######## block 1 ########
### Met2 routing, block 1

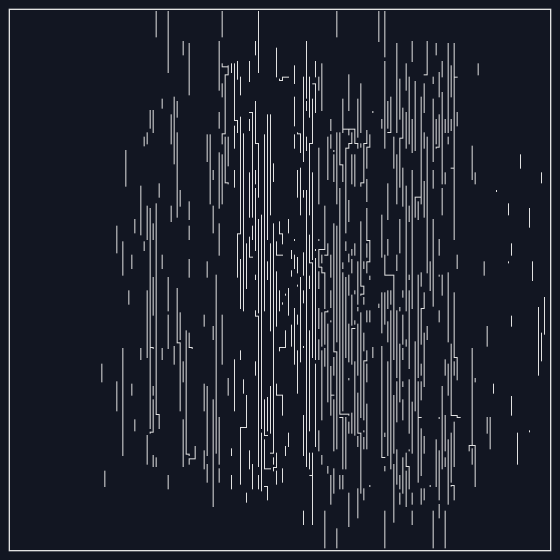

<file path="config.mk">
export PLATFORM = sky130hd
export DESIGN_NAME = deserializer
export DESIGN_NICKNAME = d
export VERILOG_FILES = /design/src/rtl/deserializer.sv
export SDC_FILE = /design/constraint.sdc
export NUM_CORES = 1
export LEC_CHECK = 0
export CORE_UTILIZATION = 40
export DETAILED_ROUTE_END_ITERATION = 8
export HOLD_SLACK_MARGIN = 0.15
export PLACE_DENSITY_LB_ADDON = 0.25
export SLEW_MARGIN = 10
export SYNTH_ARGS = -nofsm -noshare
export SYNTH_HDL_FRONTEND = slang
export SYNTH_SLANG_ARGS = --single-unit
</file>
<file path="constraint.sdc">
create_clock -name clk_i -period 2.9 [get_ports clk_i]
set_clock_uncertainty 0.05 [all_clocks]
set_input_delay 0.725 -clock clk_i [delete_from_list [all_inputs] [get_ports clk_i]]
set_output_delay 0.725 -clock clk_i [all_outputs]
set_load 0.03 [all_outputs]
</file>
<file path="src/rtl/deserializer.sv">
// Serial-to-parallel repacker for the MSB-first serializer stream.
// Emits full words, or flushes partial words after an idle timeout.
module deserializer #(
    parameter int DATA_W       = 16,
    parameter int IDLE_TIMEOUT = 4,
    parameter int MOD_W        = $clog2(DATA_W)
) (
    input  logic              clk_i,
    input  logic              srst_i,
    input  logic              data_i,
    input  logic              data_val_i,
    output logic [DATA_W-1:0] deser_data_o,
    output logic [MOD_W-1:0]  deser_data_mod_o,
    output logic              deser_data_val_o
);

    localparam int IW = (IDLE_TIMEOUT > 1) ? $clog2(IDLE_TIMEOUT) : 1;

    localparam logic [MOD_W-1:0] CNT_LAST  = MOD_W'(DATA_W - 1);
    localparam logic [IW-1:0]    IDLE_LAST = IW'(IDLE_TIMEOUT - 1);
    localparam logic [MOD_W:0]   FULL_W    = (MOD_W + 1)'(DATA_W);

    typedef enum logic {
        EMPTY   = 1'b0,
        COLLECT = 1'b1
    } state_t;

    state_t            state;
    logic [DATA_W-1:0] shreg;
    logic [MOD_W-1:0]  cnt;
    logic [IW-1:0]     idle;
    logic [MOD_W:0]    flush_sh;

    // Distance that left-aligns the cnt bits held in the LSBs of shreg.
    always_comb begin
        flush_sh = FULL_W - {1'b0, cnt};
    end

    // Collect bits; emit on completion or on idle timeout.
    always_ff @(posedge clk_i) begin
        if (!srst_i) begin
            state            <= EMPTY;
            shreg            <= '0;
            cnt              <= '0;
            idle             <= '0;
            deser_data_o     <= '0;
            deser_data_mod_o <= '0;
            deser_data_val_o <= 1'b0;
        end else begin
            deser_data_val_o <= 1'b0;
            if (data_val_i) begin
                idle <= '0;
                if (cnt == CNT_LAST) begin
                    deser_data_o     <= {shreg[DATA_W-2:0], data_i};
                    deser_data_mod_o <= '0;
                    deser_data_val_o <= 1'b1;
                    shreg            <= '0;
                    cnt              <= '0;
                    state            <= EMPTY;
                end else begin
                    shreg <= {shreg[DATA_W-2:0], data_i};
                    cnt   <= cnt + MOD_W'(1);
                    state <= COLLECT;
                end
            end else begin
                case (state)
                    COLLECT: begin
                        if (idle == IDLE_LAST) begin
                            deser_data_o     <= shreg << flush_sh;
                            deser_data_mod_o <= cnt;
                            deser_data_val_o <= 1'b1;
                            shreg            <= '0;
                            cnt              <= '0;
                            idle             <= '0;
                            state            <= EMPTY;
                        end else begin
                            idle <= idle + IW'(1);
                        end
                    end
                    default: begin
                        idle <= '0;
                    end
                endcase
            end
        end
    end

endmodule

</file>
######## block 2 ########
<file path="src/rtl/acc_ctrl_pkg.sv">
`default_nettype none
// ============================================================================
// Module      : acc_ctrl_pkg
// Description : Shared constants for the accumulation window controller:
//               default widths and the FSM state encoding.
// Revision    : 1.0 - initial release
// ============================================================================
package acc_ctrl_pkg;

    localparam int c_DEF_ACC_W = 16;
    localparam int c_DEF_WIN_W = 16;
    localparam int c_DEF_CNT_W = 8;

    // FSM state encoding
    localparam int c_ST_W = 2;
    localparam logic [1:0] c_ST_IDLE  = 2'd0;
    localparam logic [1:0] c_ST_PRIME = 2'd1;
    localparam logic [1:0] c_ST_RUN   = 2'd2;
    localparam logic [1:0] c_ST_FLUSH = 2'd3;

endpackage
`default_nettype wire

</file>
<file path="src/rtl/acc_result_hold.sv">
`default_nettype none
// ============================================================================
// Module      : acc_result_hold
// Description : Single-entry valid/ready holding register for window counts,
//               with sticky overrun detection.
//   clk, reset_n      : clock, asynchronous active-low reset
//   i_load            : write i_data/i_idx into the register
//   i_data, i_idx     : window count and window index to store
//   i_ready           : downstream accepts when high with o_valid
//   i_clr_overrun     : clears the sticky overrun flag
//   o_valid, o_data,
//   o_idx, o_overrun  : register contents and status
// Revision    : 1.0 - initial release
// ============================================================================
module acc_result_hold #(
    parameter int DATA_W = 16,
    parameter int IDX_W  = 8
) (
    input  logic              clk,
    input  logic              reset_n,
    input  logic              i_load,
    input  logic [DATA_W-1:0] i_data,
    input  logic [IDX_W-1:0]  i_idx,
    input  logic              i_ready,
    input  logic              i_clr_overrun,
    output logic              o_valid,
    output logic [DATA_W-1:0] o_data,
    output logic [IDX_W-1:0]  o_idx,
    output logic              o_overrun
);

    logic              r_valid;
    logic [DATA_W-1:0] r_data;
    logic [IDX_W-1:0]  r_idx;
    logic              r_overrun;

    // A result is lost only when a load lands on a full register that is
    // not being drained in the same cycle.
    logic w_lost;
    assign w_lost = i_load && r_valid && !i_ready;

    always_ff @(posedge clk or negedge reset_n) begin
        if (!reset_n) begin
            r_valid   <= 1'b0;
            r_data    <= '0;
            r_idx     <= '0;
            r_overrun <= 1'b0;
        end else begin
            if (i_load) begin
                r_valid <= 1'b1;
                r_data  <= i_data;
                r_idx   <= i_idx;
            end else if (r_valid && i_ready) begin
                r_valid <= 1'b0;
            end

            if (i_clr_overrun) begin
                r_overrun <= 1'b0;
            end else if (w_lost) begin
                r_overrun <= 1'b1;
            end
        end
    end

    assign o_valid   = r_valid;
    assign o_data    = r_data;
    assign o_idx     = r_idx;
    assign o_overrun = r_overrun;

endmodule
`default_nettype wire

</file>
<file path="src/rtl/accumulation_window_ctrl.sv">
`default_nettype none
// ============================================================================
// Module      : accumulation_window_ctrl
// Description : Sequencer for one bitstream accumulator. Gates the sources,
//               issues the accumulator dump pulse every window_len cycles and
//               captures each closed window's count into a holding register.
//   clk, reset_n   : clock, asynchronous active-low reset
//   start, stop    : run request (IDLE only) / graceful stop (RUN only)
//   window_len     : cycles per window, latched on accepted start
//   num_windows    : windows to run, latched on accepted start, 0 = until stop
//   acc_out        : accumulator count
//   acc_enable     : accumulator dump/restart pulse
//   src_en         : bitstream source enable
//   result_*       : held window count, index, valid/ready handshake
//   busy, done     : activity flag / final-result pulse
//   overrun        : sticky lost-result flag
//   cfg_err        : pulse on start rejected for window_len == 0
// Revision    : 1.0 - initial release
// ============================================================================
module accumulation_window_ctrl
    import acc_ctrl_pkg::*;
#(
    parameter int ACC_DATA_WIDTH = c_DEF_ACC_W,
    parameter int WIN_W          = c_DEF_WIN_W,
    parameter int CNT_W          = c_DEF_CNT_W
) (
    input  logic                      clk,
    input  logic                      reset_n,
    input  logic                      start,
    input  logic                      stop,
    input  logic [WIN_W-1:0]          window_len,
    input  logic [CNT_W-1:0]          num_windows,
    input  logic [ACC_DATA_WIDTH-1:0] acc_out,
    output logic                      acc_enable,
    output logic                      src_en,
    output logic [ACC_DATA_WIDTH-1:0] result_data,
    output logic [CNT_W-1:0]          result_idx,
    output logic                      result_valid,
    input  logic                      result_ready,
    output logic                      busy,
    output logic                      done,
    output logic                      overrun,
    output logic                      cfg_err
);

    logic [c_ST_W-1:0] r_state;
    logic [WIN_W-1:0]  r_len;
    logic [CNT_W-1:0]  r_nwin;
    logic [WIN_W-1:0]  r_cyc;
    logic [CNT_W-1:0]  r_win;
    logic              r_stop_pend;
    logic              r_cap_pend;
    logic [CNT_W-1:0]  r_cap_idx;
    logic              r_done;
    logic              r_cfg_err;

    logic              w_idle;
    logic              w_start_ok;
    logic              w_close;
    logic [CNT_W-1:0]  w_win_nxt;
    logic              w_last_win;

    assign w_idle     = (r_state == c_ST_IDLE);
    assign w_start_ok = w_idle && start && (window_len != '0);
    assign w_close    = (r_state == c_ST_RUN) && (r_cyc == r_len);
    assign w_win_nxt  = r_win + CNT_W'(1);
    // A stop arriving in the closing cycle itself still makes that window
    // the last one. The nonzero check keeps num_windows == 0 free-running
    // even when the window counter wraps.
    assign w_last_win = ((r_nwin != '0) && (w_win_nxt == r_nwin))
                        || r_stop_pend || stop;

    always_ff @(posedge clk or negedge reset_n) begin
        if (!reset_n) begin
            r_state     <= c_ST_IDLE;
            r_len       <= '0;
            r_nwin      <= '0;
            r_cyc       <= '0;
            r_win       <= '0;
            r_stop_pend <= 1'b0;
            r_cap_pend  <= 1'b0;
            r_cap_idx   <= '0;
            r_done      <= 1'b0;
            r_cfg_err   <= 1'b0;
        end else begin
            // The accumulator presents the closed window's count in the
            // cycle after the dump pulse, so capture is deferred by one.
            r_cap_pend <= w_close;
            if (w_close) begin
                r_cap_idx <= r_win;
            end
            r_done    <= (r_state == c_ST_FLUSH);
            r_cfg_err <= w_idle && start && (window_len == '0);

            case (r_state)
                c_ST_IDLE: begin
                    if (w_start_ok) begin
                        r_len       <= window_len;
                        r_nwin      <= num_windows;
                        r_cyc       <= '0;
                        r_win       <= '0;
                        r_stop_pend <= 1'b0;
                        r_state     <= c_ST_PRIME;
                    end
                end
                c_ST_PRIME: begin
                    r_cyc   <= WIN_W'(1);
                    r_state <= c_ST_RUN;
                end
                c_ST_RUN: begin
                    if (stop) begin
                        r_stop_pend <= 1'b1;
                    end
                    if (w_close) begin
                        r_cyc <= WIN_W'(1);
                        r_win <= w_win_nxt;
                        if (w_last_win) begin
                            r_state <= c_ST_FLUSH;
                        end
                    end else begin
                        r_cyc <= r_cyc + WIN_W'(1);
                    end
                end
                c_ST_FLUSH: begin
                    r_state <= c_ST_IDLE;
                end
                default: begin
                    r_state <= c_ST_IDLE;
                end
            endcase
        end
    end

    // PRIME's pulse discards stale contents and opens window 0.
    assign acc_enable = (r_state == c_ST_PRIME) || w_close;
    assign src_en     = (r_state == c_ST_PRIME) || (r_state == c_ST_RUN);
    assign busy       = !w_idle;
    assign done       = r_done;
    assign cfg_err    = r_cfg_err;

    acc_result_hold #(
        .DATA_W (ACC_DATA_WIDTH),
        .IDX_W  (CNT_W)
    ) u_hold (
        .clk           (clk),
        .reset_n       (reset_n),
        .i_load        (r_cap_pend),
        .i_data        (acc_out),
        .i_idx         (r_cap_idx),
        .i_ready       (result_ready),
        .i_clr_overrun (w_start_ok),
        .o_valid       (result_valid),
        .o_data        (result_data),
        .o_idx         (result_idx),
        .o_overrun     (overrun)
    );

endmodule
`default_nettype wire

</file>
<file path="config.mk">
export PLATFORM = sky130hd
export DESIGN_NAME = accumulation_window_ctrl
export DESIGN_NICKNAME = d
export VERILOG_FILES = /design/src/rtl/acc_ctrl_pkg.sv /design/src/rtl/acc_result_hold.sv /design/src/rtl/accumulation_window_ctrl.sv
export SDC_FILE = /design/constraint.sdc
export NUM_CORES = 1
export LEC_CHECK = 0
export ABC_AREA = 1
export CORE_MARGIN = 1
export CORE_UTILIZATION = 50
export CTS_CLUSTER_DIAMETER = 30
export DETAILED_ROUTE_END_ITERATION = 6
export GPL_ROUTABILITY_DRIVEN = 0
export PLACE_DENSITY = 0.86
export SLEW_MARGIN = 10
export SYNTH_ARGS = -nofsm -noshare
export SYNTH_HDL_FRONTEND = slang
export SYNTH_SLANG_ARGS = --single-unit
</file>
<file path="constraint.sdc">
create_clock -name clk -period 4.41 [get_ports clk]
set_input_delay 1.323 -clock clk [delete_from_list [all_inputs] [get_ports clk]]
set_output_delay 1.323 -clock clk [all_outputs]
set_load 0.05 [all_outputs]
</file>
######## block 3 ########
## src/rtl/decode_queue.sv

```systemverilog
// decode_queue: main-decode stage with a DEPTH-entry FIFO between fetch and execute.
// Instructions are decoded at enqueue; the head entry drives the outputs directly.
module decode_queue #(
  parameter int unsigned XLEN   = 32,
  parameter int unsigned DEPTH  = 4,
  parameter bit          FPU_EN = 1'b1,
  localparam int unsigned CW    = $clog2(DEPTH + 1)
) (
  input  logic            clk,
  input  logic            reset,
  input  logic            flush,
  input  logic            in_valid,
  output logic            in_ready,
  input  logic [31:0]     in_instr,
  input  logic [XLEN-1:0] in_pc,
  output logic            out_valid,
  input  logic            out_ready,
  output logic [31:0]     out_instr,
  output logic [XLEN-1:0] out_pc,
  output logic [17:0]     out_ctrl,
  output logic            out_illegal,
  output logic [CW-1:0]   count
);

  localparam int unsigned PW    = $clog2(DEPTH);
  localparam int unsigned CTRLW = 18;

  // Opcodes recognised by the decoder
  localparam logic [6:0] OP_LW    = 7'b0000011;
  localparam logic [6:0] OP_SW    = 7'b0100011;
  localparam logic [6:0] OP_FLW   = 7'b0000111;
  localparam logic [6:0] OP_FSW   = 7'b0100111;
  localparam logic [6:0] OP_R     = 7'b0110011;
  localparam logic [6:0] OP_FPR   = 7'b1010011;
  localparam logic [6:0] OP_BR    = 7'b1100011;
  localparam logic [6:0] OP_I     = 7'b0010011;
  localparam logic [6:0] OP_JAL   = 7'b1101111;
  localparam logic [6:0] OP_JALR  = 7'b1100111;
  localparam logic [6:0] OP_LUI   = 7'b0110111;

  logic [31:0]      instr_mem [DEPTH];
  logic [XLEN-1:0]  pc_mem    [DEPTH];
  logic [CTRLW-1:0] ctrl_mem  [DEPTH];
  logic             ill_mem   [DEPTH];

  logic [PW-1:0]    head_q;
  logic [PW-1:0]    tail_q;
  logic [CW-1:0]    count_q;

  logic [CTRLW-1:0] dec_ctrl;
  logic             dec_illegal;
  logic             push;
  logic             pop;

  // Handshake qualifiers; flush suppresses both sides for the cycle
  assign in_ready  = (count_q != CW'(DEPTH)) && !flush;
  assign out_valid = (count_q != CW'(0)) && !flush;
  assign push      = in_valid && in_ready;
  assign pop       = out_valid && out_ready;

  // Main decode of the incoming opcode; unknown or disabled FP opcodes are illegal
  always_comb begin
    dec_ctrl    = '0;
    dec_illegal = 1'b0;
    case (in_instr[6:0])
      OP_LW:   dec_ctrl = 18'b1_000_1_0_01_0_00_00_0000_1;
      OP_SW:   dec_ctrl = 18'b0_001_1_1_00_0_00_00_0000_0;
      OP_R:    dec_ctrl = 18'b1_000_0_0_00_0_10_00_0000_0;
      OP_BR:   dec_ctrl = 18'b0_010_0_0_00_1_01_00_0000_0;
      OP_I:    dec_ctrl = 18'b1_000_1_0_00_0_10_00_0000_0;
      OP_JAL:  dec_ctrl = 18'b1_011_0_0_10_0_00_10_0000_0;
      OP_JALR: dec_ctrl = 18'b1_000_1_0_10_0_00_01_0000_0;
      OP_LUI:  dec_ctrl = 18'b1_100_1_0_00_0_11_00_0000_0;
      OP_FLW: begin
        if (FPU_EN) dec_ctrl = 18'b1_000_1_0_01_0_00_00_1000_1;
        else        dec_illegal = 1'b1;
      end
      OP_FSW: begin
        if (FPU_EN) dec_ctrl = 18'b0_001_1_1_00_0_00_00_1001_0;
        else        dec_illegal = 1'b1;
      end
      OP_FPR: begin
        if (FPU_EN) dec_ctrl = 18'b1_000_0_0_00_0_10_00_1111_0;
        else        dec_illegal = 1'b1;
      end
      default: dec_illegal = 1'b1;
    endcase
  end

  // Pointer and occupancy tracking; flush and reset both empty the queue
  always_ff @(posedge clk or posedge reset) begin
    if (reset) begin
      head_q  <= '0;
      tail_q  <= '0;
      count_q <= '0;
    end else if (flush) begin
      head_q  <= '0;
      tail_q  <= '0;
      count_q <= '0;
    end else begin
      if (push) tail_q <= tail_q + PW'(1);
      if (pop)  head_q <= head_q + PW'(1);
      if (push && !pop)      count_q <= count_q + CW'(1);
      else if (pop && !push) count_q <= count_q - CW'(1);
    end
  end

  // Payload storage; cleared only by reset so the outputs are never X
  always_ff @(posedge clk or posedge reset) begin
    if (reset) begin
      for (int i = 0; i < int'(DEPTH); i++) begin
        instr_mem[i] <= '0;
        pc_mem[i]    <= '0;
        ctrl_mem[i]  <= '0;
        ill_mem[i]   <= 1'b0;
      end
    end else if (push) begin
      instr_mem[tail_q] <= in_instr;
      pc_mem[tail_q]    <= in_pc;
      ctrl_mem[tail_q]  <= dec_ctrl;
      ill_mem[tail_q]   <= dec_illegal;
    end
  end

  assign out_instr   = instr_mem[head_q];
  assign out_pc      = pc_mem[head_q];
  assign out_ctrl    = ctrl_mem[head_q];
  assign out_illegal = ill_mem[head_q];
  assign count       = count_q;

endmodule

```

## config.mk

```make
export PLATFORM = sky130hd
export DESIGN_NAME = decode_queue
export DESIGN_NICKNAME = d
export VERILOG_FILES = /design/src/rtl/decode_queue.sv
export SDC_FILE = /design/constraint.sdc
export NUM_CORES = 1
export LEC_CHECK = 0
export ABC_AREA = 1
export CAP_MARGIN = 10
export CORE_ASPECT_RATIO = 0.5
export CORE_MARGIN = 3
export CORE_UTILIZATION = 30
export CTS_CLUSTER_DIAMETER = 80
export DETAILED_ROUTE_END_ITERATION = 6
export PLACE_DENSITY_LB_ADDON = 0.12
export SLEW_MARGIN = 20
export SYNTH_ARGS = -nofsm -noshare
export SYNTH_HDL_FRONTEND = slang
export SYNTH_SLANG_ARGS = --single-unit
```

## constraint.sdc

```tcl
create_clock -name clk -period 16.3 [get_ports clk]
set_input_delay 3.26 -clock clk [delete_from_list [all_inputs] [get_ports clk]]
set_output_delay 3.26 -clock clk [all_outputs]
set_load 0.1 [all_outputs]
```


==> gallery <==
The metal 1 layer.
picture 1
Scale bar: 20 µm.
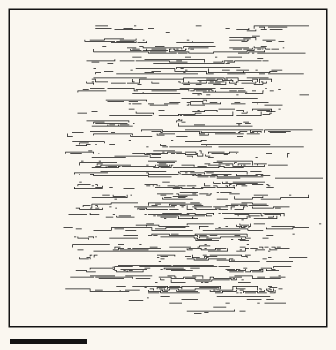
picture 2
Scale bar: 20 µm.
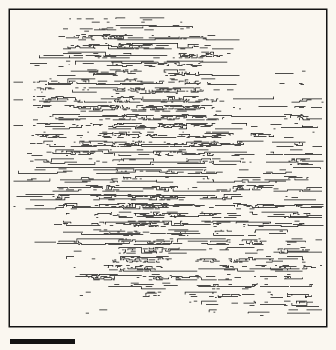
picture 3
Scale bar: 100 µm.
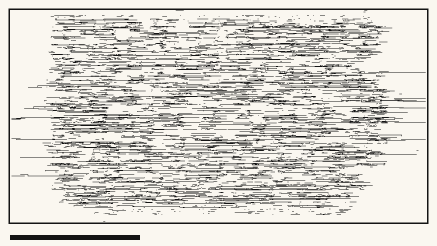
block 1 -> picture 1
block 3 -> picture 3
block 2 -> picture 2
- largest die: picture 3

Key to picture 2:
The wires run mostly horizontal. 609 nets have wire on it. The layer holds 44% of the routed length.

### Met2 routing, block 2

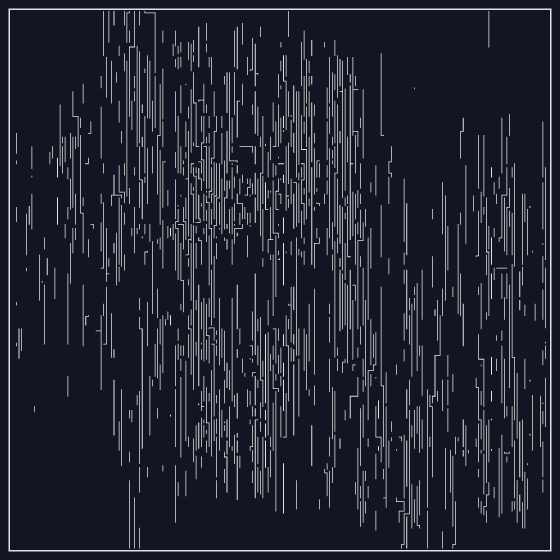
568 nets have wire on it. The layer holds 46% of the routed length. The layer carries 4,670 µm of wire. The wires run mostly vertical. The longest straight run is 29.4 µm.
vias: 3,933
met2 usage: 36.6%

==> flow_metrics.tcl, block 2 <==
# metrics dict for downstream scripts
set metrics [dict create \
    drt-vias-per-instance 5.23 \
    synth_seq_share_pct 49.1 \
    dr_wl_met2_mm 4.67 \
    num_rows 34 \
    wl_met1_mm 4.43 \
    final_area_um2 5520 \
    p_comb_share_pct 39.9 \
    synthXorXnorAreaFrac_pct 3.71 \
    hold_path.class "reg -> reg" \
    synth-warning-count 0 \
    comb_power_mw 1.12 \
    sh_seq_area_pct 39.9 \
    layout_top_cell "nand2_1" \
    drt_iter0_drc 243 \
    yosysTopAreaCell "dfrtp_1" \
    powerDensity_nw_per_um2 510 \
    use_met3_pct 4.48 \
    slew_headroom_pct 28.2 \
    comb_area_um2 1940 \
    setup.worst_path.end "acc_enable" \
    power.leakage_nw 2.66 \
    cp_max_fo 16 \
    num_io_pins 76 \
    crit_buf_inv 2 \
    yosys-stat-area_um2 4490 \
    reg2reg_depth 9 \
    status "finished clean" \
    cts_hold_buf 0 \
]
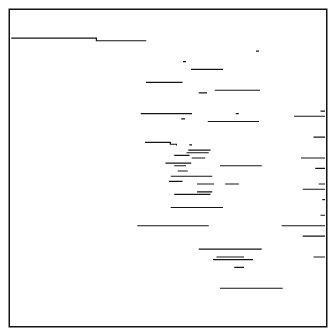
*Metal 3, block 1*
38 nets have wire on it. The wires run mostly horizontal. The longest straight run is 22.1 µm.
routing usage on met3: 4.62%
Detailed Route WL: 5.95 mm
vias: 2,126

### Nets reached from selected ports, block 1

Scale bar: 20 µm.
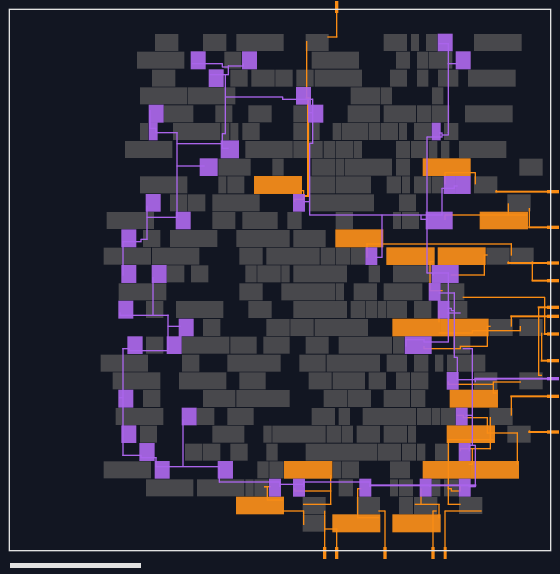
srst_i: drawn in purple, bits 1, direction input, edge right, end cells 44, buffers 3, wire 383 µm. deser_data_o: drawn in orange, bits 16, direction output, edge 10 right, 5 bottom, 1 top, end cells 16, buffers 16, wire 346 µm.

Notes on 'Met2 routing' of block 1 above:
231 nets have wire on it. The layer carries 2,680 µm of wire. The wires run mostly vertical.

==> flow_metrics.tcl, block 1 <==
# metrics dict for downstream scripts
set metrics [dict create \
    status "finished clean" \
    p_comb_share_pct 12.8 \
    dr.pass1.iters 5 \
    holdPathStages 1 \
    synth-warning-count 0 \
    topCellsByArea "dfxtp_1 34%, mux4_2 10%, mux2i_1 6.6%" \
    crit_family "multiplexers" \
    edf_count 0 \
    sh_seq_area_pct 29.3 \
    critPathRequiredTime_ns 3.04 \
    final_util_pct 49.4 \
    hold_viol 0 \
    ir_worst_vdd_uv 218 \
    power_switching_mw 0.313 \
    pg_seq_mw 0.617 \
    crit_buf_inv 2 \
    final_net_count 287 \
    die_width_um 82.5 \
    yosysTopAreaCell "dfxtp_1" \
    yosys-stat-area_um2 2590 \
    critical_path_depth 7 \
    clk_pin_slew_ns 0.08 \
    tap_cells 75 \
]
### Met2 routing, block 3

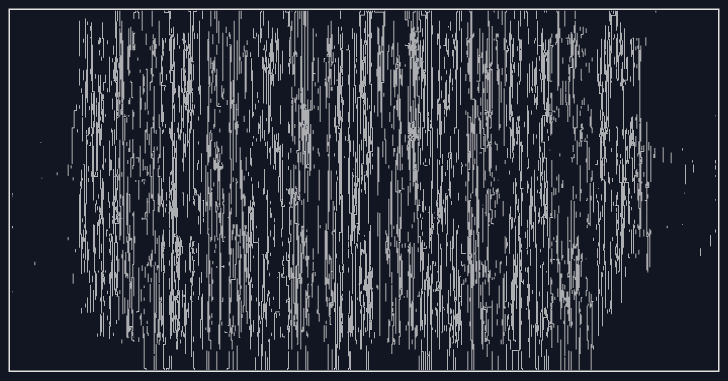
The layer holds 48% of the routed length. The longest straight run is 70.9 µm. 1,404 nets have wire on it. The layer carries 22.6 mm of wire.
Detailed Route WL: 46.9 mm
vias: 12,549
met2 usage: 30.6%

### Metal 4, block 3

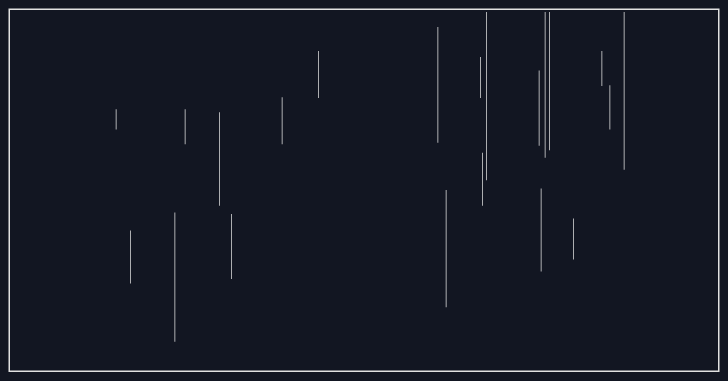
The wires run mostly vertical. The longest straight run is 76.2 µm. The layer carries 769 µm of wire. 12 nets have wire on it. The layer holds 1.6% of the routed length.

==> flow_metrics.tcl, block 3 <==
# metrics dict for downstream scripts
set metrics [dict create \
    status "finished clean" \
    synthAoiAreaFrac_pct 11.2 \
    placed_area_um2 16900 \
    rr_startpoint "count[1]" \
    synthFlopType "dfrtp_1" \
    rsz0062_at_grt "no" \
    track_usage_pct 17.8 \
    core_um2 48900 \
    critPathCaptureType "output pin" \
    nMultiInputCombCells 1422 \
    clockBufferDepth 3 \
    crit_family "buffers and inverters" \
    pg_seq_mw 1.26 \
    drt_iter0_drc 907 \
    setup.worst_path.end "out_valid" \
    sh_seq_area_pct 45.7 \
    drt-vias-per-instance 4.68 \
    clock.fmax_mhz 118 \
    powerDensity_nw_per_um2 222 \
    clock_buffers 52 \
    num-fill-cells 5134 \
    wire_per_inst_um 17.5 \
    dr.pass1.iters 5 \
    async_flop_share_pct 100 \
    comb_area_um2 5970 \
    dr_wl_met2_mm 22.6 \
    cp_max_fo 6 \
    top_power_group "combinational logic" \
    syn_avg_cell_area_um2 7.81 \
    area_delta_synth_final_pct 21.3 \
    dr.max_layer_used "met4" \
    num_io_pins 157 \
    cts_hold_buf 0 \
    clock.latency.late_pin_ns 0.52 \
    crit_path_max_incr_delay_ns 1.13 \
    reg2reg_depth 8 \
    ys_ff 331 \
    n_antenna_cell 1 \
    reg2reg_to "ctrl_mem[6]" \
]

######## block 4 ########
### Nets reached from selected ports, block 4

Scale bar: 20 µm.
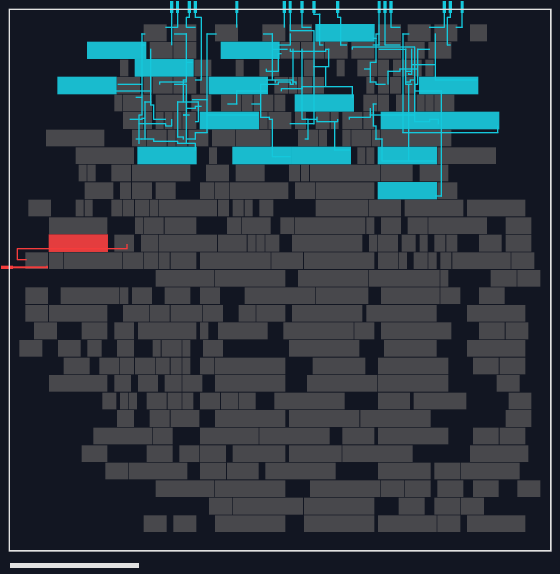

==> src/rtl/counter_mon_pkg.sv <==
// Shared types, default parameters and helpers for the counter sample monitor.
package counter_mon_pkg;

  localparam int DEF_DATA_W     = 8;
  localparam int DEF_FIFO_DEPTH = 4;
  localparam int DEF_SAMPLE_DIV = 16;
  localparam int DEF_WRAP_W     = 16;

  typedef enum logic [1:0] {
    IDLE = 2'd0,
    ARM  = 2'd1,
    RUN  = 2'd2
  } state_e;

  // Successor of a counter value of the given width (up to 32 bits), wrapping at 2^width.
  function automatic logic [31:0] next_val(input logic [31:0] prev, input int width);
    logic [31:0] mask;
    mask = (width >= 32) ? '1 : ((32'd1 << width) - 32'd1);
    return (prev + 32'd1) & mask;
  endfunction

endpackage

==> src/rtl/mon_sample_fifo.sv <==
// Small synchronous sample FIFO. A push into a full FIFO is accepted only when
// a pop happens in the same cycle; the head output holds the last popped value
// while the FIFO is empty.
module mon_sample_fifo #(
  parameter int DATA_W     = 8,
  parameter int FIFO_DEPTH = 4
) (
  input  logic              clk,
  input  logic              rst_n,
  input  logic              push,
  input  logic [DATA_W-1:0] push_data,
  input  logic              pop,
  input  logic              flush,
  output logic              full,
  output logic              empty,
  output logic [DATA_W-1:0] head
);

  localparam int AW = $clog2(FIFO_DEPTH);

  logic [DATA_W-1:0] mem [FIFO_DEPTH];
  logic [AW:0]       wr_ptr;
  logic [AW:0]       rd_ptr;
  logic [DATA_W-1:0] last_q;
  logic              do_push;
  logic              do_pop;

  // Extra pointer bit distinguishes full from empty when the indices match.
  assign empty   = (wr_ptr == rd_ptr);
  assign full    = (wr_ptr[AW] != rd_ptr[AW]) && (wr_ptr[AW-1:0] == rd_ptr[AW-1:0]);
  assign do_pop  = pop && !empty;
  assign do_push = push && (!full || do_pop);
  assign head    = empty ? last_q : mem[rd_ptr[AW-1:0]];

  // Pointer and hold-register update; flush empties the queue but keeps the held value.
  always_ff @(posedge clk or negedge rst_n) begin
    // NOTE: state registers use non-blocking assignments so every flop samples pre-edge values.
    if (!rst_n) begin
      wr_ptr <= '0;
      rd_ptr <= '0;
      last_q <= '0;
    end else if (flush) begin
      wr_ptr <= '0;
      rd_ptr <= '0;
    end else begin
      if (do_push) wr_ptr <= wr_ptr + 1'b1;
      if (do_pop) begin
        rd_ptr <= rd_ptr + 1'b1;
        last_q <= mem[rd_ptr[AW-1:0]];
      end
    end
  end

  // Sample storage write; when full with a pop, the slot being vacated is overwritten.
  always_ff @(posedge clk) begin
    // NOTE: storage has no reset; the pointers alone decide which entries are valid.
    if (do_push && !flush) mem[wr_ptr[AW-1:0]] <= push_data;
  end

endmodule

==> src/rtl/counter_sample_monitor.sv <==
// Observation stage for the free-running counter: checks +1 stepping, counts
// wrap-arounds and queues one decimated sample every SAMPLE_DIV running cycles.
module counter_sample_monitor
  import counter_mon_pkg::*;
#(
  parameter int DATA_W     = DEF_DATA_W,
  parameter int FIFO_DEPTH = DEF_FIFO_DEPTH,
  parameter int SAMPLE_DIV = DEF_SAMPLE_DIV,
  parameter int WRAP_W     = DEF_WRAP_W
) (
  input  logic              clk,
  input  logic              rst_n,
  input  logic [DATA_W-1:0] cnt_in,
  input  logic              enable,
  input  logic              clear,
  output logic              out_valid,
  input  logic              out_ready,
  output logic [DATA_W-1:0] out_data,
  output logic [WRAP_W-1:0] wrap_count,
  output logic              err_skip,
  output logic              err_stuck,
  output logic              overflow
);

  localparam int DIV_W = $clog2(SAMPLE_DIV);

  state_e            state_q;
  state_e            state_d;
  logic [DATA_W-1:0] prev_q;
  logic [DATA_W-1:0] expected;
  logic [DIV_W-1:0]  div_q;
  logic              run_cycle;
  logic              div_tc;
  logic              push;
  logic              pop;
  logic              fifo_full;
  logic              fifo_empty;
  logic              is_stuck;
  logic              is_skip;
  logic              is_wrap;

  // clear overrides everything in its cycle, so a RUN cycle only counts without it.
  assign run_cycle = (state_q == RUN) && !clear;
  assign expected  = DATA_W'(next_val(32'(prev_q), DATA_W));
  assign is_stuck  = (cnt_in == prev_q);
  assign is_skip   = !is_stuck && (cnt_in != expected);
  assign is_wrap   = (prev_q == '1) && (cnt_in == '0);
  assign div_tc    = (div_q == DIV_W'(SAMPLE_DIV - 1));
  assign push      = run_cycle && div_tc;
  assign out_valid = !fifo_empty;
  assign pop       = out_valid && out_ready;

  // Next-state logic for IDLE -> ARM -> RUN, with clear forcing a re-arm.
  always_comb begin
    // NOTE: assigning a default first keeps every path driven, so no latch is inferred.
    state_d = state_q;
    unique case (state_q)
      IDLE:    if (enable) state_d = ARM;
      ARM:     state_d = enable ? RUN : IDLE;
      RUN:     if (!enable) state_d = IDLE;
      default: state_d = IDLE;
    endcase
    if (clear) state_d = enable ? ARM : IDLE;
  end

  // State, previous-value and sample-divider registers.
  always_ff @(posedge clk or negedge rst_n) begin
    if (!rst_n) begin
      state_q <= IDLE;
      prev_q  <= '0;
      div_q   <= '0;
    end else begin
      state_q <= state_d;
      if ((state_q != IDLE) && !clear) prev_q <= cnt_in;
      if (run_cycle && (state_d == RUN) && !div_tc) div_q <= div_q + 1'b1;
      else                                          div_q <= '0;
    end
  end

  // Sticky error flags and the saturating wrap counter.
  always_ff @(posedge clk or negedge rst_n) begin
    if (!rst_n) begin
      err_stuck  <= 1'b0;
      err_skip   <= 1'b0;
      overflow   <= 1'b0;
      wrap_count <= '0;
    end else if (clear) begin
      err_stuck  <= 1'b0;
      err_skip   <= 1'b0;
      overflow   <= 1'b0;
      wrap_count <= '0;
    end else begin
      if (run_cycle && is_stuck) err_stuck <= 1'b1;
      if (run_cycle && is_skip)  err_skip  <= 1'b1;
      if (run_cycle && is_wrap && (wrap_count != '1)) wrap_count <= wrap_count + 1'b1;
      if (push && fifo_full && !pop) overflow <= 1'b1;
    end
  end

  mon_sample_fifo #(
    .DATA_W     (DATA_W),
    .FIFO_DEPTH (FIFO_DEPTH)
  ) u_fifo (
    .clk       (clk),
    .rst_n     (rst_n),
    .push      (push),
    .push_data (cnt_in),
    .pop       (pop),
    .flush     (clear),
    .full      (fifo_full),
    .empty     (fifo_empty),
    .head      (out_data)
  );

endmodule

==> config.mk <==
export PLATFORM = sky130hd
export DESIGN_NAME = counter_sample_monitor
export DESIGN_NICKNAME = d
export VERILOG_FILES = /design/src/rtl/counter_mon_pkg.sv /design/src/rtl/mon_sample_fifo.sv /design/src/rtl/counter_sample_monitor.sv
export SDC_FILE = /design/constraint.sdc
export NUM_CORES = 1
export LEC_CHECK = 0
export CORE_MARGIN = 1
export CORE_UTILIZATION = 55
export DETAILED_ROUTE_END_ITERATION = 12
export PLACE_DENSITY = 0.85
export SLEW_MARGIN = 20
export SYNTH_ARGS = -nofsm -noshare
export SYNTH_HDL_FRONTEND = slang
export SYNTH_SLANG_ARGS = --single-unit
==> constraint.sdc <==
create_clock -name clk -period 4.8 [get_ports clk]
set_input_delay 0.96 -clock clk [delete_from_list [all_inputs] [get_ports clk]]
set_output_delay 0.96 -clock clk [all_outputs]
set_load 0.05 [all_outputs]
######## block 5 ########
**config.mk**
```make
export PLATFORM = sky130hd
export DESIGN_NAME = fft_r2sdf_stage
export DESIGN_NICKNAME = d
export VERILOG_FILES = /design/src/rtl/fft_pkg.sv /design/src/rtl/fft_twiddle_rom.sv /design/src/rtl/fft_r2sdf_stage.sv
export SDC_FILE = /design/constraint.sdc
export NUM_CORES = 2
export LEC_CHECK = 0
export ABC_AREA = 0
export CAP_MARGIN = 20
export CORE_ASPECT_RATIO = 1.75
export CORE_UTILIZATION = 33
export DETAILED_ROUTE_END_ITERATION = 10
export HOLD_SLACK_MARGIN = 0.12
export PLACE_DENSITY = 0.47
export SYNTH_ARGS = -nofsm -noshare
export SYNTH_HDL_FRONTEND = slang
export SYNTH_SLANG_ARGS = --single-unit
```
**constraint.sdc**
```tcl
create_clock -name clk -period 14.82 [get_ports clk]
set_input_delay 1.482 -clock clk [delete_from_list [all_inputs] [get_ports clk]]
set_output_delay 1.482 -clock clk [all_outputs]
set_load 0.01 [all_outputs]
```
**src/rtl/fft_pkg.sv**
```systemverilog
// Shared types and constants for the 32-point R2SDF FFT pipeline.
package fft_pkg;

  localparam int DATA_W  = 16;
  localparam int TW_W    = 16;
  localparam int TW_FRAC = 14;
  localparam int N_POINT = 32;
  localparam int SAT_MAX = 32767;
  localparam int SAT_MIN = -32768;

  typedef struct packed {
    logic signed [DATA_W-1:0] r;
    logic signed [DATA_W-1:0] i;
  } cplx_t;

  // Clamp a wide signed intermediate to the sample range.
  function automatic logic signed [DATA_W-1:0] sat_data(input logic signed [33:0] v);
    if (v > 34'(SAT_MAX))      return DATA_W'(SAT_MAX);
    else if (v < 34'(SAT_MIN)) return DATA_W'(SAT_MIN);
    else                       return DATA_W'(v);
  endfunction

endpackage

```
**src/rtl/fft_twiddle_rom.sv**
```systemverilog
// W32^m twiddle lookup, m = 0..15: cos and -sin of 2*pi*m/32 in Q1.14.
module fft_twiddle_rom
  import fft_pkg::*;
(
  input  logic        [3:0]      m,
  input  logic                   unused_tie,
  output logic signed [TW_W-1:0] cos_q,
  output logic signed [TW_W-1:0] msin_q
);

  // NOTE: every output gets a default first so no path leaves it unassigned (no latch).
  always_comb begin
    cos_q  = 16'sd16384;
    msin_q = 16'sd0;
    case (m)
      4'd0:  begin cos_q =  16'sd16384; msin_q =  16'sd0;     end
      4'd1:  begin cos_q =  16'sd16069; msin_q = -16'sd3196;  end
      4'd2:  begin cos_q =  16'sd15137; msin_q = -16'sd6270;  end
      4'd3:  begin cos_q =  16'sd13623; msin_q = -16'sd9102;  end
      4'd4:  begin cos_q =  16'sd11585; msin_q = -16'sd11585; end
      4'd5:  begin cos_q =  16'sd9102;  msin_q = -16'sd13623; end
      4'd6:  begin cos_q =  16'sd6270;  msin_q = -16'sd15137; end
      4'd7:  begin cos_q =  16'sd3196;  msin_q = -16'sd16069; end
      4'd8:  begin cos_q =  16'sd0;     msin_q = -16'sd16384; end
      4'd9:  begin cos_q = -16'sd3196;  msin_q = -16'sd16069; end
      4'd10: begin cos_q = -16'sd6270;  msin_q = -16'sd15137; end
      4'd11: begin cos_q = -16'sd9102;  msin_q = -16'sd13623; end
      4'd12: begin cos_q = -16'sd11585; msin_q = -16'sd11585; end
      4'd13: begin cos_q = -16'sd13623; msin_q = -16'sd9102;  end
      4'd14: begin cos_q = -16'sd15137; msin_q = -16'sd6270;  end
      4'd15: begin cos_q = -16'sd16069; msin_q = -16'sd3196;  end
      default: ;
    endcase
  end

  logic unused;
  assign unused = unused_tie;

endmodule

```
**src/rtl/fft_r2sdf_stage.sv**
```systemverilog
// One radix-2 SDF DIF butterfly stage (feedback FIFO, butterfly, twiddle multiply).
// Optional macro FFT_STAGE_SCALE_EN halves sum/difference instead of saturating.
module fft_r2sdf_stage
  import fft_pkg::*;
#(
  parameter int DELAY   = 16,
  parameter int N_POINT = fft_pkg::N_POINT
) (
  input  logic                     clk,
  input  logic                     rst,
  input  logic                     in_valid,
  input  logic signed [DATA_W-1:0] in_r,
  input  logic signed [DATA_W-1:0] in_i,
  output logic                     out_valid,
  output logic signed [DATA_W-1:0] out_r,
  output logic signed [DATA_W-1:0] out_i,
  output logic                     out_first
);

  localparam int CNT_W = $clog2(2 * DELAY);
  localparam int STEP  = (N_POINT / 2) / DELAY;

  logic [CNT_W-1:0] cnt;
  logic             primed;
  logic             phase_b;
  cplx_t            fifo [DELAY];
  cplx_t            head, push;

  assign head    = fifo[DELAY-1];
  assign phase_b = (cnt >= CNT_W'(DELAY));

  function automatic logic signed [DATA_W-1:0] bfly_reduce(input logic signed [DATA_W:0] v);
`ifdef FFT_STAGE_SCALE_EN
    return v[DATA_W:1];
`else
    return sat_data(34'(v));
`endif
  endfunction

  // Butterfly: a = FIFO head (first half), b = current input (second half).
  logic signed [DATA_W:0] sum_r, sum_i, dif_r, dif_i;
  assign sum_r = 17'(head.r) + 17'(in_r);
  assign sum_i = 17'(head.i) + 17'(in_i);
  assign dif_r = 17'(head.r) - 17'(in_r);
  assign dif_i = 17'(head.i) - 17'(in_i);

  assign push = phase_b ? cplx_t'{r: bfly_reduce(dif_r), i: bfly_reduce(dif_i)}
                        : cplx_t'{r: in_r, i: in_i};

  // NOTE: the delay line carries no reset; stale contents are masked by primed.
  always_ff @(posedge clk) begin
    if (in_valid) begin
      fifo[0] <= push;
      for (int k = 1; k < DELAY; k++) fifo[k] <= fifo[k-1];
    end
  end

  // Twiddle index k*16/DELAY; only meaningful in phase A where cnt < DELAY.
  logic [3:0] tw_m;
  int         tw_idx;
  always_comb begin
    tw_idx = int'(cnt) * STEP;
    tw_m   = tw_idx[3:0];
  end

  logic signed [TW_W-1:0] tw_c, tw_s;
  fft_twiddle_rom u_rom (
    .m          (tw_m),
    .unused_tie (1'b0),
    .cos_q      (tw_c),
    .msin_q     (tw_s)
  );

  logic signed [31:0] p_ac, p_bd, p_ad, p_bc;
  logic signed [32:0] acc_r, acc_i, shr_r, shr_i;
  assign p_ac  = 32'(head.r) * 32'(tw_c);
  assign p_bd  = 32'(head.i) * 32'(tw_s);
  assign p_ad  = 32'(head.r) * 32'(tw_s);
  assign p_bc  = 32'(head.i) * 32'(tw_c);
  assign acc_r = 33'(p_ac) - 33'(p_bd) + 33'sd8192;
  assign acc_i = 33'(p_ad) + 33'(p_bc) + 33'sd8192;
  assign shr_r = acc_r >>> TW_FRAC;
  assign shr_i = acc_i >>> TW_FRAC;

  // NOTE: sequential state uses non-blocking assignments only.
  always_ff @(posedge clk or posedge rst) begin
    if (rst) begin
      cnt       <= '0;
      primed    <= 1'b0;
      out_valid <= 1'b0;
      out_first <= 1'b0;
      out_r     <= '0;
      out_i     <= '0;
    end else begin
      out_valid <= 1'b0;
      out_first <= 1'b0;
      if (in_valid) begin
        cnt <= cnt + 1'b1;
        if (phase_b) begin
          out_r     <= bfly_reduce(sum_r);
          out_i     <= bfly_reduce(sum_i);
          out_valid <= 1'b1;
          out_first <= (cnt == CNT_W'(DELAY));
          primed    <= 1'b1;
        end else begin
          out_r     <= sat_data(34'(shr_r));
          out_i     <= sat_data(34'(shr_i));
          out_valid <= primed;
        end
      end
    end
  end

endmodule

```
### The metal 1 layer, block 5

Scale bar: 100 µm.
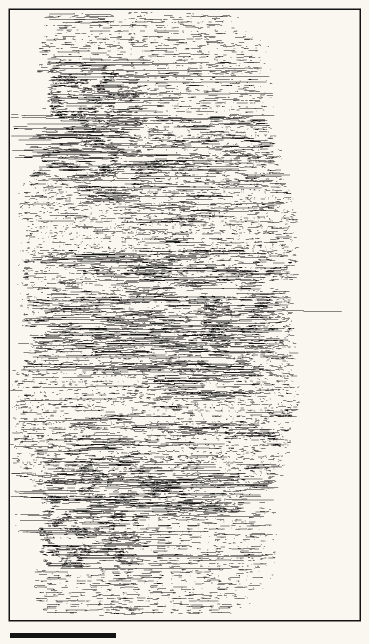
6,528 nets have wire on it. The layer carries 61.2 mm of wire. The longest straight run is 159 µm.

==> flow_metrics.tcl, block 5 <==
# metrics dict for downstream scripts
set metrics [dict create \
    io_buffers 68 \
    largest_reg_flops 512 \
    synth_stat.cells 5597 \
    hold_start "fifo[1][10]" \
    grt_max_degree 97 \
    fp_nets 7184 \
    vias 37743 \
    dr.pass1.iters 5 \
    skew_ns 0.0469 \
    status "finished clean" \
    clk_pin_slew_ns 0.07 \
    wl_met3_mm 4.10 \
    fin_hold_ws_ns 0.376 \
    rsz0062_at_grt "no" \
    syn_avg_cell_area_um2 11.0 \
    wl_mm 162 \
    sh_comb_area_pct 58.8 \
    critPathRequiredTime_ns 15.27 \
    die_width_um 328 \
]
### Routing congestion, block 4

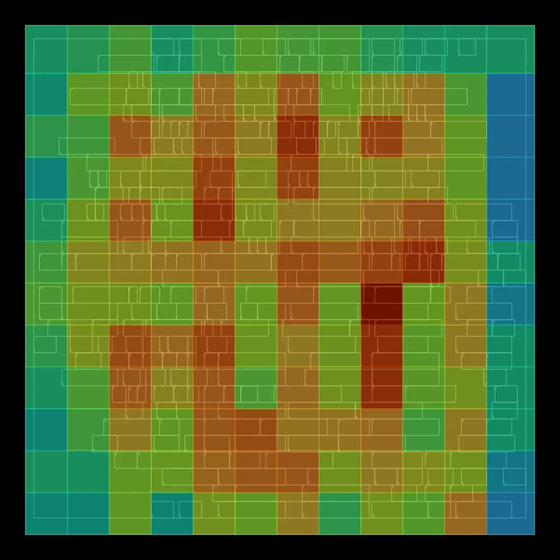
gr usage total: 20.3%
Most Crowded Layer GR: met2

About 'Nets reached from selected ports' of block 4:
wrap_count: drawn in cyan, bits 16, direction output, edge top, end cells 16, buffers 16, wire 551 µm. err_stuck: drawn in red, bits 1, direction output, edge left, end cells 1, buffers 1, wire 26.2 µm.

==> flow_metrics.tcl, block 4 <==
# metrics dict for downstream scripts
set metrics [dict create \
    largestClassByArea "registers" \
    synthTopLogicFamily "simple AND/OR/NAND/NOR gates" \
    nMultiInputCombCells 184 \
    critical_path_depth 5 \
    vias 2281 \
    syn_avg_cell_area_um2 13.3 \
    synth_stat.cells 276 \
    drt-vias-per-instance 5.66 \
    fp_util_pct 57.6 \
    seq_cells 79 \
    hold_path.class "reg -> reg" \
    crit_type "reg -> out" \
    worst_pin_slew_ns 0.810 \
    fin_hold_ws_ns 0.482 \
    worstSetupStartpointType "register" \
    crit_buf_inv 1 \
    cp-startpoint "u_fifo.rd_ptr[0]" \
    synth-warning-count 0 \
    cts_resized 0 \
    sh_comb_area_pct 33.8 \
    synth_cells 276 \
    io_buffers 40 \
    chipArea_um2 7020 \
    synth.most_common_cell "dfrtp_1" \
    grt.overflow.total 0 \
    async_flop_share_pct 59.5 \
    root_buffer "clkbuf_8" \
    cp_cell_sequence "xor2_1 > nor2_1 > nand2_1 > mux2_2 > clkdlybuf4s50_1" \
    hold_viol 0 \
    cap_viol_max_count 0 \
    drive_gt1_share_pct 16.9 \
    tap_cells 77 \
    r2r_setup_slack_ns 2.30 \
    slew_headroom_pct 45.6 \
    wire_per_inst_um 15.9 \
    cts_hold_buf 0 \
    status "finished clean" \
    dr.pass1.iters 4 \
]

==> notes/layouts.md <==
Pictures saved along the way, in no particular order.

Met2 routing.
panel A
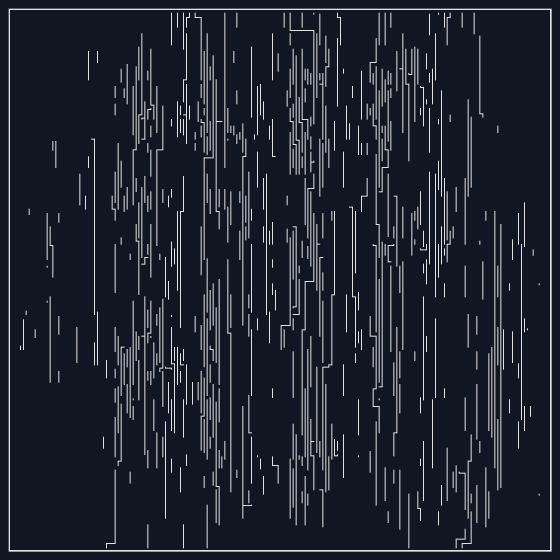
panel B
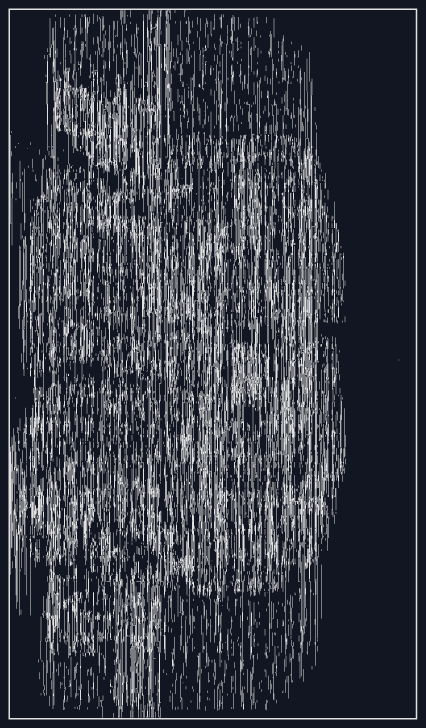
| from | picture |
|---|---|
| block 5 | panel B |
| block 4 | panel A |


######## block 6 ########
### Metal 3, block 6

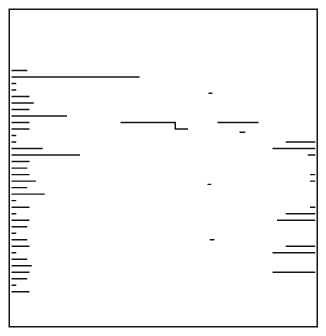

**config.mk**
```make
export PLATFORM = sky130hd
export DESIGN_NAME = dispense_controller
export DESIGN_NICKNAME = d
export VERILOG_FILES = /design/src/rtl/water_dispenser_pkg.sv /design/src/rtl/button_synchronizer.sv /design/src/rtl/dispense_controller.sv
export SDC_FILE = /design/constraint.sdc
export NUM_CORES = 1
export LEC_CHECK = 0
export ABC_AREA = 1
export CAP_MARGIN = 30
export CORE_AREA = 3 3 61 63
export CTS_BUF_LIST = sky130_fd_sc_hd__clkbuf_16
export CTS_CLUSTER_SIZE = 24
export DETAILED_ROUTE_END_ITERATION = 10
export DIE_AREA = 0 0 64 66
export HOLD_SLACK_MARGIN = 0.06
export PLACE_DENSITY = 0.83
export SETUP_SLACK_MARGIN = 0.4
export SKIP_CTS_REPAIR_TIMING = 1
export SKIP_LAST_GASP = 1
export SYNTH_ARGS = -nofsm -noshare
export SYNTH_HDL_FRONTEND = slang
export SYNTH_SLANG_ARGS = --single-unit
```
**constraint.sdc**
```tcl
create_clock -name clock -period 2.05 [get_ports clock]
set_clock_uncertainty 0.05 [all_clocks]
set_input_delay 0.41 -clock clock [delete_from_list [all_inputs] [get_ports clock]]
set_output_delay 0.41 -clock clock [all_outputs]
set_load 0.02 [all_outputs]
```
**src/rtl/water_dispenser_pkg.sv**
```systemverilog
// Shared types and defaults for the water dispenser control path.
package water_dispenser_pkg;

  typedef enum logic [2:0] {
    IDLE       = 3'd0,
    START      = 3'd1,
    DISPENSE   = 3'd2,
    COOL_START = 3'd3,
    COOLDOWN   = 3'd4
  } state_t;

  localparam int unsigned DEFAULT_DISPENSE_COUNT = 18;
  localparam int unsigned DEFAULT_COOLDOWN_COUNT = 50;

endpackage

```
**src/rtl/button_synchronizer.sv**
```systemverilog
// Two-flop synchronizer for the raw push button followed by a rising-edge
// detector; rise is high for exactly one cycle per synchronized low-to-high.
module button_synchronizer (
  input  logic clock,
  input  logic reset,
  input  logic in,
  output logic rise
);

  logic sync_1;
  logic sync_2;
  logic sync_prev;

  // Metastability chain plus previous-value register for edge detection.
  always_ff @(posedge clock or negedge reset) begin
    if (!reset) begin
      sync_1    <= 1'b0;
      sync_2    <= 1'b0;
      sync_prev <= 1'b0;
    end else begin
      sync_1    <= in;
      sync_2    <= sync_1;
      sync_prev <= sync_2;
    end
  end

  assign rise = sync_2 & ~sync_prev;

endmodule

```
**src/rtl/dispense_controller.sv**
```systemverilog
// Pour/cooldown control FSM in front of the external timing counter.
// Optional feature macro: WATER_DISPENSER_CUP_ABORT_EN (abort a pour when the
// cup is removed during START or DISPENSE).
module dispense_controller
  import water_dispenser_pkg::*;
#(
  parameter int unsigned BIT_COUNT      = 32,
  parameter int unsigned DISPENSE_COUNT = DEFAULT_DISPENSE_COUNT,
  parameter int unsigned COOLDOWN_COUNT = DEFAULT_COOLDOWN_COUNT,
  parameter int unsigned SERVED_WIDTH   = 16
) (
  input  logic                    clock,
  input  logic                    reset,
  input  logic                    button,
  input  logic                    cup_present,
  input  logic [BIT_COUNT-1:0]    count,
  output logic                    counter_clear,
  output logic                    valve_open,
  output logic                    busy,
  output logic                    done,
  output logic [SERVED_WIDTH-1:0] served
);

  // Last count value of each timed phase.
  localparam logic [BIT_COUNT-1:0] DISPENSE_LAST = BIT_COUNT'(DISPENSE_COUNT - 1);
  localparam logic [BIT_COUNT-1:0] COOLDOWN_LAST = BIT_COUNT'(COOLDOWN_COUNT - 1);
  // Count one cycle before the final DISPENSE cycle (only meaningful when
  // DISPENSE_COUNT >= 2; the single-count case is handled from START).
  localparam logic [BIT_COUNT-1:0] DISPENSE_PRE =
    BIT_COUNT'((DISPENSE_COUNT >= 2) ? (DISPENSE_COUNT - 2) : 0);

  state_t state;
  state_t next_state;
  logic   press;
  logic   done_next;

  button_synchronizer u_button_synchronizer (
    .clock (clock),
    .reset (reset),
    .in    (button),
    .rise  (press)
  );

  // State register.
  always_ff @(posedge clock or negedge reset) begin
    if (!reset) begin
      state <= IDLE;
    end else begin
      state <= next_state;
    end
  end

  // Next-state logic. done is registered, so it is raised one cycle early:
  // the counter advances by one per cycle, so the cycle before the final
  // DISPENSE count is known from the current count.
  always_comb begin
    next_state = state;
    done_next  = 1'b0;
    case (state)
      IDLE: begin
        if (press && cup_present) begin
          next_state = START;
        end
      end
      START: begin
        next_state = DISPENSE;
`ifdef WATER_DISPENSER_CUP_ABORT_EN
        if (!cup_present) begin
          next_state = COOL_START;
        end
`endif
        if ((DISPENSE_COUNT == 1) && (next_state == DISPENSE)) begin
          done_next = 1'b1;
        end
      end
      DISPENSE: begin
        if (count >= DISPENSE_LAST) begin
          next_state = COOL_START;
        end else begin
`ifdef WATER_DISPENSER_CUP_ABORT_EN
          if (!cup_present) begin
            next_state = COOL_START;
          end
`endif
          if ((next_state == DISPENSE) && (count >= DISPENSE_PRE)) begin
            done_next = 1'b1;
          end
        end
      end
      COOL_START: begin
        next_state = COOLDOWN;
      end
      COOLDOWN: begin
        if (count >= COOLDOWN_LAST) begin
          next_state = IDLE;
        end
      end
      default: begin
        next_state = IDLE;
      end
    endcase
  end

  // Moore outputs decoded from the state register only.
  always_comb begin
    counter_clear = 1'b1;
    valve_open    = 1'b0;
    busy          = (state != IDLE);
    case (state)
      IDLE:       counter_clear = 1'b1;
      START: begin
        counter_clear = 1'b1;
        valve_open    = 1'b1;
      end
      DISPENSE: begin
        counter_clear = 1'b0;
        valve_open    = 1'b1;
      end
      COOL_START: counter_clear = 1'b1;
      COOLDOWN:   counter_clear = 1'b0;
      default:    counter_clear = 1'b1;
    endcase
  end

  // Registered done pulse, high during the final DISPENSE cycle.
  always_ff @(posedge clock or negedge reset) begin
    if (!reset) begin
      done <= 1'b0;
    end else begin
      done <= done_next;
    end
  end

  // Saturating tally of completed pours, advanced on the done cycle.
  always_ff @(posedge clock or negedge reset) begin
    if (!reset) begin
      served <= '0;
    end else if (done && (served != '1)) begin
      served <= served + 1'b1;
    end
  end

endmodule

```
######## block 7 ########
--- src/rtl/md_pkg.sv ---
// Shared definitions for the multicycle multiply/divide unit: op encodings,
// FSM state type and the magnitude/negate helpers used when preparing operands and fixing results.
package md_pkg;

    localparam logic [1:0] MD_MULT  = 2'b00;
    localparam logic [1:0] MD_MULTU = 2'b01;
    localparam logic [1:0] MD_DIV   = 2'b10;
    localparam logic [1:0] MD_DIVU  = 2'b11;

    typedef enum logic [1:0] {
        IDLE = 2'd0,
        PREP = 2'd1,
        RUN  = 2'd2,
        FIX  = 2'd3
    } mdState_e;

    // Helpers work on a fixed wide container; callers zero-extend in and truncate out,
    // which covers the 2*WIDTH product for WIDTH up to 64.
    localparam int MD_MAX_W = 128;
    typedef logic [MD_MAX_W-1:0] mdWide_t;

    function automatic mdWide_t mdNegate(input mdWide_t v);
        return ~v + mdWide_t'(1);
    endfunction

    function automatic mdWide_t mdMagnitude(input mdWide_t v, input logic isNeg);
        return isNeg ? mdNegate(v) : v;
    endfunction

endpackage

--- src/rtl/md_unit_if.sv ---
// Request/result bundle between the control FSM and the multiply/divide unit.
interface md_unit_if #(
    parameter int WIDTH = 32
);
    import md_pkg::*;

    // start is sampled only while busy=0; op/a/b are captured with it. busy stays high
    // until the one-cycle done pulse, which arrives together with div0 and the new hi/lo.
    logic             start;
    logic [1:0]       op;
    logic [WIDTH-1:0] a;
    logic [WIDTH-1:0] b;
    logic             busy;
    logic             done;
    logic             div0;
    logic [WIDTH-1:0] hi;
    logic [WIDTH-1:0] lo;
    mdState_e         dbgState;

    modport master (
        output start, op, a, b,
        input  busy, done, div0, hi, lo, dbgState
    );

    modport slave (
        input  start, op, a, b,
        output busy, done, div0, hi, lo, dbgState
    );

endinterface

--- src/rtl/md_unit.sv ---
// Multicycle signed/unsigned multiply (shift-add) and divide (restoring) unit
// writing HI/LO; one iteration per cycle, WIDTH+2 cycles from start to done.
module md_unit
    import md_pkg::*;
#(
    parameter int WIDTH = 32,
    parameter int CNT_W = $clog2(WIDTH + 1)
) (
    input logic       clock,
    input logic       reset,
    md_unit_if.slave  bus
);

    localparam int AW = 2 * WIDTH + 1;

    mdState_e state, nextState;

    logic [1:0]       opR;
    logic [WIDTH-1:0] aR, bR, operandR;
    logic [AW-1:0]    accR;
    logic [CNT_W-1:0] cntR;
    logic             negLoR, negHiR, divZeroR;
    logic             busyR, doneR, div0R;
    logic [WIDTH-1:0] hiR, loR;

    logic               isDiv, isSigned, aNeg, bNeg, bZero, lastIter;
    logic [WIDTH-1:0]   magA, magB;
    logic [WIDTH:0]     mulUpper;
    logic [AW-1:0]      mulNext, divShift, divNext;
    logic [WIDTH+1:0]   divDiff;
    logic [2*WIDTH-1:0] prodFix;
    logic [WIDTH-1:0]   quotFix, remFix;

    always_comb begin
        isDiv    = opR[1];
        isSigned = ~opR[0];
        aNeg     = isSigned & aR[WIDTH-1];
        bNeg     = isSigned & bR[WIDTH-1];
        magA     = WIDTH'(mdMagnitude(mdWide_t'(aR), aNeg));
        magB     = WIDTH'(mdMagnitude(mdWide_t'(bR), bNeg));
        bZero    = (bR == '0);
        lastIter = (cntR == CNT_W'(WIDTH - 1));

        // Multiply: multiplier sits in the low half and is consumed from bit 0.
        mulUpper = accR[AW-1:WIDTH] + (accR[0] ? {1'b0, operandR} : '0);
        mulNext  = {1'b0, mulUpper, accR[WIDTH-1:1]};

        // Divide: the extra top bit keeps the shifted partial remainder intact.
        divShift = {accR[AW-2:0], 1'b0};
        divDiff  = {1'b0, divShift[AW-1:WIDTH]} - {2'b0, operandR};
        divNext  = divDiff[WIDTH+1] ? divShift
                                    : {divDiff[WIDTH:0], divShift[WIDTH-1:1], 1'b1};

        prodFix = negLoR ? (2*WIDTH)'(mdNegate(mdWide_t'(accR[2*WIDTH-1:0])))
                         : accR[2*WIDTH-1:0];
        quotFix = negLoR ? WIDTH'(mdNegate(mdWide_t'(accR[WIDTH-1:0])))
                         : accR[WIDTH-1:0];
        remFix  = negHiR ? WIDTH'(mdNegate(mdWide_t'(accR[2*WIDTH-1:WIDTH])))
                         : accR[2*WIDTH-1:WIDTH];
    end

    always_ff @(posedge clock or negedge reset) begin
        if (!reset) begin
            state <= IDLE;
        end else begin
            state <= nextState;
        end
    end

    // A zero divisor still passes through FIX so done lands on the cycle the
    // control FSM expects, with hi/lo left untouched.
    always_comb begin
        nextState = state;
        unique case (state)
            IDLE: if (bus.start) nextState = PREP;
            PREP: nextState = (isDiv && bZero) ? FIX : RUN;
            RUN:  if (lastIter) nextState = FIX;
            FIX:  nextState = IDLE;
            default: nextState = IDLE;
        endcase
    end

    always_ff @(posedge clock or negedge reset) begin
        if (!reset) begin
            opR      <= '0;
            aR       <= '0;
            bR       <= '0;
            operandR <= '0;
            accR     <= '0;
            cntR     <= '0;
            negLoR   <= 1'b0;
            negHiR   <= 1'b0;
            divZeroR <= 1'b0;
            hiR      <= '0;
            loR      <= '0;
        end else begin
            unique case (state)
                IDLE: begin
                    if (bus.start) begin
                        opR <= bus.op;
                        aR  <= bus.a;
                        bR  <= bus.b;
                    end
                end
                PREP: begin
                    operandR <= isDiv ? magB : magA;
                    accR     <= {{(WIDTH + 1){1'b0}}, (isDiv ? magA : magB)};
                    cntR     <= '0;
                    negLoR   <= aNeg ^ bNeg;
                    negHiR   <= aNeg;
                    divZeroR <= isDiv & bZero;
                end
                RUN: begin
                    accR <= isDiv ? divNext : mulNext;
                    cntR <= cntR + CNT_W'(1);
                end
                FIX: begin
                    if (!divZeroR) begin
                        hiR <= isDiv ? remFix  : prodFix[2*WIDTH-1:WIDTH];
                        loR <= isDiv ? quotFix : prodFix[WIDTH-1:0];
                    end
                end
                default: ;
            endcase
        end
    end

    always_ff @(posedge clock or negedge reset) begin
        if (!reset) begin
            busyR <= 1'b0;
            doneR <= 1'b0;
            div0R <= 1'b0;
        end else begin
            busyR <= (nextState != IDLE);
            doneR <= (state == FIX);
            div0R <= (state == FIX) & divZeroR;
        end
    end

    assign bus.busy     = busyR;
    assign bus.done     = doneR;
    assign bus.div0     = div0R;
    assign bus.hi       = hiR;
    assign bus.lo       = loR;
    assign bus.dbgState = state;

endmodule

--- src/flat_wrapper.sv ---
// flat-port wrapper written by rule: the top's interface ports become plain ports
module md_unit_flat import md_pkg::*;
#(
    parameter int WIDTH = 32,
    parameter int CNT_W = $clog2(WIDTH + 1)
)
  (clock, reset, bus_start, bus_op, bus_a, bus_b, bus_busy, bus_done, bus_div0, bus_hi, bus_lo, bus_dbgState);
  md_unit_if #(.WIDTH(WIDTH)) bus_i ();
  input logic clock;
  input logic reset;
  input wire logic [$bits(bus_i.start)-1:0] bus_start;
  input wire logic [$bits(bus_i.op)-1:0] bus_op;
  input wire logic [$bits(bus_i.a)-1:0] bus_a;
  input wire logic [$bits(bus_i.b)-1:0] bus_b;
  output wire logic [$bits(bus_i.busy)-1:0] bus_busy;
  output wire logic [$bits(bus_i.done)-1:0] bus_done;
  output wire logic [$bits(bus_i.div0)-1:0] bus_div0;
  output wire logic [$bits(bus_i.hi)-1:0] bus_hi;
  output wire logic [$bits(bus_i.lo)-1:0] bus_lo;
  output wire logic [$bits(bus_i.dbgState)-1:0] bus_dbgState;
  assign bus_i.start = bus_start;
  assign bus_i.op = bus_op;
  assign bus_i.a = bus_a;
  assign bus_i.b = bus_b;
  assign bus_busy = bus_i.busy;
  assign bus_done = bus_i.done;
  assign bus_div0 = bus_i.div0;
  assign bus_hi = bus_i.hi;
  assign bus_lo = bus_i.lo;
  assign bus_dbgState = bus_i.dbgState;
  md_unit #(.WIDTH(WIDTH), .CNT_W(CNT_W)) u_core (.clock(clock), .reset(reset), .bus(bus_i));
endmodule
--- config.mk ---
export PLATFORM = sky130hd
export DESIGN_NAME = md_unit_flat
export DESIGN_NICKNAME = d
export VERILOG_FILES = /design/src/rtl/md_pkg.sv /design/src/rtl/md_unit_if.sv /design/src/rtl/md_unit.sv /design/src/flat_wrapper.sv
export SDC_FILE = /design/constraint.sdc
export NUM_CORES = 1
export LEC_CHECK = 0
export CAP_MARGIN = 20
export CORE_ASPECT_RATIO = 0.9
export CORE_MARGIN = 4
export CORE_UTILIZATION = 40
export CTS_CLUSTER_SIZE = 14
export DETAILED_ROUTE_END_ITERATION = 6
export PLACE_DENSITY_LB_ADDON = 0.12
export SYNTH_ARGS = -nofsm -noshare
export SYNTH_HDL_FRONTEND = slang
export SYNTH_SLANG_ARGS = --single-unit
--- constraint.sdc ---
create_clock -name clock -period 3.5 [get_ports clock]
set_clock_uncertainty 0.2 [all_clocks]
set_input_delay 0.7 -clock clock [delete_from_list [all_inputs] [get_ports clock]]
set_output_delay 0.7 -clock clock [all_outputs]
set_load 0.01 [all_outputs]
######## block 8 ########
**src/rtl/instr_fetch_unit_if.sv**
```systemverilog
// rtl/instr_fetch_unit_if.sv - instruction memory request/valid read port
interface instr_fetch_unit_if;
    logic        imem_req;
    logic [31:0] imem_addr;
    logic        imem_rvalid;
    logic [31:0] imem_rdata;

    modport master (
        output imem_req,
        output imem_addr,
        input  imem_rvalid,
        input  imem_rdata
    );

    modport slave (
        input  imem_req,
        input  imem_addr,
        output imem_rvalid,
        output imem_rdata
    );
endinterface

```
**src/rtl/instr_fetch_unit.sv**
```systemverilog
// rtl/instr_fetch_unit.sv - MIPS fetch stage: PC, imem handshake, next-PC select
module instr_fetch_unit #(
    parameter logic [31:0] RESET_PC = 32'h0000_0000,
    parameter int          TIMEOUT  = 16
) (
    input  logic                       clk,
    input  logic                       rst_n,
    instr_fetch_unit_if.master         imem,
    output logic [31:0]                instr,
    output logic [5:0]                 opcode,
    output logic                       instr_valid,
    output logic [31:0]                pc,
    output logic [31:0]                pc_plus4,
    input  logic                       jump,
    input  logic                       branch,
    input  logic                       alu_zero,
    input  logic                       advance,
    output logic                       fetch_err,
    output logic [31:0]                retired
);

    typedef enum logic [1:0] {IDLE, REQ, WAIT, HOLD} fetchState;

    // Retry fires when the counter would step onto TIMEOUT-1, so WAIT lasts at most TIMEOUT-1 cycles.
    localparam logic [7:0] WaitLimit = 8'(TIMEOUT - 2);

    fetchState   state;
    logic [7:0]  waitCnt;
    logic [31:0] nextPc;
    logic [31:0] branchOff;

    assign pc_plus4 = pc + 32'd4;
    assign opcode   = instr[31:26];

    always_comb begin
        branchOff = {{14{instr[15]}}, instr[15:0], 2'b00};
        if (jump) begin
            nextPc = {pc_plus4[31:28], instr[25:0], 2'b00};
        end else if (branch && alu_zero) begin
            nextPc = pc_plus4 + branchOff;
        end else begin
            nextPc = pc_plus4;
        end
    end

    always_ff @(posedge clk) begin
        if (!rst_n) begin
            state          <= IDLE;
            pc             <= RESET_PC;
            instr          <= '0;
            instr_valid    <= 1'b0;
            imem.imem_req  <= 1'b0;
            imem.imem_addr <= RESET_PC;
            fetch_err      <= 1'b0;
            retired        <= '0;
            waitCnt        <= '0;
        end else begin
            case (state)
                IDLE: begin
                    state          <= REQ;
                    imem.imem_req  <= 1'b1;
                    imem.imem_addr <= pc;
                end
                REQ: begin
                    state         <= WAIT;
                    imem.imem_req <= 1'b0;
                    waitCnt       <= '0;
                end
                WAIT: begin
                    if (imem.imem_rvalid) begin
                        instr       <= imem.imem_rdata;
                        instr_valid <= 1'b1;
                        state       <= HOLD;
                    end else if (waitCnt == WaitLimit) begin
                        fetch_err      <= 1'b1;
                        waitCnt        <= '0;
                        state          <= REQ;
                        imem.imem_req  <= 1'b1;
                        imem.imem_addr <= pc;
                    end else begin
                        waitCnt <= waitCnt + 8'd1;
                    end
                end
                HOLD: begin
                    if (advance) begin
                        pc             <= nextPc;
                        retired        <= retired + 32'd1;
                        instr_valid    <= 1'b0;
                        state          <= REQ;
                        imem.imem_req  <= 1'b1;
                        imem.imem_addr <= nextPc;
                    end
                end
                default: state <= IDLE;
            endcase
        end
    end

endmodule

```
**src/flat_wrapper.sv**
```systemverilog
// flat-port wrapper written by rule: the top's interface ports become plain ports
module instr_fetch_unit_flat 
#(
    parameter logic [31:0] RESET_PC = 32'h0000_0000,
    parameter int          TIMEOUT  = 16
)
  (clk, rst_n, instr, opcode, instr_valid, pc, pc_plus4, jump, branch, alu_zero, advance, fetch_err, retired, imem_imem_req, imem_imem_addr, imem_imem_rvalid, imem_imem_rdata);
  instr_fetch_unit_if imem_i ();
  input  logic clk;
  input  logic rst_n;
  output logic [31:0] instr;
  output logic [5:0] opcode;
  output logic instr_valid;
  output logic [31:0] pc;
  output logic [31:0] pc_plus4;
  input  logic jump;
  input  logic branch;
  input  logic alu_zero;
  input  logic advance;
  output logic fetch_err;
  output logic [31:0] retired;
  output wire logic [$bits(imem_i.imem_req)-1:0] imem_imem_req;
  output wire logic [$bits(imem_i.imem_addr)-1:0] imem_imem_addr;
  input wire logic [$bits(imem_i.imem_rvalid)-1:0] imem_imem_rvalid;
  input wire logic [$bits(imem_i.imem_rdata)-1:0] imem_imem_rdata;
  assign imem_imem_req = imem_i.imem_req;
  assign imem_imem_addr = imem_i.imem_addr;
  assign imem_i.imem_rvalid = imem_imem_rvalid;
  assign imem_i.imem_rdata = imem_imem_rdata;
  instr_fetch_unit #(.RESET_PC(RESET_PC), .TIMEOUT(TIMEOUT)) u_core (.clk(clk), .rst_n(rst_n), .imem(imem_i), .instr(instr), .opcode(opcode), .instr_valid(instr_valid), .pc(pc), .pc_plus4(pc_plus4), .jump(jump), .branch(branch), .alu_zero(alu_zero), .advance(advance), .fetch_err(fetch_err), .retired(retired));
endmodule
```
**config.mk**
```make
export PLATFORM = sky130hd
export DESIGN_NAME = instr_fetch_unit_flat
export DESIGN_NICKNAME = d
export VERILOG_FILES = /design/src/rtl/instr_fetch_unit_if.sv /design/src/rtl/instr_fetch_unit.sv /design/src/flat_wrapper.sv
export SDC_FILE = /design/constraint.sdc
export NUM_CORES = 1
export LEC_CHECK = 0
export CAP_MARGIN = 20
export CORE_MARGIN = 5
export CORE_UTILIZATION = 55
export DETAILED_ROUTE_END_ITERATION = 6
export GPL_TIMING_DRIVEN = 0
export PLACE_DENSITY = 0.86
export SKIP_CTS_REPAIR_TIMING = 1
export SLEW_MARGIN = 10
export SYNTH_ARGS = -nofsm -noshare
export SYNTH_HDL_FRONTEND = slang
export SYNTH_SLANG_ARGS = --single-unit
```
**constraint.sdc**
```tcl
create_clock -name clk -period 6 [get_ports clk]
set_input_delay 1.2 -clock clk [delete_from_list [all_inputs] [get_ports clk]]
set_output_delay 1.2 -clock clk [all_outputs]
set_load 0.01 [all_outputs]
```
######## block 9 ########
`config.mk`:
```
export PLATFORM = sky130hd
export DESIGN_NAME = mac_accumulator
export DESIGN_NICKNAME = d
export VERILOG_FILES = /design/src/rtl/mac_accumulator.sv
export SDC_FILE = /design/constraint.sdc
export NUM_CORES = 1
export LEC_CHECK = 0
export ABC_AREA = 1
export CAP_MARGIN = 10
export CORE_UTILIZATION = 51
export CTS_CLUSTER_DIAMETER = 100
export DETAILED_ROUTE_END_ITERATION = 16
export GPL_TIMING_DRIVEN = 0
export PLACE_DENSITY = 0.84
export SLEW_MARGIN = 20
export SYNTH_ARGS = -nofsm -noshare
export SYNTH_HDL_FRONTEND = slang
export SYNTH_SLANG_ARGS = --single-unit
```
`constraint.sdc`:
```
create_clock -name clk -period 7.7 [get_ports clk]
set_input_delay 0.77 -clock clk [delete_from_list [all_inputs] [get_ports clk]]
set_output_delay 0.77 -clock clk [all_outputs]
set_load 0.03 [all_outputs]
```
`src/rtl/mac_accumulator.sv`:
```
// rtl/mac_accumulator.sv - saturating dot-product accumulator with a decoupled output register
module mac_accumulator #(
    parameter int MUL_WIDTH = 32,
    parameter int ACC_WIDTH = 40,
    parameter int VEC_LEN   = 8
) (
    input  logic                 clk,
    input  logic                 rst,
    input  logic [MUL_WIDTH-1:0] mul_in,
    input  logic                 mul_valid,
    output logic                 mul_ready,
    input  logic                 flush,
    output logic [ACC_WIDTH-1:0] acc_out,
    output logic                 acc_sat,
    output logic                 acc_valid,
    input  logic                 acc_ready
);

    localparam int CNT_W = (VEC_LEN > 1) ? $clog2(VEC_LEN) : 1;
    localparam logic [CNT_W-1:0] LAST = CNT_W'(VEC_LEN - 1);
    localparam logic [ACC_WIDTH-1:0] MAX_V = {1'b0, {(ACC_WIDTH-1){1'b1}}};
    localparam logic [ACC_WIDTH-1:0] MIN_V = {1'b1, {(ACC_WIDTH-1){1'b0}}};

    logic [CNT_W-1:0]     cnt;
    logic [ACC_WIDTH-1:0] sum;
    logic                 sat_r;

    logic                 is_last;
    logic                 take;
    logic                 clamp;
    logic [ACC_WIDTH-1:0] base;
    logic [ACC_WIDTH-1:0] addend;
    logic [ACC_WIDTH:0]   sum_w;
    logic [ACC_WIDTH-1:0] result;

    assign is_last   = (cnt == LAST);
    // Only the closing product of a vector needs the output register free.
    assign mul_ready = !rst && !flush && !(is_last && acc_valid && !acc_ready);
    assign take      = mul_valid && mul_ready;

    always_comb begin
        base   = (cnt == '0) ? '0 : sum;
        addend = {{(ACC_WIDTH-MUL_WIDTH){mul_in[MUL_WIDTH-1]}}, mul_in};
        sum_w  = {base[ACC_WIDTH-1], base} + {addend[ACC_WIDTH-1], addend};
        // Exact sum leaves the ACC_WIDTH range when the two top bits disagree.
        clamp  = sum_w[ACC_WIDTH] ^ sum_w[ACC_WIDTH-1];
        if (!clamp) begin
            result = sum_w[ACC_WIDTH-1:0];
        end else if (sum_w[ACC_WIDTH]) begin
            result = MIN_V;
        end else begin
            result = MAX_V;
        end
    end

    always_ff @(posedge clk or posedge rst) begin
        if (rst) begin
            cnt       <= '0;
            sum       <= '0;
            sat_r     <= 1'b0;
            acc_out   <= '0;
            acc_sat   <= 1'b0;
            acc_valid <= 1'b0;
        end else begin
            if (acc_valid && acc_ready) begin
                acc_valid <= 1'b0;
            end
            if (flush) begin
                cnt   <= '0;
                sat_r <= 1'b0;
            end else if (take) begin
                if (is_last) begin
                    acc_out   <= result;
                    acc_sat   <= sat_r | clamp;
                    acc_valid <= 1'b1;
                    cnt       <= '0;
                    sat_r     <= 1'b0;
                end else begin
                    sum   <= result;
                    sat_r <= sat_r | clamp;
                    cnt   <= cnt + CNT_W'(1);
                end
            end
        end
    end

endmodule

```

## Gallery

Routing congestion.
image #1
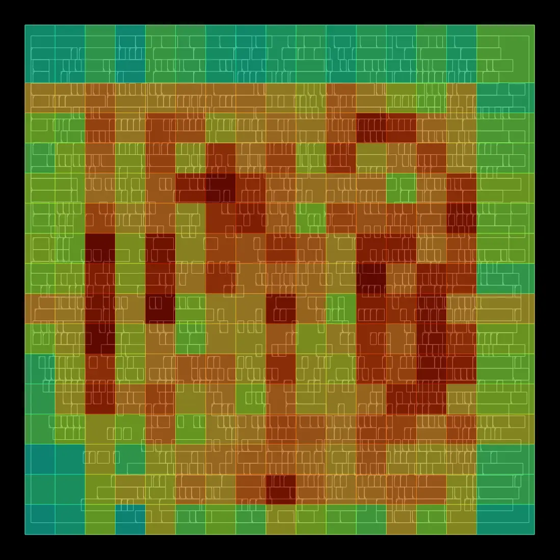
image #2
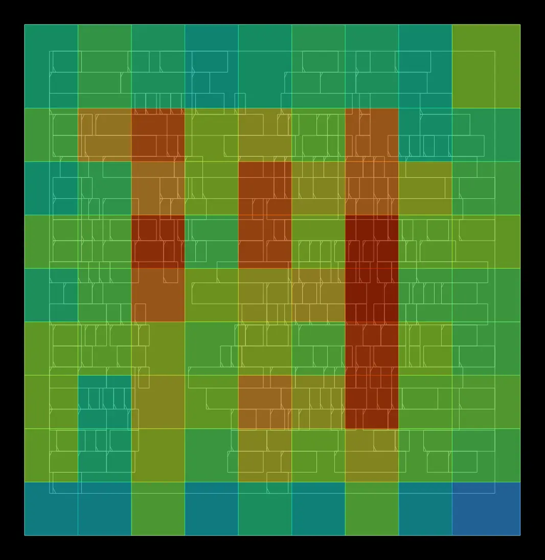
image #3
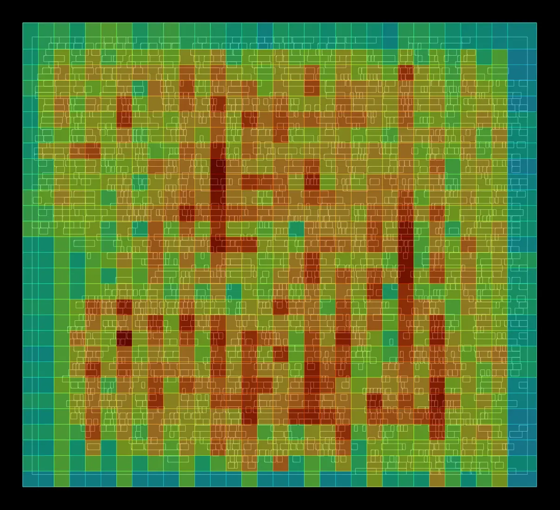
image #4
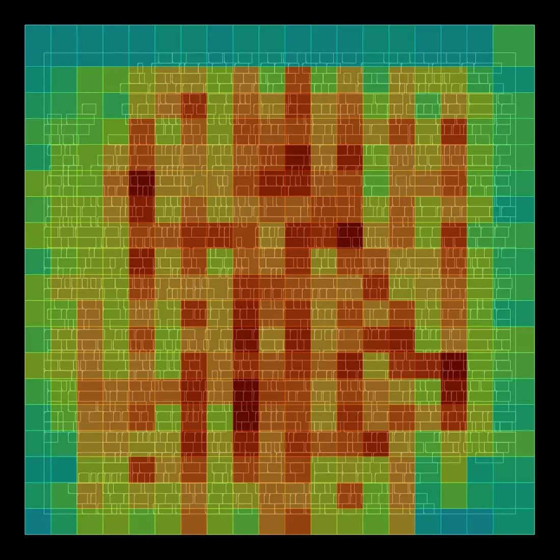
The one with the lowest utilization is image #3.
The one with the most wire per cell is image #3.
| picture | from |
|---|---|
| image #1 | block 9 |
| image #4 | block 8 |
| image #2 | block 6 |
| image #3 | block 7 |

### Nets reached from selected ports, block 6

Scale bar: 20 µm.
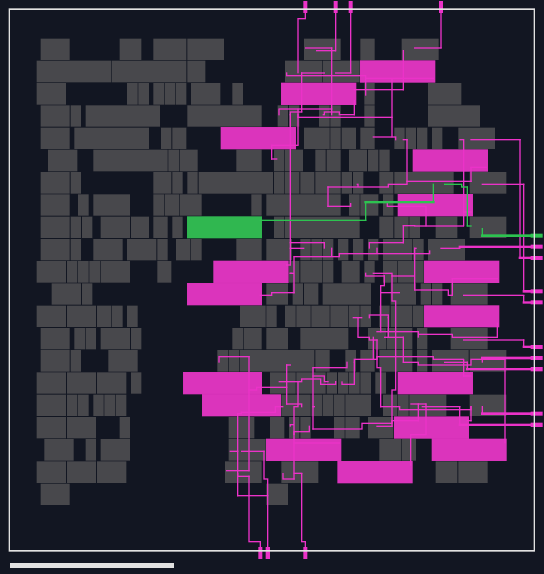
done: drawn in green, bits 1, direction output, edge right, end cells 1, buffers 1, wire 40.6 µm. served: drawn in magenta, bits 16, direction output, edge 9 right, 4 top, 3 bottom, end cells 16, buffers 16, wire 687 µm.

## Picture notes: 'Metal 3' of block 6
The layer carries 223 µm of wire. The longest straight run is 26.4 µm. 50 nets have wire on it. The wires run mostly horizontal.
routing usage on met3: 4.08%
vias: 1,411
Detailed Route WL: 3.42 mm

==> flow_metrics.tcl, block 6 <==
# metrics dict for downstream scripts
set metrics [dict create \
    status "finished clean" \
    fin_hold_ws_ns 0.297 \
    hold_viol 0 \
    critPathRequiredTime_ns 1.59 \
    yosysTopAreaCell "dfrtp_1" \
    grt_pass1_vias 1344 \
    n_antenna_cell 0 \
    clkCellAreaFrac_pct 3.62 \
    synth_stat.cells 183 \
    layout_top_cells "53 x nand2_1, 35 x clkdlybuf4s50_1, 30 x nor2_1, 21 x dfrtp_1, 19 x dlymetal6s2s_1" \
    chipArea_um2 4220 \
    io_buffers 55 \
    ant_nets 0 \
    grt.overflow.total 0 \
    synthXorXnorAreaFrac_pct 5.12 \
    layout.area.seq_um2 578 \
    critPathCaptureType "output pin" \
    seq_cells 23 \
    placed_area_um2 1970 \
    gp_congestion 0.910 \
    comb_area_um2 772 \
    n_all_buffers 63 \
    crit_family "simple AND/OR/NAND/NOR gates" \
    sh_seq_area_pct 26.2 \
    cap_viol_max_count 0 \
    hold_path.class "reg -> reg" \
    num_rows 21 \
    ys_sh_adder_pct 0.914 \
    clockBufferDepth 2 \
    htree_levels 1 \
    core_um2 3280 \
    warnings 27 \
    cts_tree "done" \
    wl_met1_mm 1.44 \
    worst_pin_slew_ns 0.366 \
    slew_viol_final 0 \
    clock_buffers 3 \
    dp_cells 283 \
    drc 0 \
    fp_util_pct 41.7 \
    synth_cell_types 28 \
    tap_cells 46 \
    top_register "served" \
    synth-warning-count 0 \
    rr_startpoint "served[0]" \
]
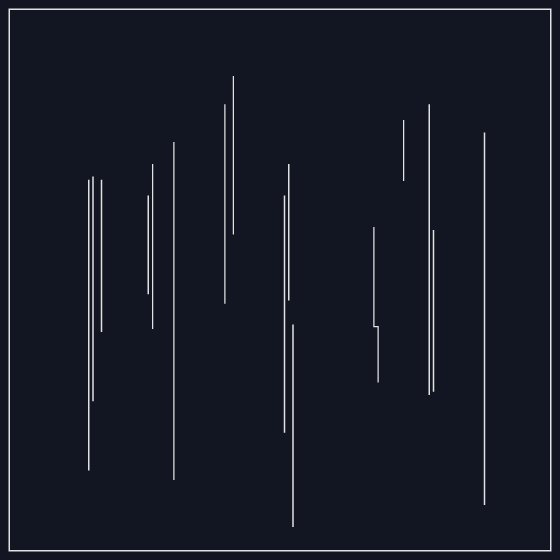
*Metal 4, block 9*
The wires run mostly vertical. 14 nets have wire on it.
Detailed Route WL: 20.9 mm
vias: 6,813

==> flow_metrics.tcl, block 9 <==
# metrics dict for downstream scripts
set metrics [dict create \
    num_rows 41 \
    p_comb_share_pct 37.5 \
    final_net_count 1231 \
    setup_ws_ns 3.10 \
    ant_nets 0 \
    pg_seq_mw 0.539 \
    pwr-share-clk_pct 28.4 \
    status "finished clean" \
    crit_path_max_incr_delay_ns 0.57 \
    clk-power_mw 0.448 \
    grt_pass1_vias 6365 \
    synth_cell_types 32 \
    synthXorXnorAreaFrac_pct 3.26 \
    powerDensity_nw_per_um2 196 \
    worstSetupStartpointType "register" \
    clock_buffers 11 \
    wire_per_inst_um 15.7 \
    grt_util_met2_pct 53.1 \
    final_area_um2 8040 \
    sh_seq_area_pct 26.8 \
    track_usage_pct 32.0 \
    synth_area_um2 6710 \
    topCellsByArea "dfrtp_1 32%, nand2_1 25%, ha_1 8.0%" \
    holdPathStages 2 \
    pre_cts_slack_ns 3.17 \
    grt_pass1_wl_mm 32.3 \
    setup.worst_path.end "sum[14]" \
    yosys-stat-area_um2 6710 \
    slew_viol_final 0 \
    ys_sh_adder_pct 8.31 \
    critPathCaptureType "register" \
    cts_buffers 9 \
    num_io_pins 80 \
    dp_hpwl_mm 17.2 \
    crit_family "simple AND/OR/NAND/NOR gates" \
    cts.sinks 86 \
    hold_viol 0 \
    cts_tree "done" \
    r2r_setup_slack_ns 3.10 \
    final_util_pct 63.2 \
    reg2reg_to "sum[14]" \
    dp_cells 1311 \
    worst_pin_slew_ns 0.704 \
    cts_resized 0 \
    fin_tns_setup_ns 0 \
]
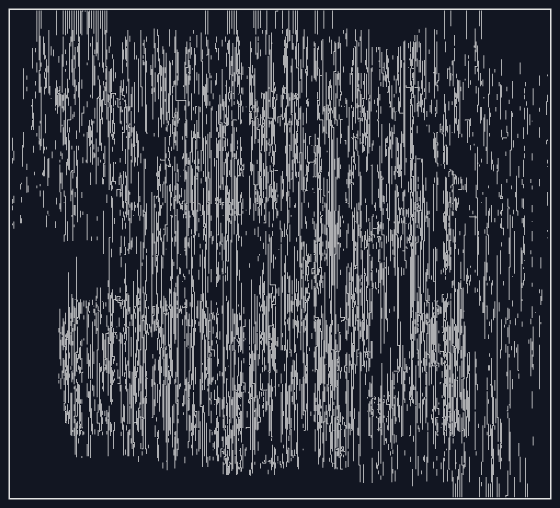
*Met2 routing, block 7*
The layer holds 44% of the routed length. The wires run mostly vertical. The layer carries 25.9 mm of wire.

### Metal 4, block 7

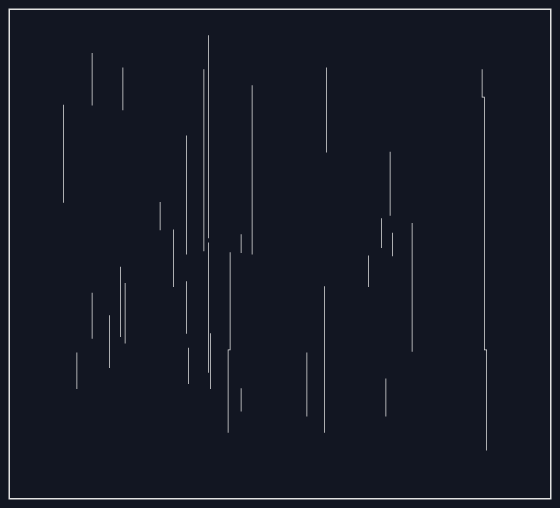
The wires run mostly vertical. The layer holds 1.9% of the routed length. The layer carries 1,130 µm of wire. 19 nets have wire on it. The longest straight run is 106 µm.
Detailed Route WL: 59.4 mm
vias: 15,543

==> flow_metrics.tcl, block 7 <==
# metrics dict for downstream scripts
set metrics [dict create \
    critical_path_depth 14 \
    power_switching_mw 11.6 \
    hold_path.class "reg -> reg" \
    cp_slowest_cell "dfrtp_1" \
    cts_resized 1 \
    nMultiInputCombCells 1508 \
    yosysTopAreaCell "dfrtp_1" \
    layout.area.seq_um2 6030 \
    grt_max_degree 85 \
    layout_top_cell "dfrtp_1" \
    powerDensity_nw_per_um2 1130 \
    grt_util_met2_pct 38.0 \
    dp_hpwl_mm 46.4 \
    status "finished clean" \
    synth_seq_share_pct 35.0 \
    synth.most_common_cell "dfrtp_1" \
    syn_avg_cell_area_um2 8.91 \
    num-fill-cells 4005 \
    reg2reg_to "u_core.accR[62]" \
    synth-warning-count 0 \
    topCellsByArea "dfrtp_1 35%, mux2_2 6.0%, ha_1 5.4%" \
    grt_pass1_vias 14864 \
    num_rows 71 \
    synth.area.mux_share_pct 11.1 \
    async_flop_share_pct 100 \
    seq_cells 241 \
    fin_hold_ws_ns 0.273 \
    p_comb_share_pct 64.9 \
    swShare_pct 48.9 \
    worstSetupStartpointType "register" \
    rr_startpoint "u_core.accR[0]" \
    cp-startpoint "u_core.accR[0]" \
    inverters_excl_clock 73 \
    synthSimpleGateAreaFrac_pct 16.7 \
    r2r_setup_slack_ns 0.14 \
    drt_iter0_drc 1319 \
    top_register "u_core.accR" \
    synth_cells 1932 \
    synthXorXnorAreaFrac_pct 8.85 \
    hold_start "u_core.bus.lo[14]" \
    track_usage_pct 24.9 \
    n_all_buffers 284 \
    rsz0062_at_grt "no" \
    ys_ff 241 \
]
### The metal 1 layer, block 8

Scale bar: 50 µm.
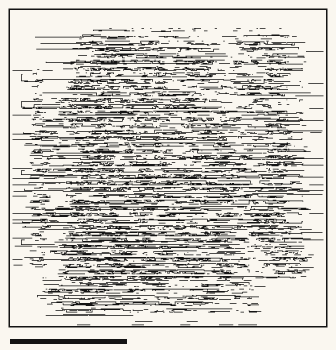
The wires run mostly horizontal. The layer holds 43% of the routed length. 1,265 nets have wire on it.
Detailed Route WL: 28.5 mm
vias: 8,892

==> flow_metrics.tcl, block 8 <==
# metrics dict for downstream scripts
set metrics [dict create \
    htree_levels 4 \
    dp_cells 1496 \
    reg2reg_to "u_core.imem.imem_addr[31]" \
    drt-vias-per-instance 5.82 \
    wl_met1_mm 12.1 \
    worst_pin_slew_ns 1.09 \
    grt.busiest_layer "met2" \
    async_flop_share_pct 0 \
    clock_buffers 18 \
    nMultiInputCombCells 855 \
    final_util_pct 75.5 \
    n_all_buffers 269 \
    grt_max_degree 27 \
    area_delta_synth_final_pct 34.2 \
    seq_cells 141 \
    fp_nets 1162 \
    wire_per_inst_um 18.6 \
    die-height_um 135 \
    synth.area.mux_share_pct 1.90 \
    dp_hpwl_mm 21.7 \
    final_area_um2 11600 \
    hold_viol 0 \
    status "finished clean" \
    clockBufferDepth 2 \
    holdPathEnd "u_core.imem.imem_addr[4]" \
    grt_pass1_wl_mm 44.6 \
    hold_path.class "reg -> reg" \
    power.internal_mw 1.76 \
    finalNonFillerCells 1528 \
    hold_start "u_core.imem.imem_addr[4]" \
]

######## block 10 ########
### src/rtl/cpu_types_pkg.sv
// Shared CPU types: register selects, data words and pipeline controller states.
package cpu_types_pkg;

   typedef logic [4:0]  regbits_t;
   typedef logic [31:0] word_t;

   typedef enum logic [1:0] {
      RUN   = 2'd0,
      DWAIT = 2'd1,
      HALT  = 2'd2
   } pctrl_state_t;

endpackage

### src/rtl/pipeline_ctrl.sv
// Five-stage pipeline sequencer: enables/flushes are combinational from state and hazards (zero latency);
// memory waits freeze everything, fetch misses bubble MEM, load-use inserts one ID/EX bubble.
module pipeline_ctrl
   import cpu_types_pkg::*;
#(
   parameter int STALL_W = 32
) (
   input  logic               CLK,
   input  logic               RST,
   input  logic               ihit,
   input  logic               dhit,
   input  logic               mem_dREN,
   input  logic               mem_dWEN,
   input  logic               mem_halt,
   input  logic               ex_dREN,
   input  logic [4:0]         ex_writeReg,
   input  logic [4:0]         id_rs,
   input  logic [4:0]         id_rt,
   input  logic               id_usesRt,
   input  logic               branch_taken,
   output logic               pcWEN,
   output logic               ifid_writeEN,
   output logic               ifid_flush,
   output logic               idex_writeEN,
   output logic               idex_flush,
   output logic               exmem_writeEN,
   output logic               exmem_flush,
   output logic               memwb_writeEN,
   output logic               memwb_flush,
   output logic               halt,
   output logic [STALL_W-1:0] stall_cnt
);

   localparam logic [STALL_W-1:0] CNT_ONE = {{(STALL_W-1){1'b0}}, 1'b1};

   pctrl_state_t state, next_state;
   logic         dacc, lu, active, back_go, fgo;
   regbits_t     ex_dst;

   assign ex_dst = ex_writeReg;
   assign dacc   = mem_dREN | mem_dWEN;
   assign lu     = ex_dREN && (ex_dst != '0) &&
                   ((ex_dst == id_rs) || (id_usesRt && (ex_dst == id_rt)));

   always_comb begin
      next_state = state;
      active     = 1'b0;
      back_go    = 1'b0;
      case (state)
         RUN: begin
            if (dacc && !dhit) begin
               next_state = DWAIT;
            end else begin
               active  = 1'b1;
               back_go = dacc ? 1'b1 : ihit;
            end
         end
         DWAIT: begin
            if (dhit) begin
               next_state = RUN;
               active     = 1'b1;
               back_go    = 1'b1;
            end
         end
         HALT:    next_state = HALT;
         default: next_state = RUN;
      endcase
      if (active && back_go && mem_halt)
         next_state = HALT;
   end

   assign fgo = active && back_go && ihit;

   always_comb begin
      pcWEN         = 1'b0;
      ifid_writeEN  = 1'b0;
      ifid_flush    = 1'b0;
      idex_writeEN  = 1'b0;
      idex_flush    = 1'b0;
      exmem_writeEN = 1'b0;
      exmem_flush   = 1'b0;
      memwb_writeEN = 1'b0;
      memwb_flush   = 1'b0;
      if (active) begin
         exmem_writeEN = back_go;
         memwb_writeEN = back_go;
         exmem_flush   = back_go && !ihit;
         if (fgo) begin
            pcWEN        = 1'b1;
            ifid_writeEN = 1'b1;
            idex_writeEN = 1'b1;
            if (branch_taken) begin
               ifid_flush = 1'b1;
               idex_flush = 1'b1;
            end else if (lu) begin
               pcWEN        = 1'b0;
               ifid_writeEN = 1'b0;
               idex_flush   = 1'b1;
            end
         end
         // HALT drains only into MEM/WB; everything upstream is squashed and the PC frozen.
         if (back_go && mem_halt) begin
            pcWEN         = 1'b0;
            ifid_writeEN  = 1'b0;
            idex_writeEN  = 1'b0;
            exmem_writeEN = 1'b0;
            memwb_writeEN = 1'b1;
            ifid_flush    = 1'b1;
            idex_flush    = 1'b1;
            exmem_flush   = 1'b1;
         end
      end
   end

   always_ff @(posedge CLK or posedge RST) begin
      if (RST) begin
         state     <= RUN;
         stall_cnt <= '0;
      end else begin
         state <= next_state;
         if ((state != HALT) && !pcWEN && (stall_cnt != '1))
            stall_cnt <= stall_cnt + CNT_ONE;
      end
   end

   assign halt = (state == HALT);

endmodule

### config.mk
export PLATFORM = sky130hd
export DESIGN_NAME = pipeline_ctrl
export DESIGN_NICKNAME = d
export VERILOG_FILES = /design/src/rtl/cpu_types_pkg.sv /design/src/rtl/pipeline_ctrl.sv
export SDC_FILE = /design/constraint.sdc
export NUM_CORES = 1
export LEC_CHECK = 0
export ABC_AREA = 1
export CORE_UTILIZATION = 50
export DETAILED_ROUTE_END_ITERATION = 6
export PLACE_DENSITY = 0.84
export SLEW_MARGIN = 20
export SYNTH_ARGS = -nofsm -noshare
export SYNTH_HDL_FRONTEND = slang
export SYNTH_SLANG_ARGS = --single-unit
export TNS_END_PERCENT = 100
### constraint.sdc
create_clock -name CLK -period 2.1 [get_ports CLK]
set_input_delay 0.42 -clock CLK [delete_from_list [all_inputs] [get_ports CLK]]
set_output_delay 0.42 -clock CLK [all_outputs]
set_load 0.02 [all_outputs]
######## block 11 ########
`src/rtl/pfvf_rtable_pkg.sv`:
```
// ---------------------------------------------------------------------------
// pfvf_rtable_pkg
// Shared types and widths for the PF/VF routing-table lookup block.
//   PF_W / VF_W     : requester physical / virtual function ID widths.
//   ENTRY_PID_W     : stored port-ID field width. The wide field lets one entry
//                     format serve every NUM_PORTS up to 32. The lookup uses
//                     only the low PID_W bits.
//   t_rtable_entry  : one routing-table entry.
//   t_rtable_array  : a full-size table view (MAX_ENTRIES entries), intended
//                     for software models and register maps.
// ---------------------------------------------------------------------------
package pfvf_rtable_pkg;

  localparam int PF_W        = 3;
  localparam int VF_W        = 11;
  localparam int ENTRY_PID_W = 5;
  localparam int MAX_ENTRIES = 32;

  typedef struct packed {
    logic                   en;
    logic [PF_W-1:0]        pf;
    logic [VF_W-1:0]        vf;
    logic                   vf_active;
    logic                   any_vf;      // wildcard over every VF of this PF
    logic [ENTRY_PID_W-1:0] pid;
  } t_rtable_entry;

  typedef t_rtable_entry [MAX_ENTRIES-1:0] t_rtable_array;

endpackage

```
`src/rtl/pfvf_rtable_match.sv`:
```
// ---------------------------------------------------------------------------
// pfvf_rtable_match
// Purely combinational comparison of one lookup request against every table
// entry. This block performs no priority resolution.
// Ports:
//   lkp_pf, lkp_vf, lkp_vf_active : requester function ID.
//   table_q                       : current table contents.
//   match_vec                     : bit i is set when entry i matches.
// ---------------------------------------------------------------------------
module pfvf_rtable_match
  import pfvf_rtable_pkg::*;
#(
  parameter int NUM_ENTRIES = 6
) (
  input  logic [PF_W-1:0]        lkp_pf,
  input  logic [VF_W-1:0]        lkp_vf,
  input  logic                   lkp_vf_active,
  input  t_rtable_entry          table_q [NUM_ENTRIES],
  output logic [NUM_ENTRIES-1:0] match_vec
);

  genvar gi;
  generate
    for (gi = 0; gi < NUM_ENTRIES; gi++) begin : g_match
      t_rtable_entry          ent;
      logic [ENTRY_PID_W-1:0] unused_pid;

      assign ent        = table_q[gi];
      assign unused_pid = ent.pid;
      // A PF-only entry (vf_active=0) never compares the VF field.
      // The any_vf bit widens a VF entry to every VF of its PF.
      assign match_vec[gi] = ent.en
                          && (ent.pf == lkp_pf)
                          && (ent.vf_active == lkp_vf_active)
                          && (!ent.vf_active || ent.any_vf || (ent.vf == lkp_vf));
    end
  endgenerate

endmodule

```
`src/rtl/pfvf_rtable_lookup.sv`:
```
// ---------------------------------------------------------------------------
// pfvf_rtable_lookup
// PF/VF routing-table lookup with a two-stage valid/ready pipeline.
//   S1 captures the match vector, each entry's port ID and the tag.
//   S2 holds the priority-encoded result. The lowest index wins.
//   A request presented in cycle N, and accepted at the end of cycle N,
//   returns its result in cycle N+2. Throughput is one lookup per cycle.
// Ports:
//   clk, rst_n              : clock and asynchronous active-low reset.
//   lkp_*                   : lookup request (valid/ready, PF, VF, vf_active, tag).
//   res_*                   : result (valid/ready, pid, hit, idx, tag).
//   cfg_wr/cfg_idx/cfg_entry: table write port. Out-of-range indices are ignored.
//   stats_clr, hit_cnt, miss_cnt : saturating lookup statistics.
// Build option: define PFVF_RTABLE_STATS_EN to build the hit/miss counters.
// Without it, both counters read 0 and stats_clr is ignored.
// ---------------------------------------------------------------------------
module pfvf_rtable_lookup
  import pfvf_rtable_pkg::*;
#(
  parameter int  NUM_ENTRIES = 6,
  parameter int  NUM_PORTS   = 4,
  parameter int  DEF_PID     = 0,
  parameter int  TAG_W       = 8,
  localparam int PID_W       = (NUM_PORTS > 2) ? $clog2(NUM_PORTS) : 1,
  localparam int IDX_W       = $clog2(NUM_ENTRIES)
) (
  input  logic              clk,
  input  logic              rst_n,
  input  logic              lkp_valid,
  output logic              lkp_ready,
  input  logic [PF_W-1:0]   lkp_pf,
  input  logic [VF_W-1:0]   lkp_vf,
  input  logic              lkp_vf_active,
  input  logic [TAG_W-1:0]  lkp_tag,
  output logic              res_valid,
  input  logic              res_ready,
  output logic [PID_W-1:0]  res_pid,
  output logic              res_hit,
  output logic [IDX_W-1:0]  res_idx,
  output logic [TAG_W-1:0]  res_tag,
  input  logic              cfg_wr,
  input  logic [IDX_W-1:0]  cfg_idx,
  input  t_rtable_entry     cfg_entry,
  input  logic              stats_clr,
  output logic [31:0]       hit_cnt,
  output logic [31:0]       miss_cnt
);

  // ---------------- routing table ----------------
  t_rtable_entry                      table_reg [NUM_ENTRIES];
  logic [NUM_ENTRIES-1:0]             entry_we;
  logic [NUM_ENTRIES-1:0][PID_W-1:0]  entry_pid;

  genvar gi;
  generate
    for (gi = 0; gi < NUM_ENTRIES; gi++) begin : g_entry
      // cfg_idx values at or above NUM_ENTRIES never equal any gi,
      // so those writes are dropped.
      assign entry_we[gi]  = cfg_wr && (cfg_idx == IDX_W'(gi));
      assign entry_pid[gi] = table_reg[gi].pid[PID_W-1:0];
    end
  endgenerate

  always_ff @(posedge clk or negedge rst_n) begin
    if (!rst_n) begin
      for (int i = 0; i < NUM_ENTRIES; i++) table_reg[i] <= '0;
    end else begin
      for (int i = 0; i < NUM_ENTRIES; i++) begin
        if (entry_we[i]) table_reg[i] <= cfg_entry;
      end
    end
  end

  logic [NUM_ENTRIES-1:0] match_vec;

  pfvf_rtable_match #(
    .NUM_ENTRIES (NUM_ENTRIES)
  ) u_match (
    .lkp_pf        (lkp_pf),
    .lkp_vf        (lkp_vf),
    .lkp_vf_active (lkp_vf_active),
    .table_q       (table_reg),
    .match_vec     (match_vec)
  );

  // ---------------- pipeline control ----------------
  logic                              s1_valid_reg;
  logic [NUM_ENTRIES-1:0]            s1_match_reg;
  logic [NUM_ENTRIES-1:0][PID_W-1:0] s1_pid_reg;
  logic [TAG_W-1:0]                  s1_tag_reg;
  logic                              s2_valid_reg;
  logic                              s2_hit_reg;
  logic [IDX_W-1:0]                  s2_idx_reg;
  logic [PID_W-1:0]                  s2_pid_reg;
  logic [TAG_W-1:0]                  s2_tag_reg;
  logic                              s2_ready;
  logic                              s1_load;

  assign s2_ready  = !s2_valid_reg || res_ready;
  assign lkp_ready = !s1_valid_reg || s2_ready;
  assign s1_load   = lkp_valid && lkp_ready;

  // Port IDs are snapshotted together with the match vector. A table write
  // after acceptance therefore cannot change an in-flight result.
  always_ff @(posedge clk or negedge rst_n) begin
    if (!rst_n) begin
      s1_valid_reg <= 1'b0;
      s1_match_reg <= '0;
      s1_pid_reg   <= '0;
      s1_tag_reg   <= '0;
    end else begin
      if (lkp_ready) s1_valid_reg <= lkp_valid;
      if (s1_load) begin
        s1_match_reg <= match_vec;
        s1_pid_reg   <= entry_pid;
        s1_tag_reg   <= lkp_tag;
      end
    end
  end

  // ---------------- priority encoder ----------------
  logic             enc_hit_next;
  logic [IDX_W-1:0] enc_idx_next;
  logic [PID_W-1:0] enc_pid_next;

  always_comb begin
    enc_hit_next = |s1_match_reg;
    enc_idx_next = '0;
    enc_pid_next = PID_W'(DEF_PID);
    // Scan high to low so the lowest matching index is the last one written.
    for (int i = NUM_ENTRIES - 1; i >= 0; i--) begin
      if (s1_match_reg[i]) begin
        enc_idx_next = IDX_W'(i);
        enc_pid_next = s1_pid_reg[i];
      end
    end
  end

  always_ff @(posedge clk or negedge rst_n) begin
    if (!rst_n) begin
      s2_valid_reg <= 1'b0;
      s2_hit_reg   <= 1'b0;
      s2_idx_reg   <= '0;
      s2_pid_reg   <= '0;
      s2_tag_reg   <= '0;
    end else if (s2_ready) begin
      s2_valid_reg <= s1_valid_reg;
      if (s1_valid_reg) begin
        s2_hit_reg <= enc_hit_next;
        s2_idx_reg <= enc_idx_next;
        s2_pid_reg <= enc_pid_next;
        s2_tag_reg <= s1_tag_reg;
      end
    end
  end

  assign res_valid = s2_valid_reg;
  assign res_hit   = s2_hit_reg;
  assign res_idx   = s2_idx_reg;
  assign res_pid   = s2_pid_reg;
  assign res_tag   = s2_tag_reg;

  // ---------------- statistics ----------------
`ifdef PFVF_RTABLE_STATS_EN
  logic [31:0] hit_cnt_reg;
  logic [31:0] miss_cnt_reg;
  logic        res_fire;

  assign res_fire = s2_valid_reg && res_ready;

  always_ff @(posedge clk or negedge rst_n) begin
    if (!rst_n) begin
      hit_cnt_reg  <= '0;
      miss_cnt_reg <= '0;
    end else if (stats_clr) begin
      hit_cnt_reg  <= '0;
      miss_cnt_reg <= '0;
    end else if (res_fire) begin
      if (s2_hit_reg) begin
        if (hit_cnt_reg != 32'hFFFF_FFFF) hit_cnt_reg <= hit_cnt_reg + 32'd1;
      end else begin
        if (miss_cnt_reg != 32'hFFFF_FFFF) miss_cnt_reg <= miss_cnt_reg + 32'd1;
      end
    end
  end

  assign hit_cnt  = hit_cnt_reg;
  assign miss_cnt = miss_cnt_reg;
`else
  logic unused_stats_clr;
  assign unused_stats_clr = stats_clr;
  assign hit_cnt          = '0;
  assign miss_cnt         = '0;
`endif

endmodule

```
`config.mk`:
```
export PLATFORM = sky130hd
export DESIGN_NAME = pfvf_rtable_lookup
export DESIGN_NICKNAME = d
export VERILOG_FILES = /design/src/rtl/pfvf_rtable_pkg.sv /design/src/rtl/pfvf_rtable_match.sv /design/src/rtl/pfvf_rtable_lookup.sv
export SDC_FILE = /design/constraint.sdc
export NUM_CORES = 1
export LEC_CHECK = 0
export CAP_MARGIN = 20
export CORE_UTILIZATION = 40
export DETAILED_ROUTE_END_ITERATION = 7
export DONT_BUFFER_PORTS = 1
export HOLD_SLACK_MARGIN = 0.1
export SLEW_MARGIN = 10
export SYNTH_ARGS = -nofsm -noshare
export SYNTH_HDL_FRONTEND = slang
export SYNTH_SLANG_ARGS = --single-unit
```
`constraint.sdc`:
```
create_clock -name clk -period 1.37 [get_ports clk]
set_input_delay 0.274 -clock clk [delete_from_list [all_inputs] [get_ports clk]]
set_output_delay 0.274 -clock clk [all_outputs]
set_load 0.05 [all_outputs]
```

==> gallery <==
Met2 routing.
shot_01.png
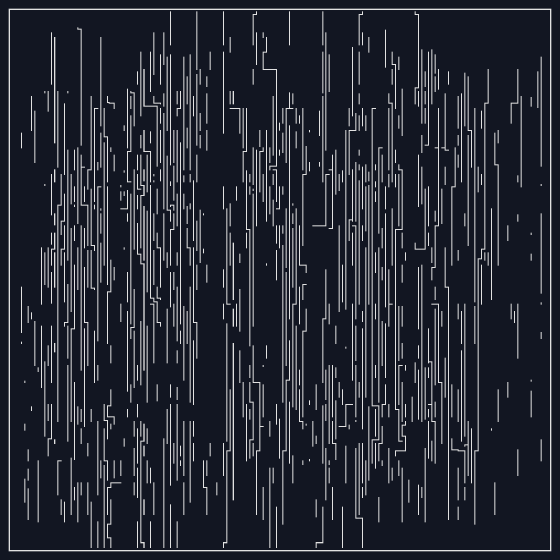
shot_02.png
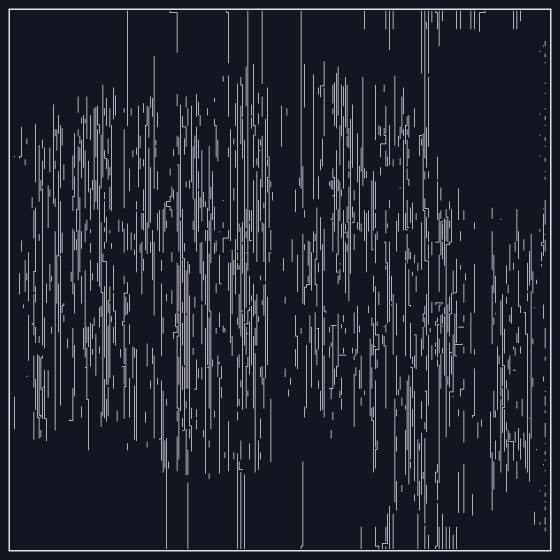
shot_01.png: block 10
shot_02.png: block 11

### Nets reached from selected ports, block 10

Scale bar: 20 µm.
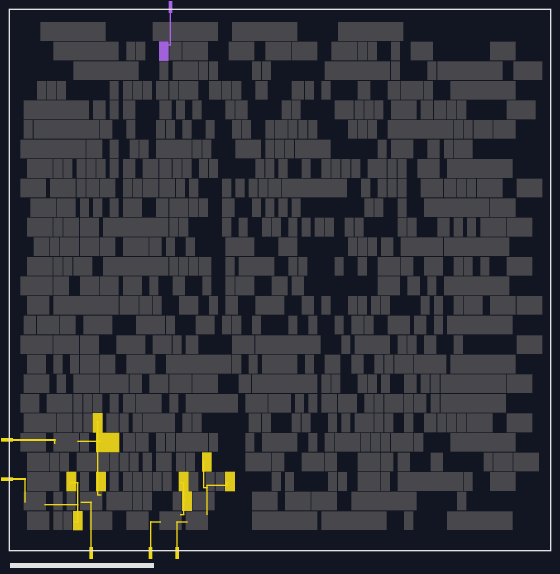
id_rs: drawn in yellow, bits 5, direction input, edge 3 bottom, 2 left, end cells 9, buffers 5, wire 71.3 µm. memwb_flush: drawn in purple, bits 1, direction output, edge top, end cells 1, buffers 0, wire 5.10 µm.

### Routing congestion, block 10

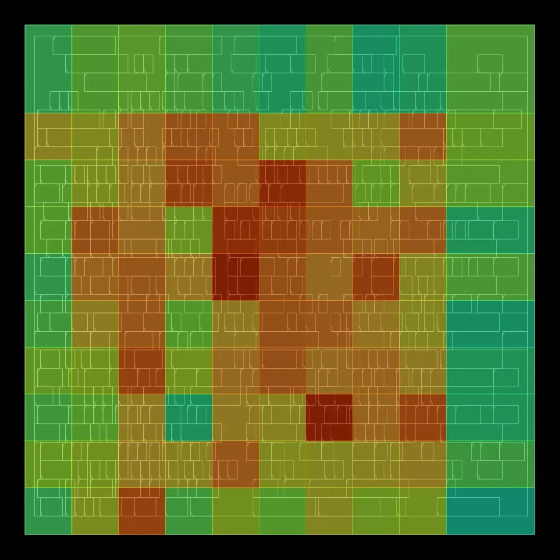
gr usage total: 28.0%
routing usage on met3: 4.02%
met2 usage: 49.4%

==> flow_metrics.tcl, block 10 <==
# metrics dict for downstream scripts
set metrics [dict create \
    synthFlopType "dfrtp_1" \
    dp_hpwl_mm 5.61 \
    ys_sh_adder_pct 0.469 \
    cp-startpoint "state[0]" \
    synthTopLogicFamily "simple AND/OR/NAND/NOR gates" \
    crit_buf_inv 2 \
    synth_cell_types 27 \
    crit_type "reg -> out" \
    clock_buffers 6 \
    wire_per_inst_um 13.0 \
    clock.latency.late_pin_ns 0.29 \
    status "finished clean" \
    critPathCaptureType "output pin" \
    wl_met1_mm 3.30 \
    pg_seq_mw 0.808 \
    grt_max_degree 35 \
    pwr-share-clk_pct 21.2 \
    synth_cells 423 \
    drt_iter0_drc 189 \
    hold_path.class "reg -> reg" \
    cts_buffers 5 \
]
### Routing congestion, block 11

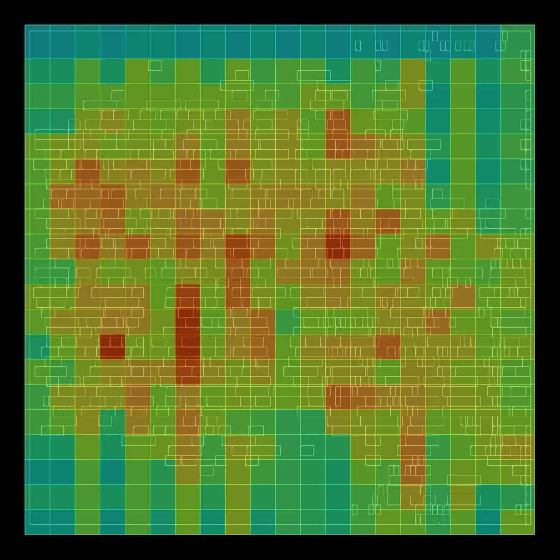
routing usage on met3: 4.65%
wire length per cell: 16.8 µm
final core utilization: 47.0%
Most Crowded Layer GR: met2
met2 usage: 27.4%

==> flow_metrics.tcl, block 11 <==
# metrics dict for downstream scripts
set metrics [dict create \
    status "finished, violations left" \
    violations "hold timing, setup timing" \
    cp_slowest_cell "dfrtp_2" \
    antenna_found_initial 1 \
    ir_worst_vdd_uv 911 \
    synthAoiAreaFrac_pct 2.24 \
    synth.most_common_cell "dfrtp_1" \
    setup_violations 2 \
    drt-vias-per-instance 4.80 \
    cp_max_fo 3 \
    topCellsByArea "dfrtp_1 51%, mux2_2 13%, xor2_1 9.6%" \
    power.total_mw 13.9 \
    powerDensity_nw_per_um2 1580 \
    wl_mm 15.4 \
    r2r_setup_slack_ns -0.02 \
    num_io_pins 134 \
    final_net_count 724 \
    setup_ws_ns -0.0381 \
    rsz0062_at_grt "yes" \
    die-height_um 140 \
    crit_path_max_incr_delay_ns 0.41 \
    clock.fmax_mhz 710 \
    clk_pin_slew_ns 0.06 \
    warnings 37 \
    power.internal_mw 9.71 \
    swShare_pct 30.2 \
    hold_viol 156 \
    vias 4400 \
    grt.overflow.total 0 \
    yosys-stat-area_um2 7660 \
    crit_type "reg -> out" \
    placed_area_um2 7780 \
    fin_hold_ws_ns -0.453 \
    post-route-min-period_ns 1.41 \
    cts_hold_buf 30 \
    synth_stat.cells 632 \
]

######## block 12 ########
`src/rtl/tlb_entry_pkg.sv`:
```
// Shared types and constants for the TLB entry-data store.
// Flag vector layout (bit 13 first):
//   {u,g,ae,sw,sx,sr,pw,px,pr,pal,paa,eff,c,fragmented_superpage}
package tlb_entry_pkg;

  localparam int unsigned FLAG_W    = 14;
  localparam int unsigned DEF_PPN_W = 20;

  // Bit positions inside the flag vector
  localparam int unsigned U              = 13;
  localparam int unsigned G              = 12;
  localparam int unsigned AE             = 11;
  localparam int unsigned SW             = 10;
  localparam int unsigned SX             = 9;
  localparam int unsigned SR             = 8;
  localparam int unsigned PW             = 7;
  localparam int unsigned PX             = 6;
  localparam int unsigned PR             = 5;
  localparam int unsigned PAL            = 4;
  localparam int unsigned PAA            = 3;
  localparam int unsigned EFF            = 2;
  localparam int unsigned C              = 1;
  localparam int unsigned FRAG_SUPERPAGE = 0;

  // Entry payload at the default ppn width
  typedef struct packed {
    logic [DEF_PPN_W-1:0] ppn;
    logic [FLAG_W-1:0]    flags;
  } entry_data_t;

  typedef enum logic {
    IDLE  = 1'b0,
    FLUSH = 1'b1
  } flush_state_t;

endpackage

```
`src/rtl/tlb_entry_flush_fsm.sv`:
```
// Flush sequencer: walks every entry once, one per cycle, after a flush request.
// Ports:
//   clock, reset     : clock, synchronous active-high reset
//   flush_valid      : flush request (ignored while busy)
//   flush_keep_g     : captured with the request; keep global entries
//   busy             : flush walk in progress
//   keep_g           : captured keep-global setting for the current walk
//   clr_en_c         : combinational clear-enable for entry clr_idx this cycle
//   clr_idx          : entry being visited by the walk
module tlb_entry_flush_fsm
  import tlb_entry_pkg::*;
#(
  parameter int unsigned ENTRIES = 8
) (
  input  logic                       clock,
  input  logic                       reset,
  input  logic                       flush_valid,
  input  logic                       flush_keep_g,
  output logic                       busy,
  output logic                       keep_g,
  output logic                       clr_en_c,
  output logic [$clog2(ENTRIES)-1:0] clr_idx
);

  localparam int unsigned IDX_W = $clog2(ENTRIES);

  flush_state_t     state_q, state_d;
  logic [IDX_W-1:0] ptr_q, ptr_d;
  logic             keep_g_q, keep_g_d;

  // State register
  always_ff @(posedge clock) begin
    if (reset) begin
      state_q  <= IDLE;
      ptr_q    <= '0;
      keep_g_q <= 1'b0;
    end else begin
      state_q  <= state_d;
      ptr_q    <= ptr_d;
      keep_g_q <= keep_g_d;
    end
  end

  // Next-state and clear-enable
  always_comb begin
    state_d  = state_q;
    ptr_d    = ptr_q;
    keep_g_d = keep_g_q;
    clr_en_c = 1'b0;
    case (state_q)
      IDLE: begin
        if (flush_valid) begin
          state_d  = FLUSH;
          ptr_d    = '0;
          keep_g_d = flush_keep_g;
        end
      end
      FLUSH: begin
        clr_en_c = 1'b1;
        ptr_d    = ptr_q + IDX_W'(1);
        if (ptr_q == IDX_W'(ENTRIES - 1)) begin
          state_d = IDLE;
        end
      end
      default: state_d = IDLE;
    endcase
  end

  assign busy    = (state_q == FLUSH);
  assign keep_g  = keep_g_q;
  assign clr_idx = ptr_q;

endmodule

```
`src/rtl/tlb_entry_data_store.sv`:
```
// TLB entry-data store: holds ppn + flags per entry, accepts refill writes,
// serves a 1-cycle registered read port and runs sfence-style flushes.
// Optional build macro: TLB_ENTRY_PARITY_EN adds one even-parity bit per entry
// and drives io_r_perr; otherwise io_r_perr is always 0.
// Ports:
//   clock, reset                 : clock, synchronous active-high reset
//   io_w_*                       : refill write (valid/ready, idx, ppn, flags)
//   io_r_valid, io_r_idx         : read request
//   io_r_resp_valid/hit/ppn/flags/perr : registered read response
//   io_flush_valid/keep_g/busy   : flush control and status
module tlb_entry_data_store
  import tlb_entry_pkg::*;
#(
  parameter int unsigned ENTRIES = 8,
  parameter int unsigned PPN_W   = 20
) (
  input  logic                       clock,
  input  logic                       reset,
  input  logic                       io_w_valid,
  output logic                       io_w_ready,
  input  logic [$clog2(ENTRIES)-1:0] io_w_idx,
  input  logic [PPN_W-1:0]           io_w_ppn,
  input  logic [FLAG_W-1:0]          io_w_flags,
  input  logic                       io_r_valid,
  input  logic [$clog2(ENTRIES)-1:0] io_r_idx,
  output logic                       io_r_resp_valid,
  output logic                       io_r_hit,
  output logic [PPN_W-1:0]           io_r_ppn,
  output logic [FLAG_W-1:0]          io_r_flags,
  output logic                       io_r_perr,
  input  logic                       io_flush_valid,
  input  logic                       io_flush_keep_g,
  output logic                       io_flush_busy
);

  localparam int unsigned IDX_W = $clog2(ENTRIES);

  typedef struct packed {
    logic [PPN_W-1:0]  ppn;
    logic [FLAG_W-1:0] flags;
  } entry_t;

  entry_t             data_q [ENTRIES];
  logic [ENTRIES-1:0] valid_q;

  logic               busy;
  logic               keep_g;
  logic               clr_en_c;
  logic [IDX_W-1:0]   clr_idx;

  logic               w_fire_c;
  logic               byp_c;
  logic               rd_hit_c;
  entry_t             rd_data_c;
  logic               perr_c;

  tlb_entry_flush_fsm #(
    .ENTRIES (ENTRIES)
  ) u_flush_fsm (
    .clock        (clock),
    .reset        (reset),
    .flush_valid  (io_flush_valid),
    .flush_keep_g (io_flush_keep_g),
    .busy         (busy),
    .keep_g       (keep_g),
    .clr_en_c     (clr_en_c),
    .clr_idx      (clr_idx)
  );

  // A flush request in the same cycle takes priority over a refill
  assign io_w_ready    = !reset && !busy && !io_flush_valid;
  assign w_fire_c      = io_w_valid && io_w_ready;
  assign io_flush_busy = busy;

  // Payload storage; contents of invalid entries are never exposed
  always_ff @(posedge clock) begin
    if (w_fire_c) begin
      data_q[io_w_idx] <= '{ppn: io_w_ppn, flags: io_w_flags};
    end
  end

  // Valid bits: flush walk clears, refill sets (never both in one cycle)
  always_ff @(posedge clock) begin
    if (reset) begin
      valid_q <= '0;
    end else begin
      if (clr_en_c && !(keep_g && data_q[clr_idx].flags[G])) begin
        valid_q[clr_idx] <= 1'b0;
      end
      if (w_fire_c) begin
        valid_q[io_w_idx] <= 1'b1;
      end
    end
  end

  // Write-first bypass for a same-index refill
  always_comb begin
    byp_c     = w_fire_c && (io_w_idx == io_r_idx);
    rd_hit_c  = byp_c || valid_q[io_r_idx];
    rd_data_c = byp_c ? entry_t'({io_w_ppn, io_w_flags}) : data_q[io_r_idx];
  end

`ifdef TLB_ENTRY_PARITY_EN
  logic [ENTRIES-1:0] par_q;

  // Even parity over {ppn,flags} captured on refill
  always_ff @(posedge clock) begin
    if (w_fire_c) begin
      par_q[io_w_idx] <= ^{io_w_ppn, io_w_flags};
    end
  end

  assign perr_c = rd_hit_c && !byp_c && ((^rd_data_c) != par_q[io_r_idx]);
`else
  assign perr_c = 1'b0;
`endif

  // Read response register; data holds until the next read, perr pulses with resp_valid
  always_ff @(posedge clock) begin
    if (reset) begin
      io_r_resp_valid <= 1'b0;
      io_r_hit        <= 1'b0;
      io_r_ppn        <= '0;
      io_r_flags      <= '0;
      io_r_perr       <= 1'b0;
    end else begin
      io_r_resp_valid <= io_r_valid;
      io_r_perr       <= 1'b0;
      if (io_r_valid) begin
        io_r_hit   <= rd_hit_c;
        io_r_ppn   <= rd_hit_c ? rd_data_c.ppn : '0;
        io_r_flags <= rd_hit_c ? rd_data_c.flags : '0;
        io_r_perr  <= perr_c;
      end
    end
  end

endmodule

```
`config.mk`:
```
export PLATFORM = sky130hd
export DESIGN_NAME = tlb_entry_data_store
export DESIGN_NICKNAME = d
export VERILOG_FILES = /design/src/rtl/tlb_entry_pkg.sv /design/src/rtl/tlb_entry_flush_fsm.sv /design/src/rtl/tlb_entry_data_store.sv
export SDC_FILE = /design/constraint.sdc
export NUM_CORES = 1
export LEC_CHECK = 0
export CAP_MARGIN = 30
export CORE_MARGIN = 3
export CORE_UTILIZATION = 40
export DETAILED_ROUTE_END_ITERATION = 12
export PLACE_DENSITY = 0.62
export SETUP_SLACK_MARGIN = 0.05
export SLEW_MARGIN = 40
export SYNTH_ARGS = -nofsm -noshare
export SYNTH_HDL_FRONTEND = slang
export SYNTH_SLANG_ARGS = --single-unit
```
`constraint.sdc`:
```
create_clock -name clock -period 10.45 [get_ports clock]
set_input_delay 2.6125 -clock clock [delete_from_list [all_inputs] [get_ports clock]]
set_output_delay 2.6125 -clock clock [all_outputs]
set_load 0.02 [all_outputs]
```
### The metal 1 layer, block 12

Scale bar: 50 µm.
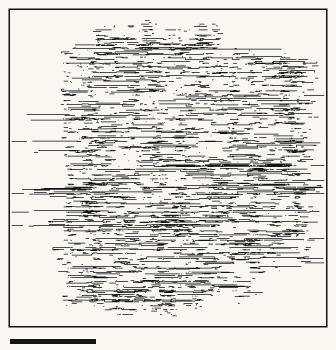
The wires run mostly horizontal. The longest straight run is 52.9 µm. 758 nets have wire on it.

==> flow_metrics.tcl <==
# metrics dict for downstream scripts
set metrics [dict create \
    pwr-share-clk_pct 41.3 \
    common_cells "272 x edfxtp_1, 71 x mux4_2, 52 x dfxtp_1, 38 x nor2b_1, 36 x a21oi_1" \
    postCtsSetupBuffers 0 \
    dr_wl_met2_mm 13.5 \
    clkCellAreaFrac_pct 6.66 \
    synthXorXnorAreaFrac_pct 0.206 \
    clock_buffers 33 \
    yosys-stat-area_um2 12700 \
    netlist.area_leader.share_pct 64.1 \
    warnings 28 \
    cts.sinks 324 \
    power.leakage_nw 4.67 \
    skew_ns 0.0124 \
    cp_cell_sequence "clkdlybuf4s50_1 > nor3_1 > clkdlybuf4s50_1" \
    holdPathStages 2 \
    clock.fmax_mhz 153 \
    comb_area_um2 3370 \
    synth.most_common_cell "edfxtp_1" \
    dr.pass1.iters 7 \
    ys_sh_adder_pct 0.196 \
    inverters_excl_clock 2 \
    cts_hold_buf 0 \
    io_buffers 83 \
    tap_cells 396 \
    hold_start "io_r_hit" \
    grt.overflow.total 0 \
    grt_pass1_wl_mm 41.8 \
    status "finished clean" \
    sh_seq_area_pct 61.2 \
    critPathRequiredTime_ns 7.84 \
    clk-power_mw 1.09 \
]


## Gallery

Routing congestion.
(a)
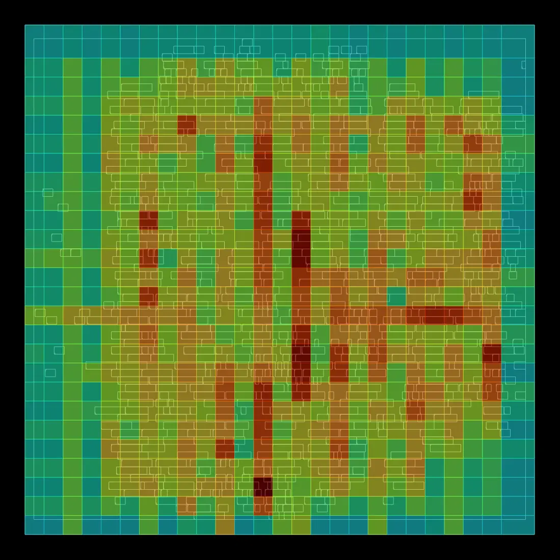
(b)
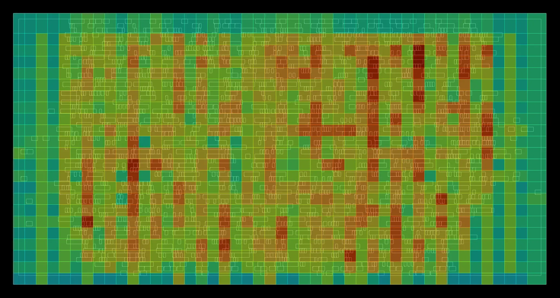
(c)
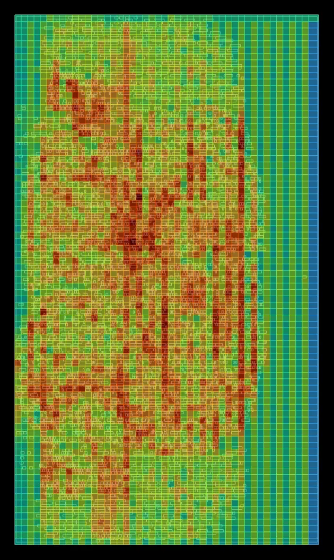
(d)
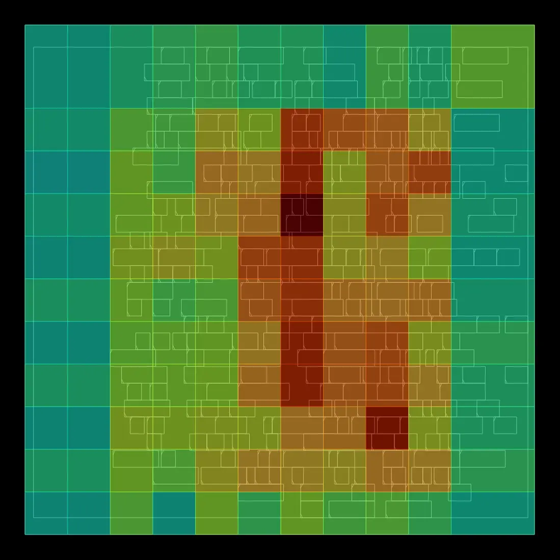
(e)
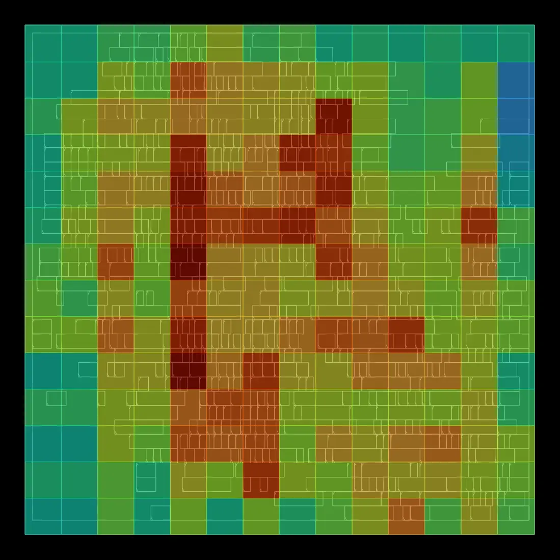
(e) is block 2.
(d) is block 1.
(b) is block 3.
(c) is block 5.
(a) is block 12.


==> gallery <==
Metal 3.
Plate I
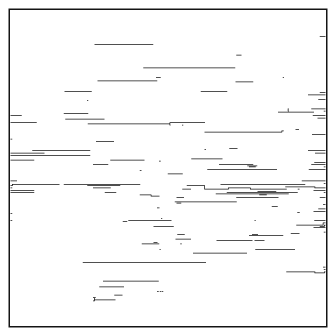
Plate II
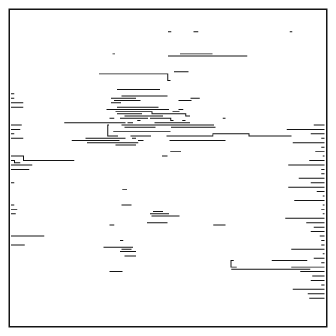
Plate III
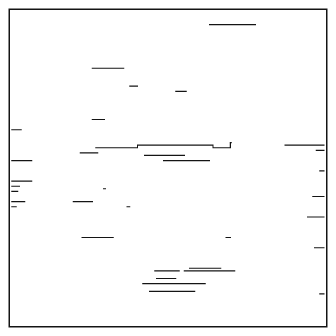
Plate IV
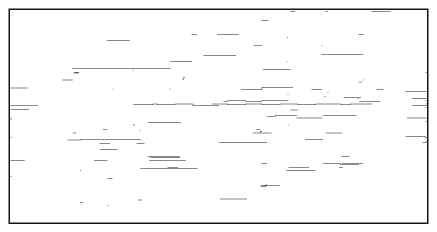
Plate V
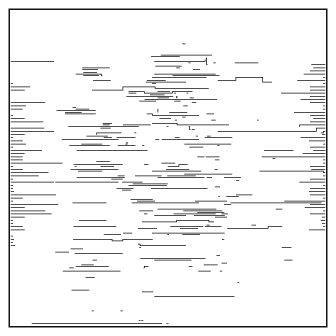
Plate VI
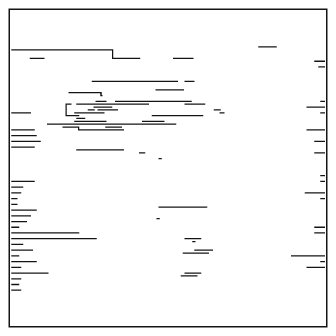
- Plate VI = block 10
- Plate II = block 2
- Plate I = block 12
- Plate IV = block 3
- Plate III = block 4
- Plate V = block 8

Key to Plate III:
The wires run mostly horizontal. 29 nets have wire on it. The layer carries 218 µm of wire. The layer holds 3.4% of the routed length. The longest straight run is 20.0 µm.

Power and IR drop assume default switching activity.
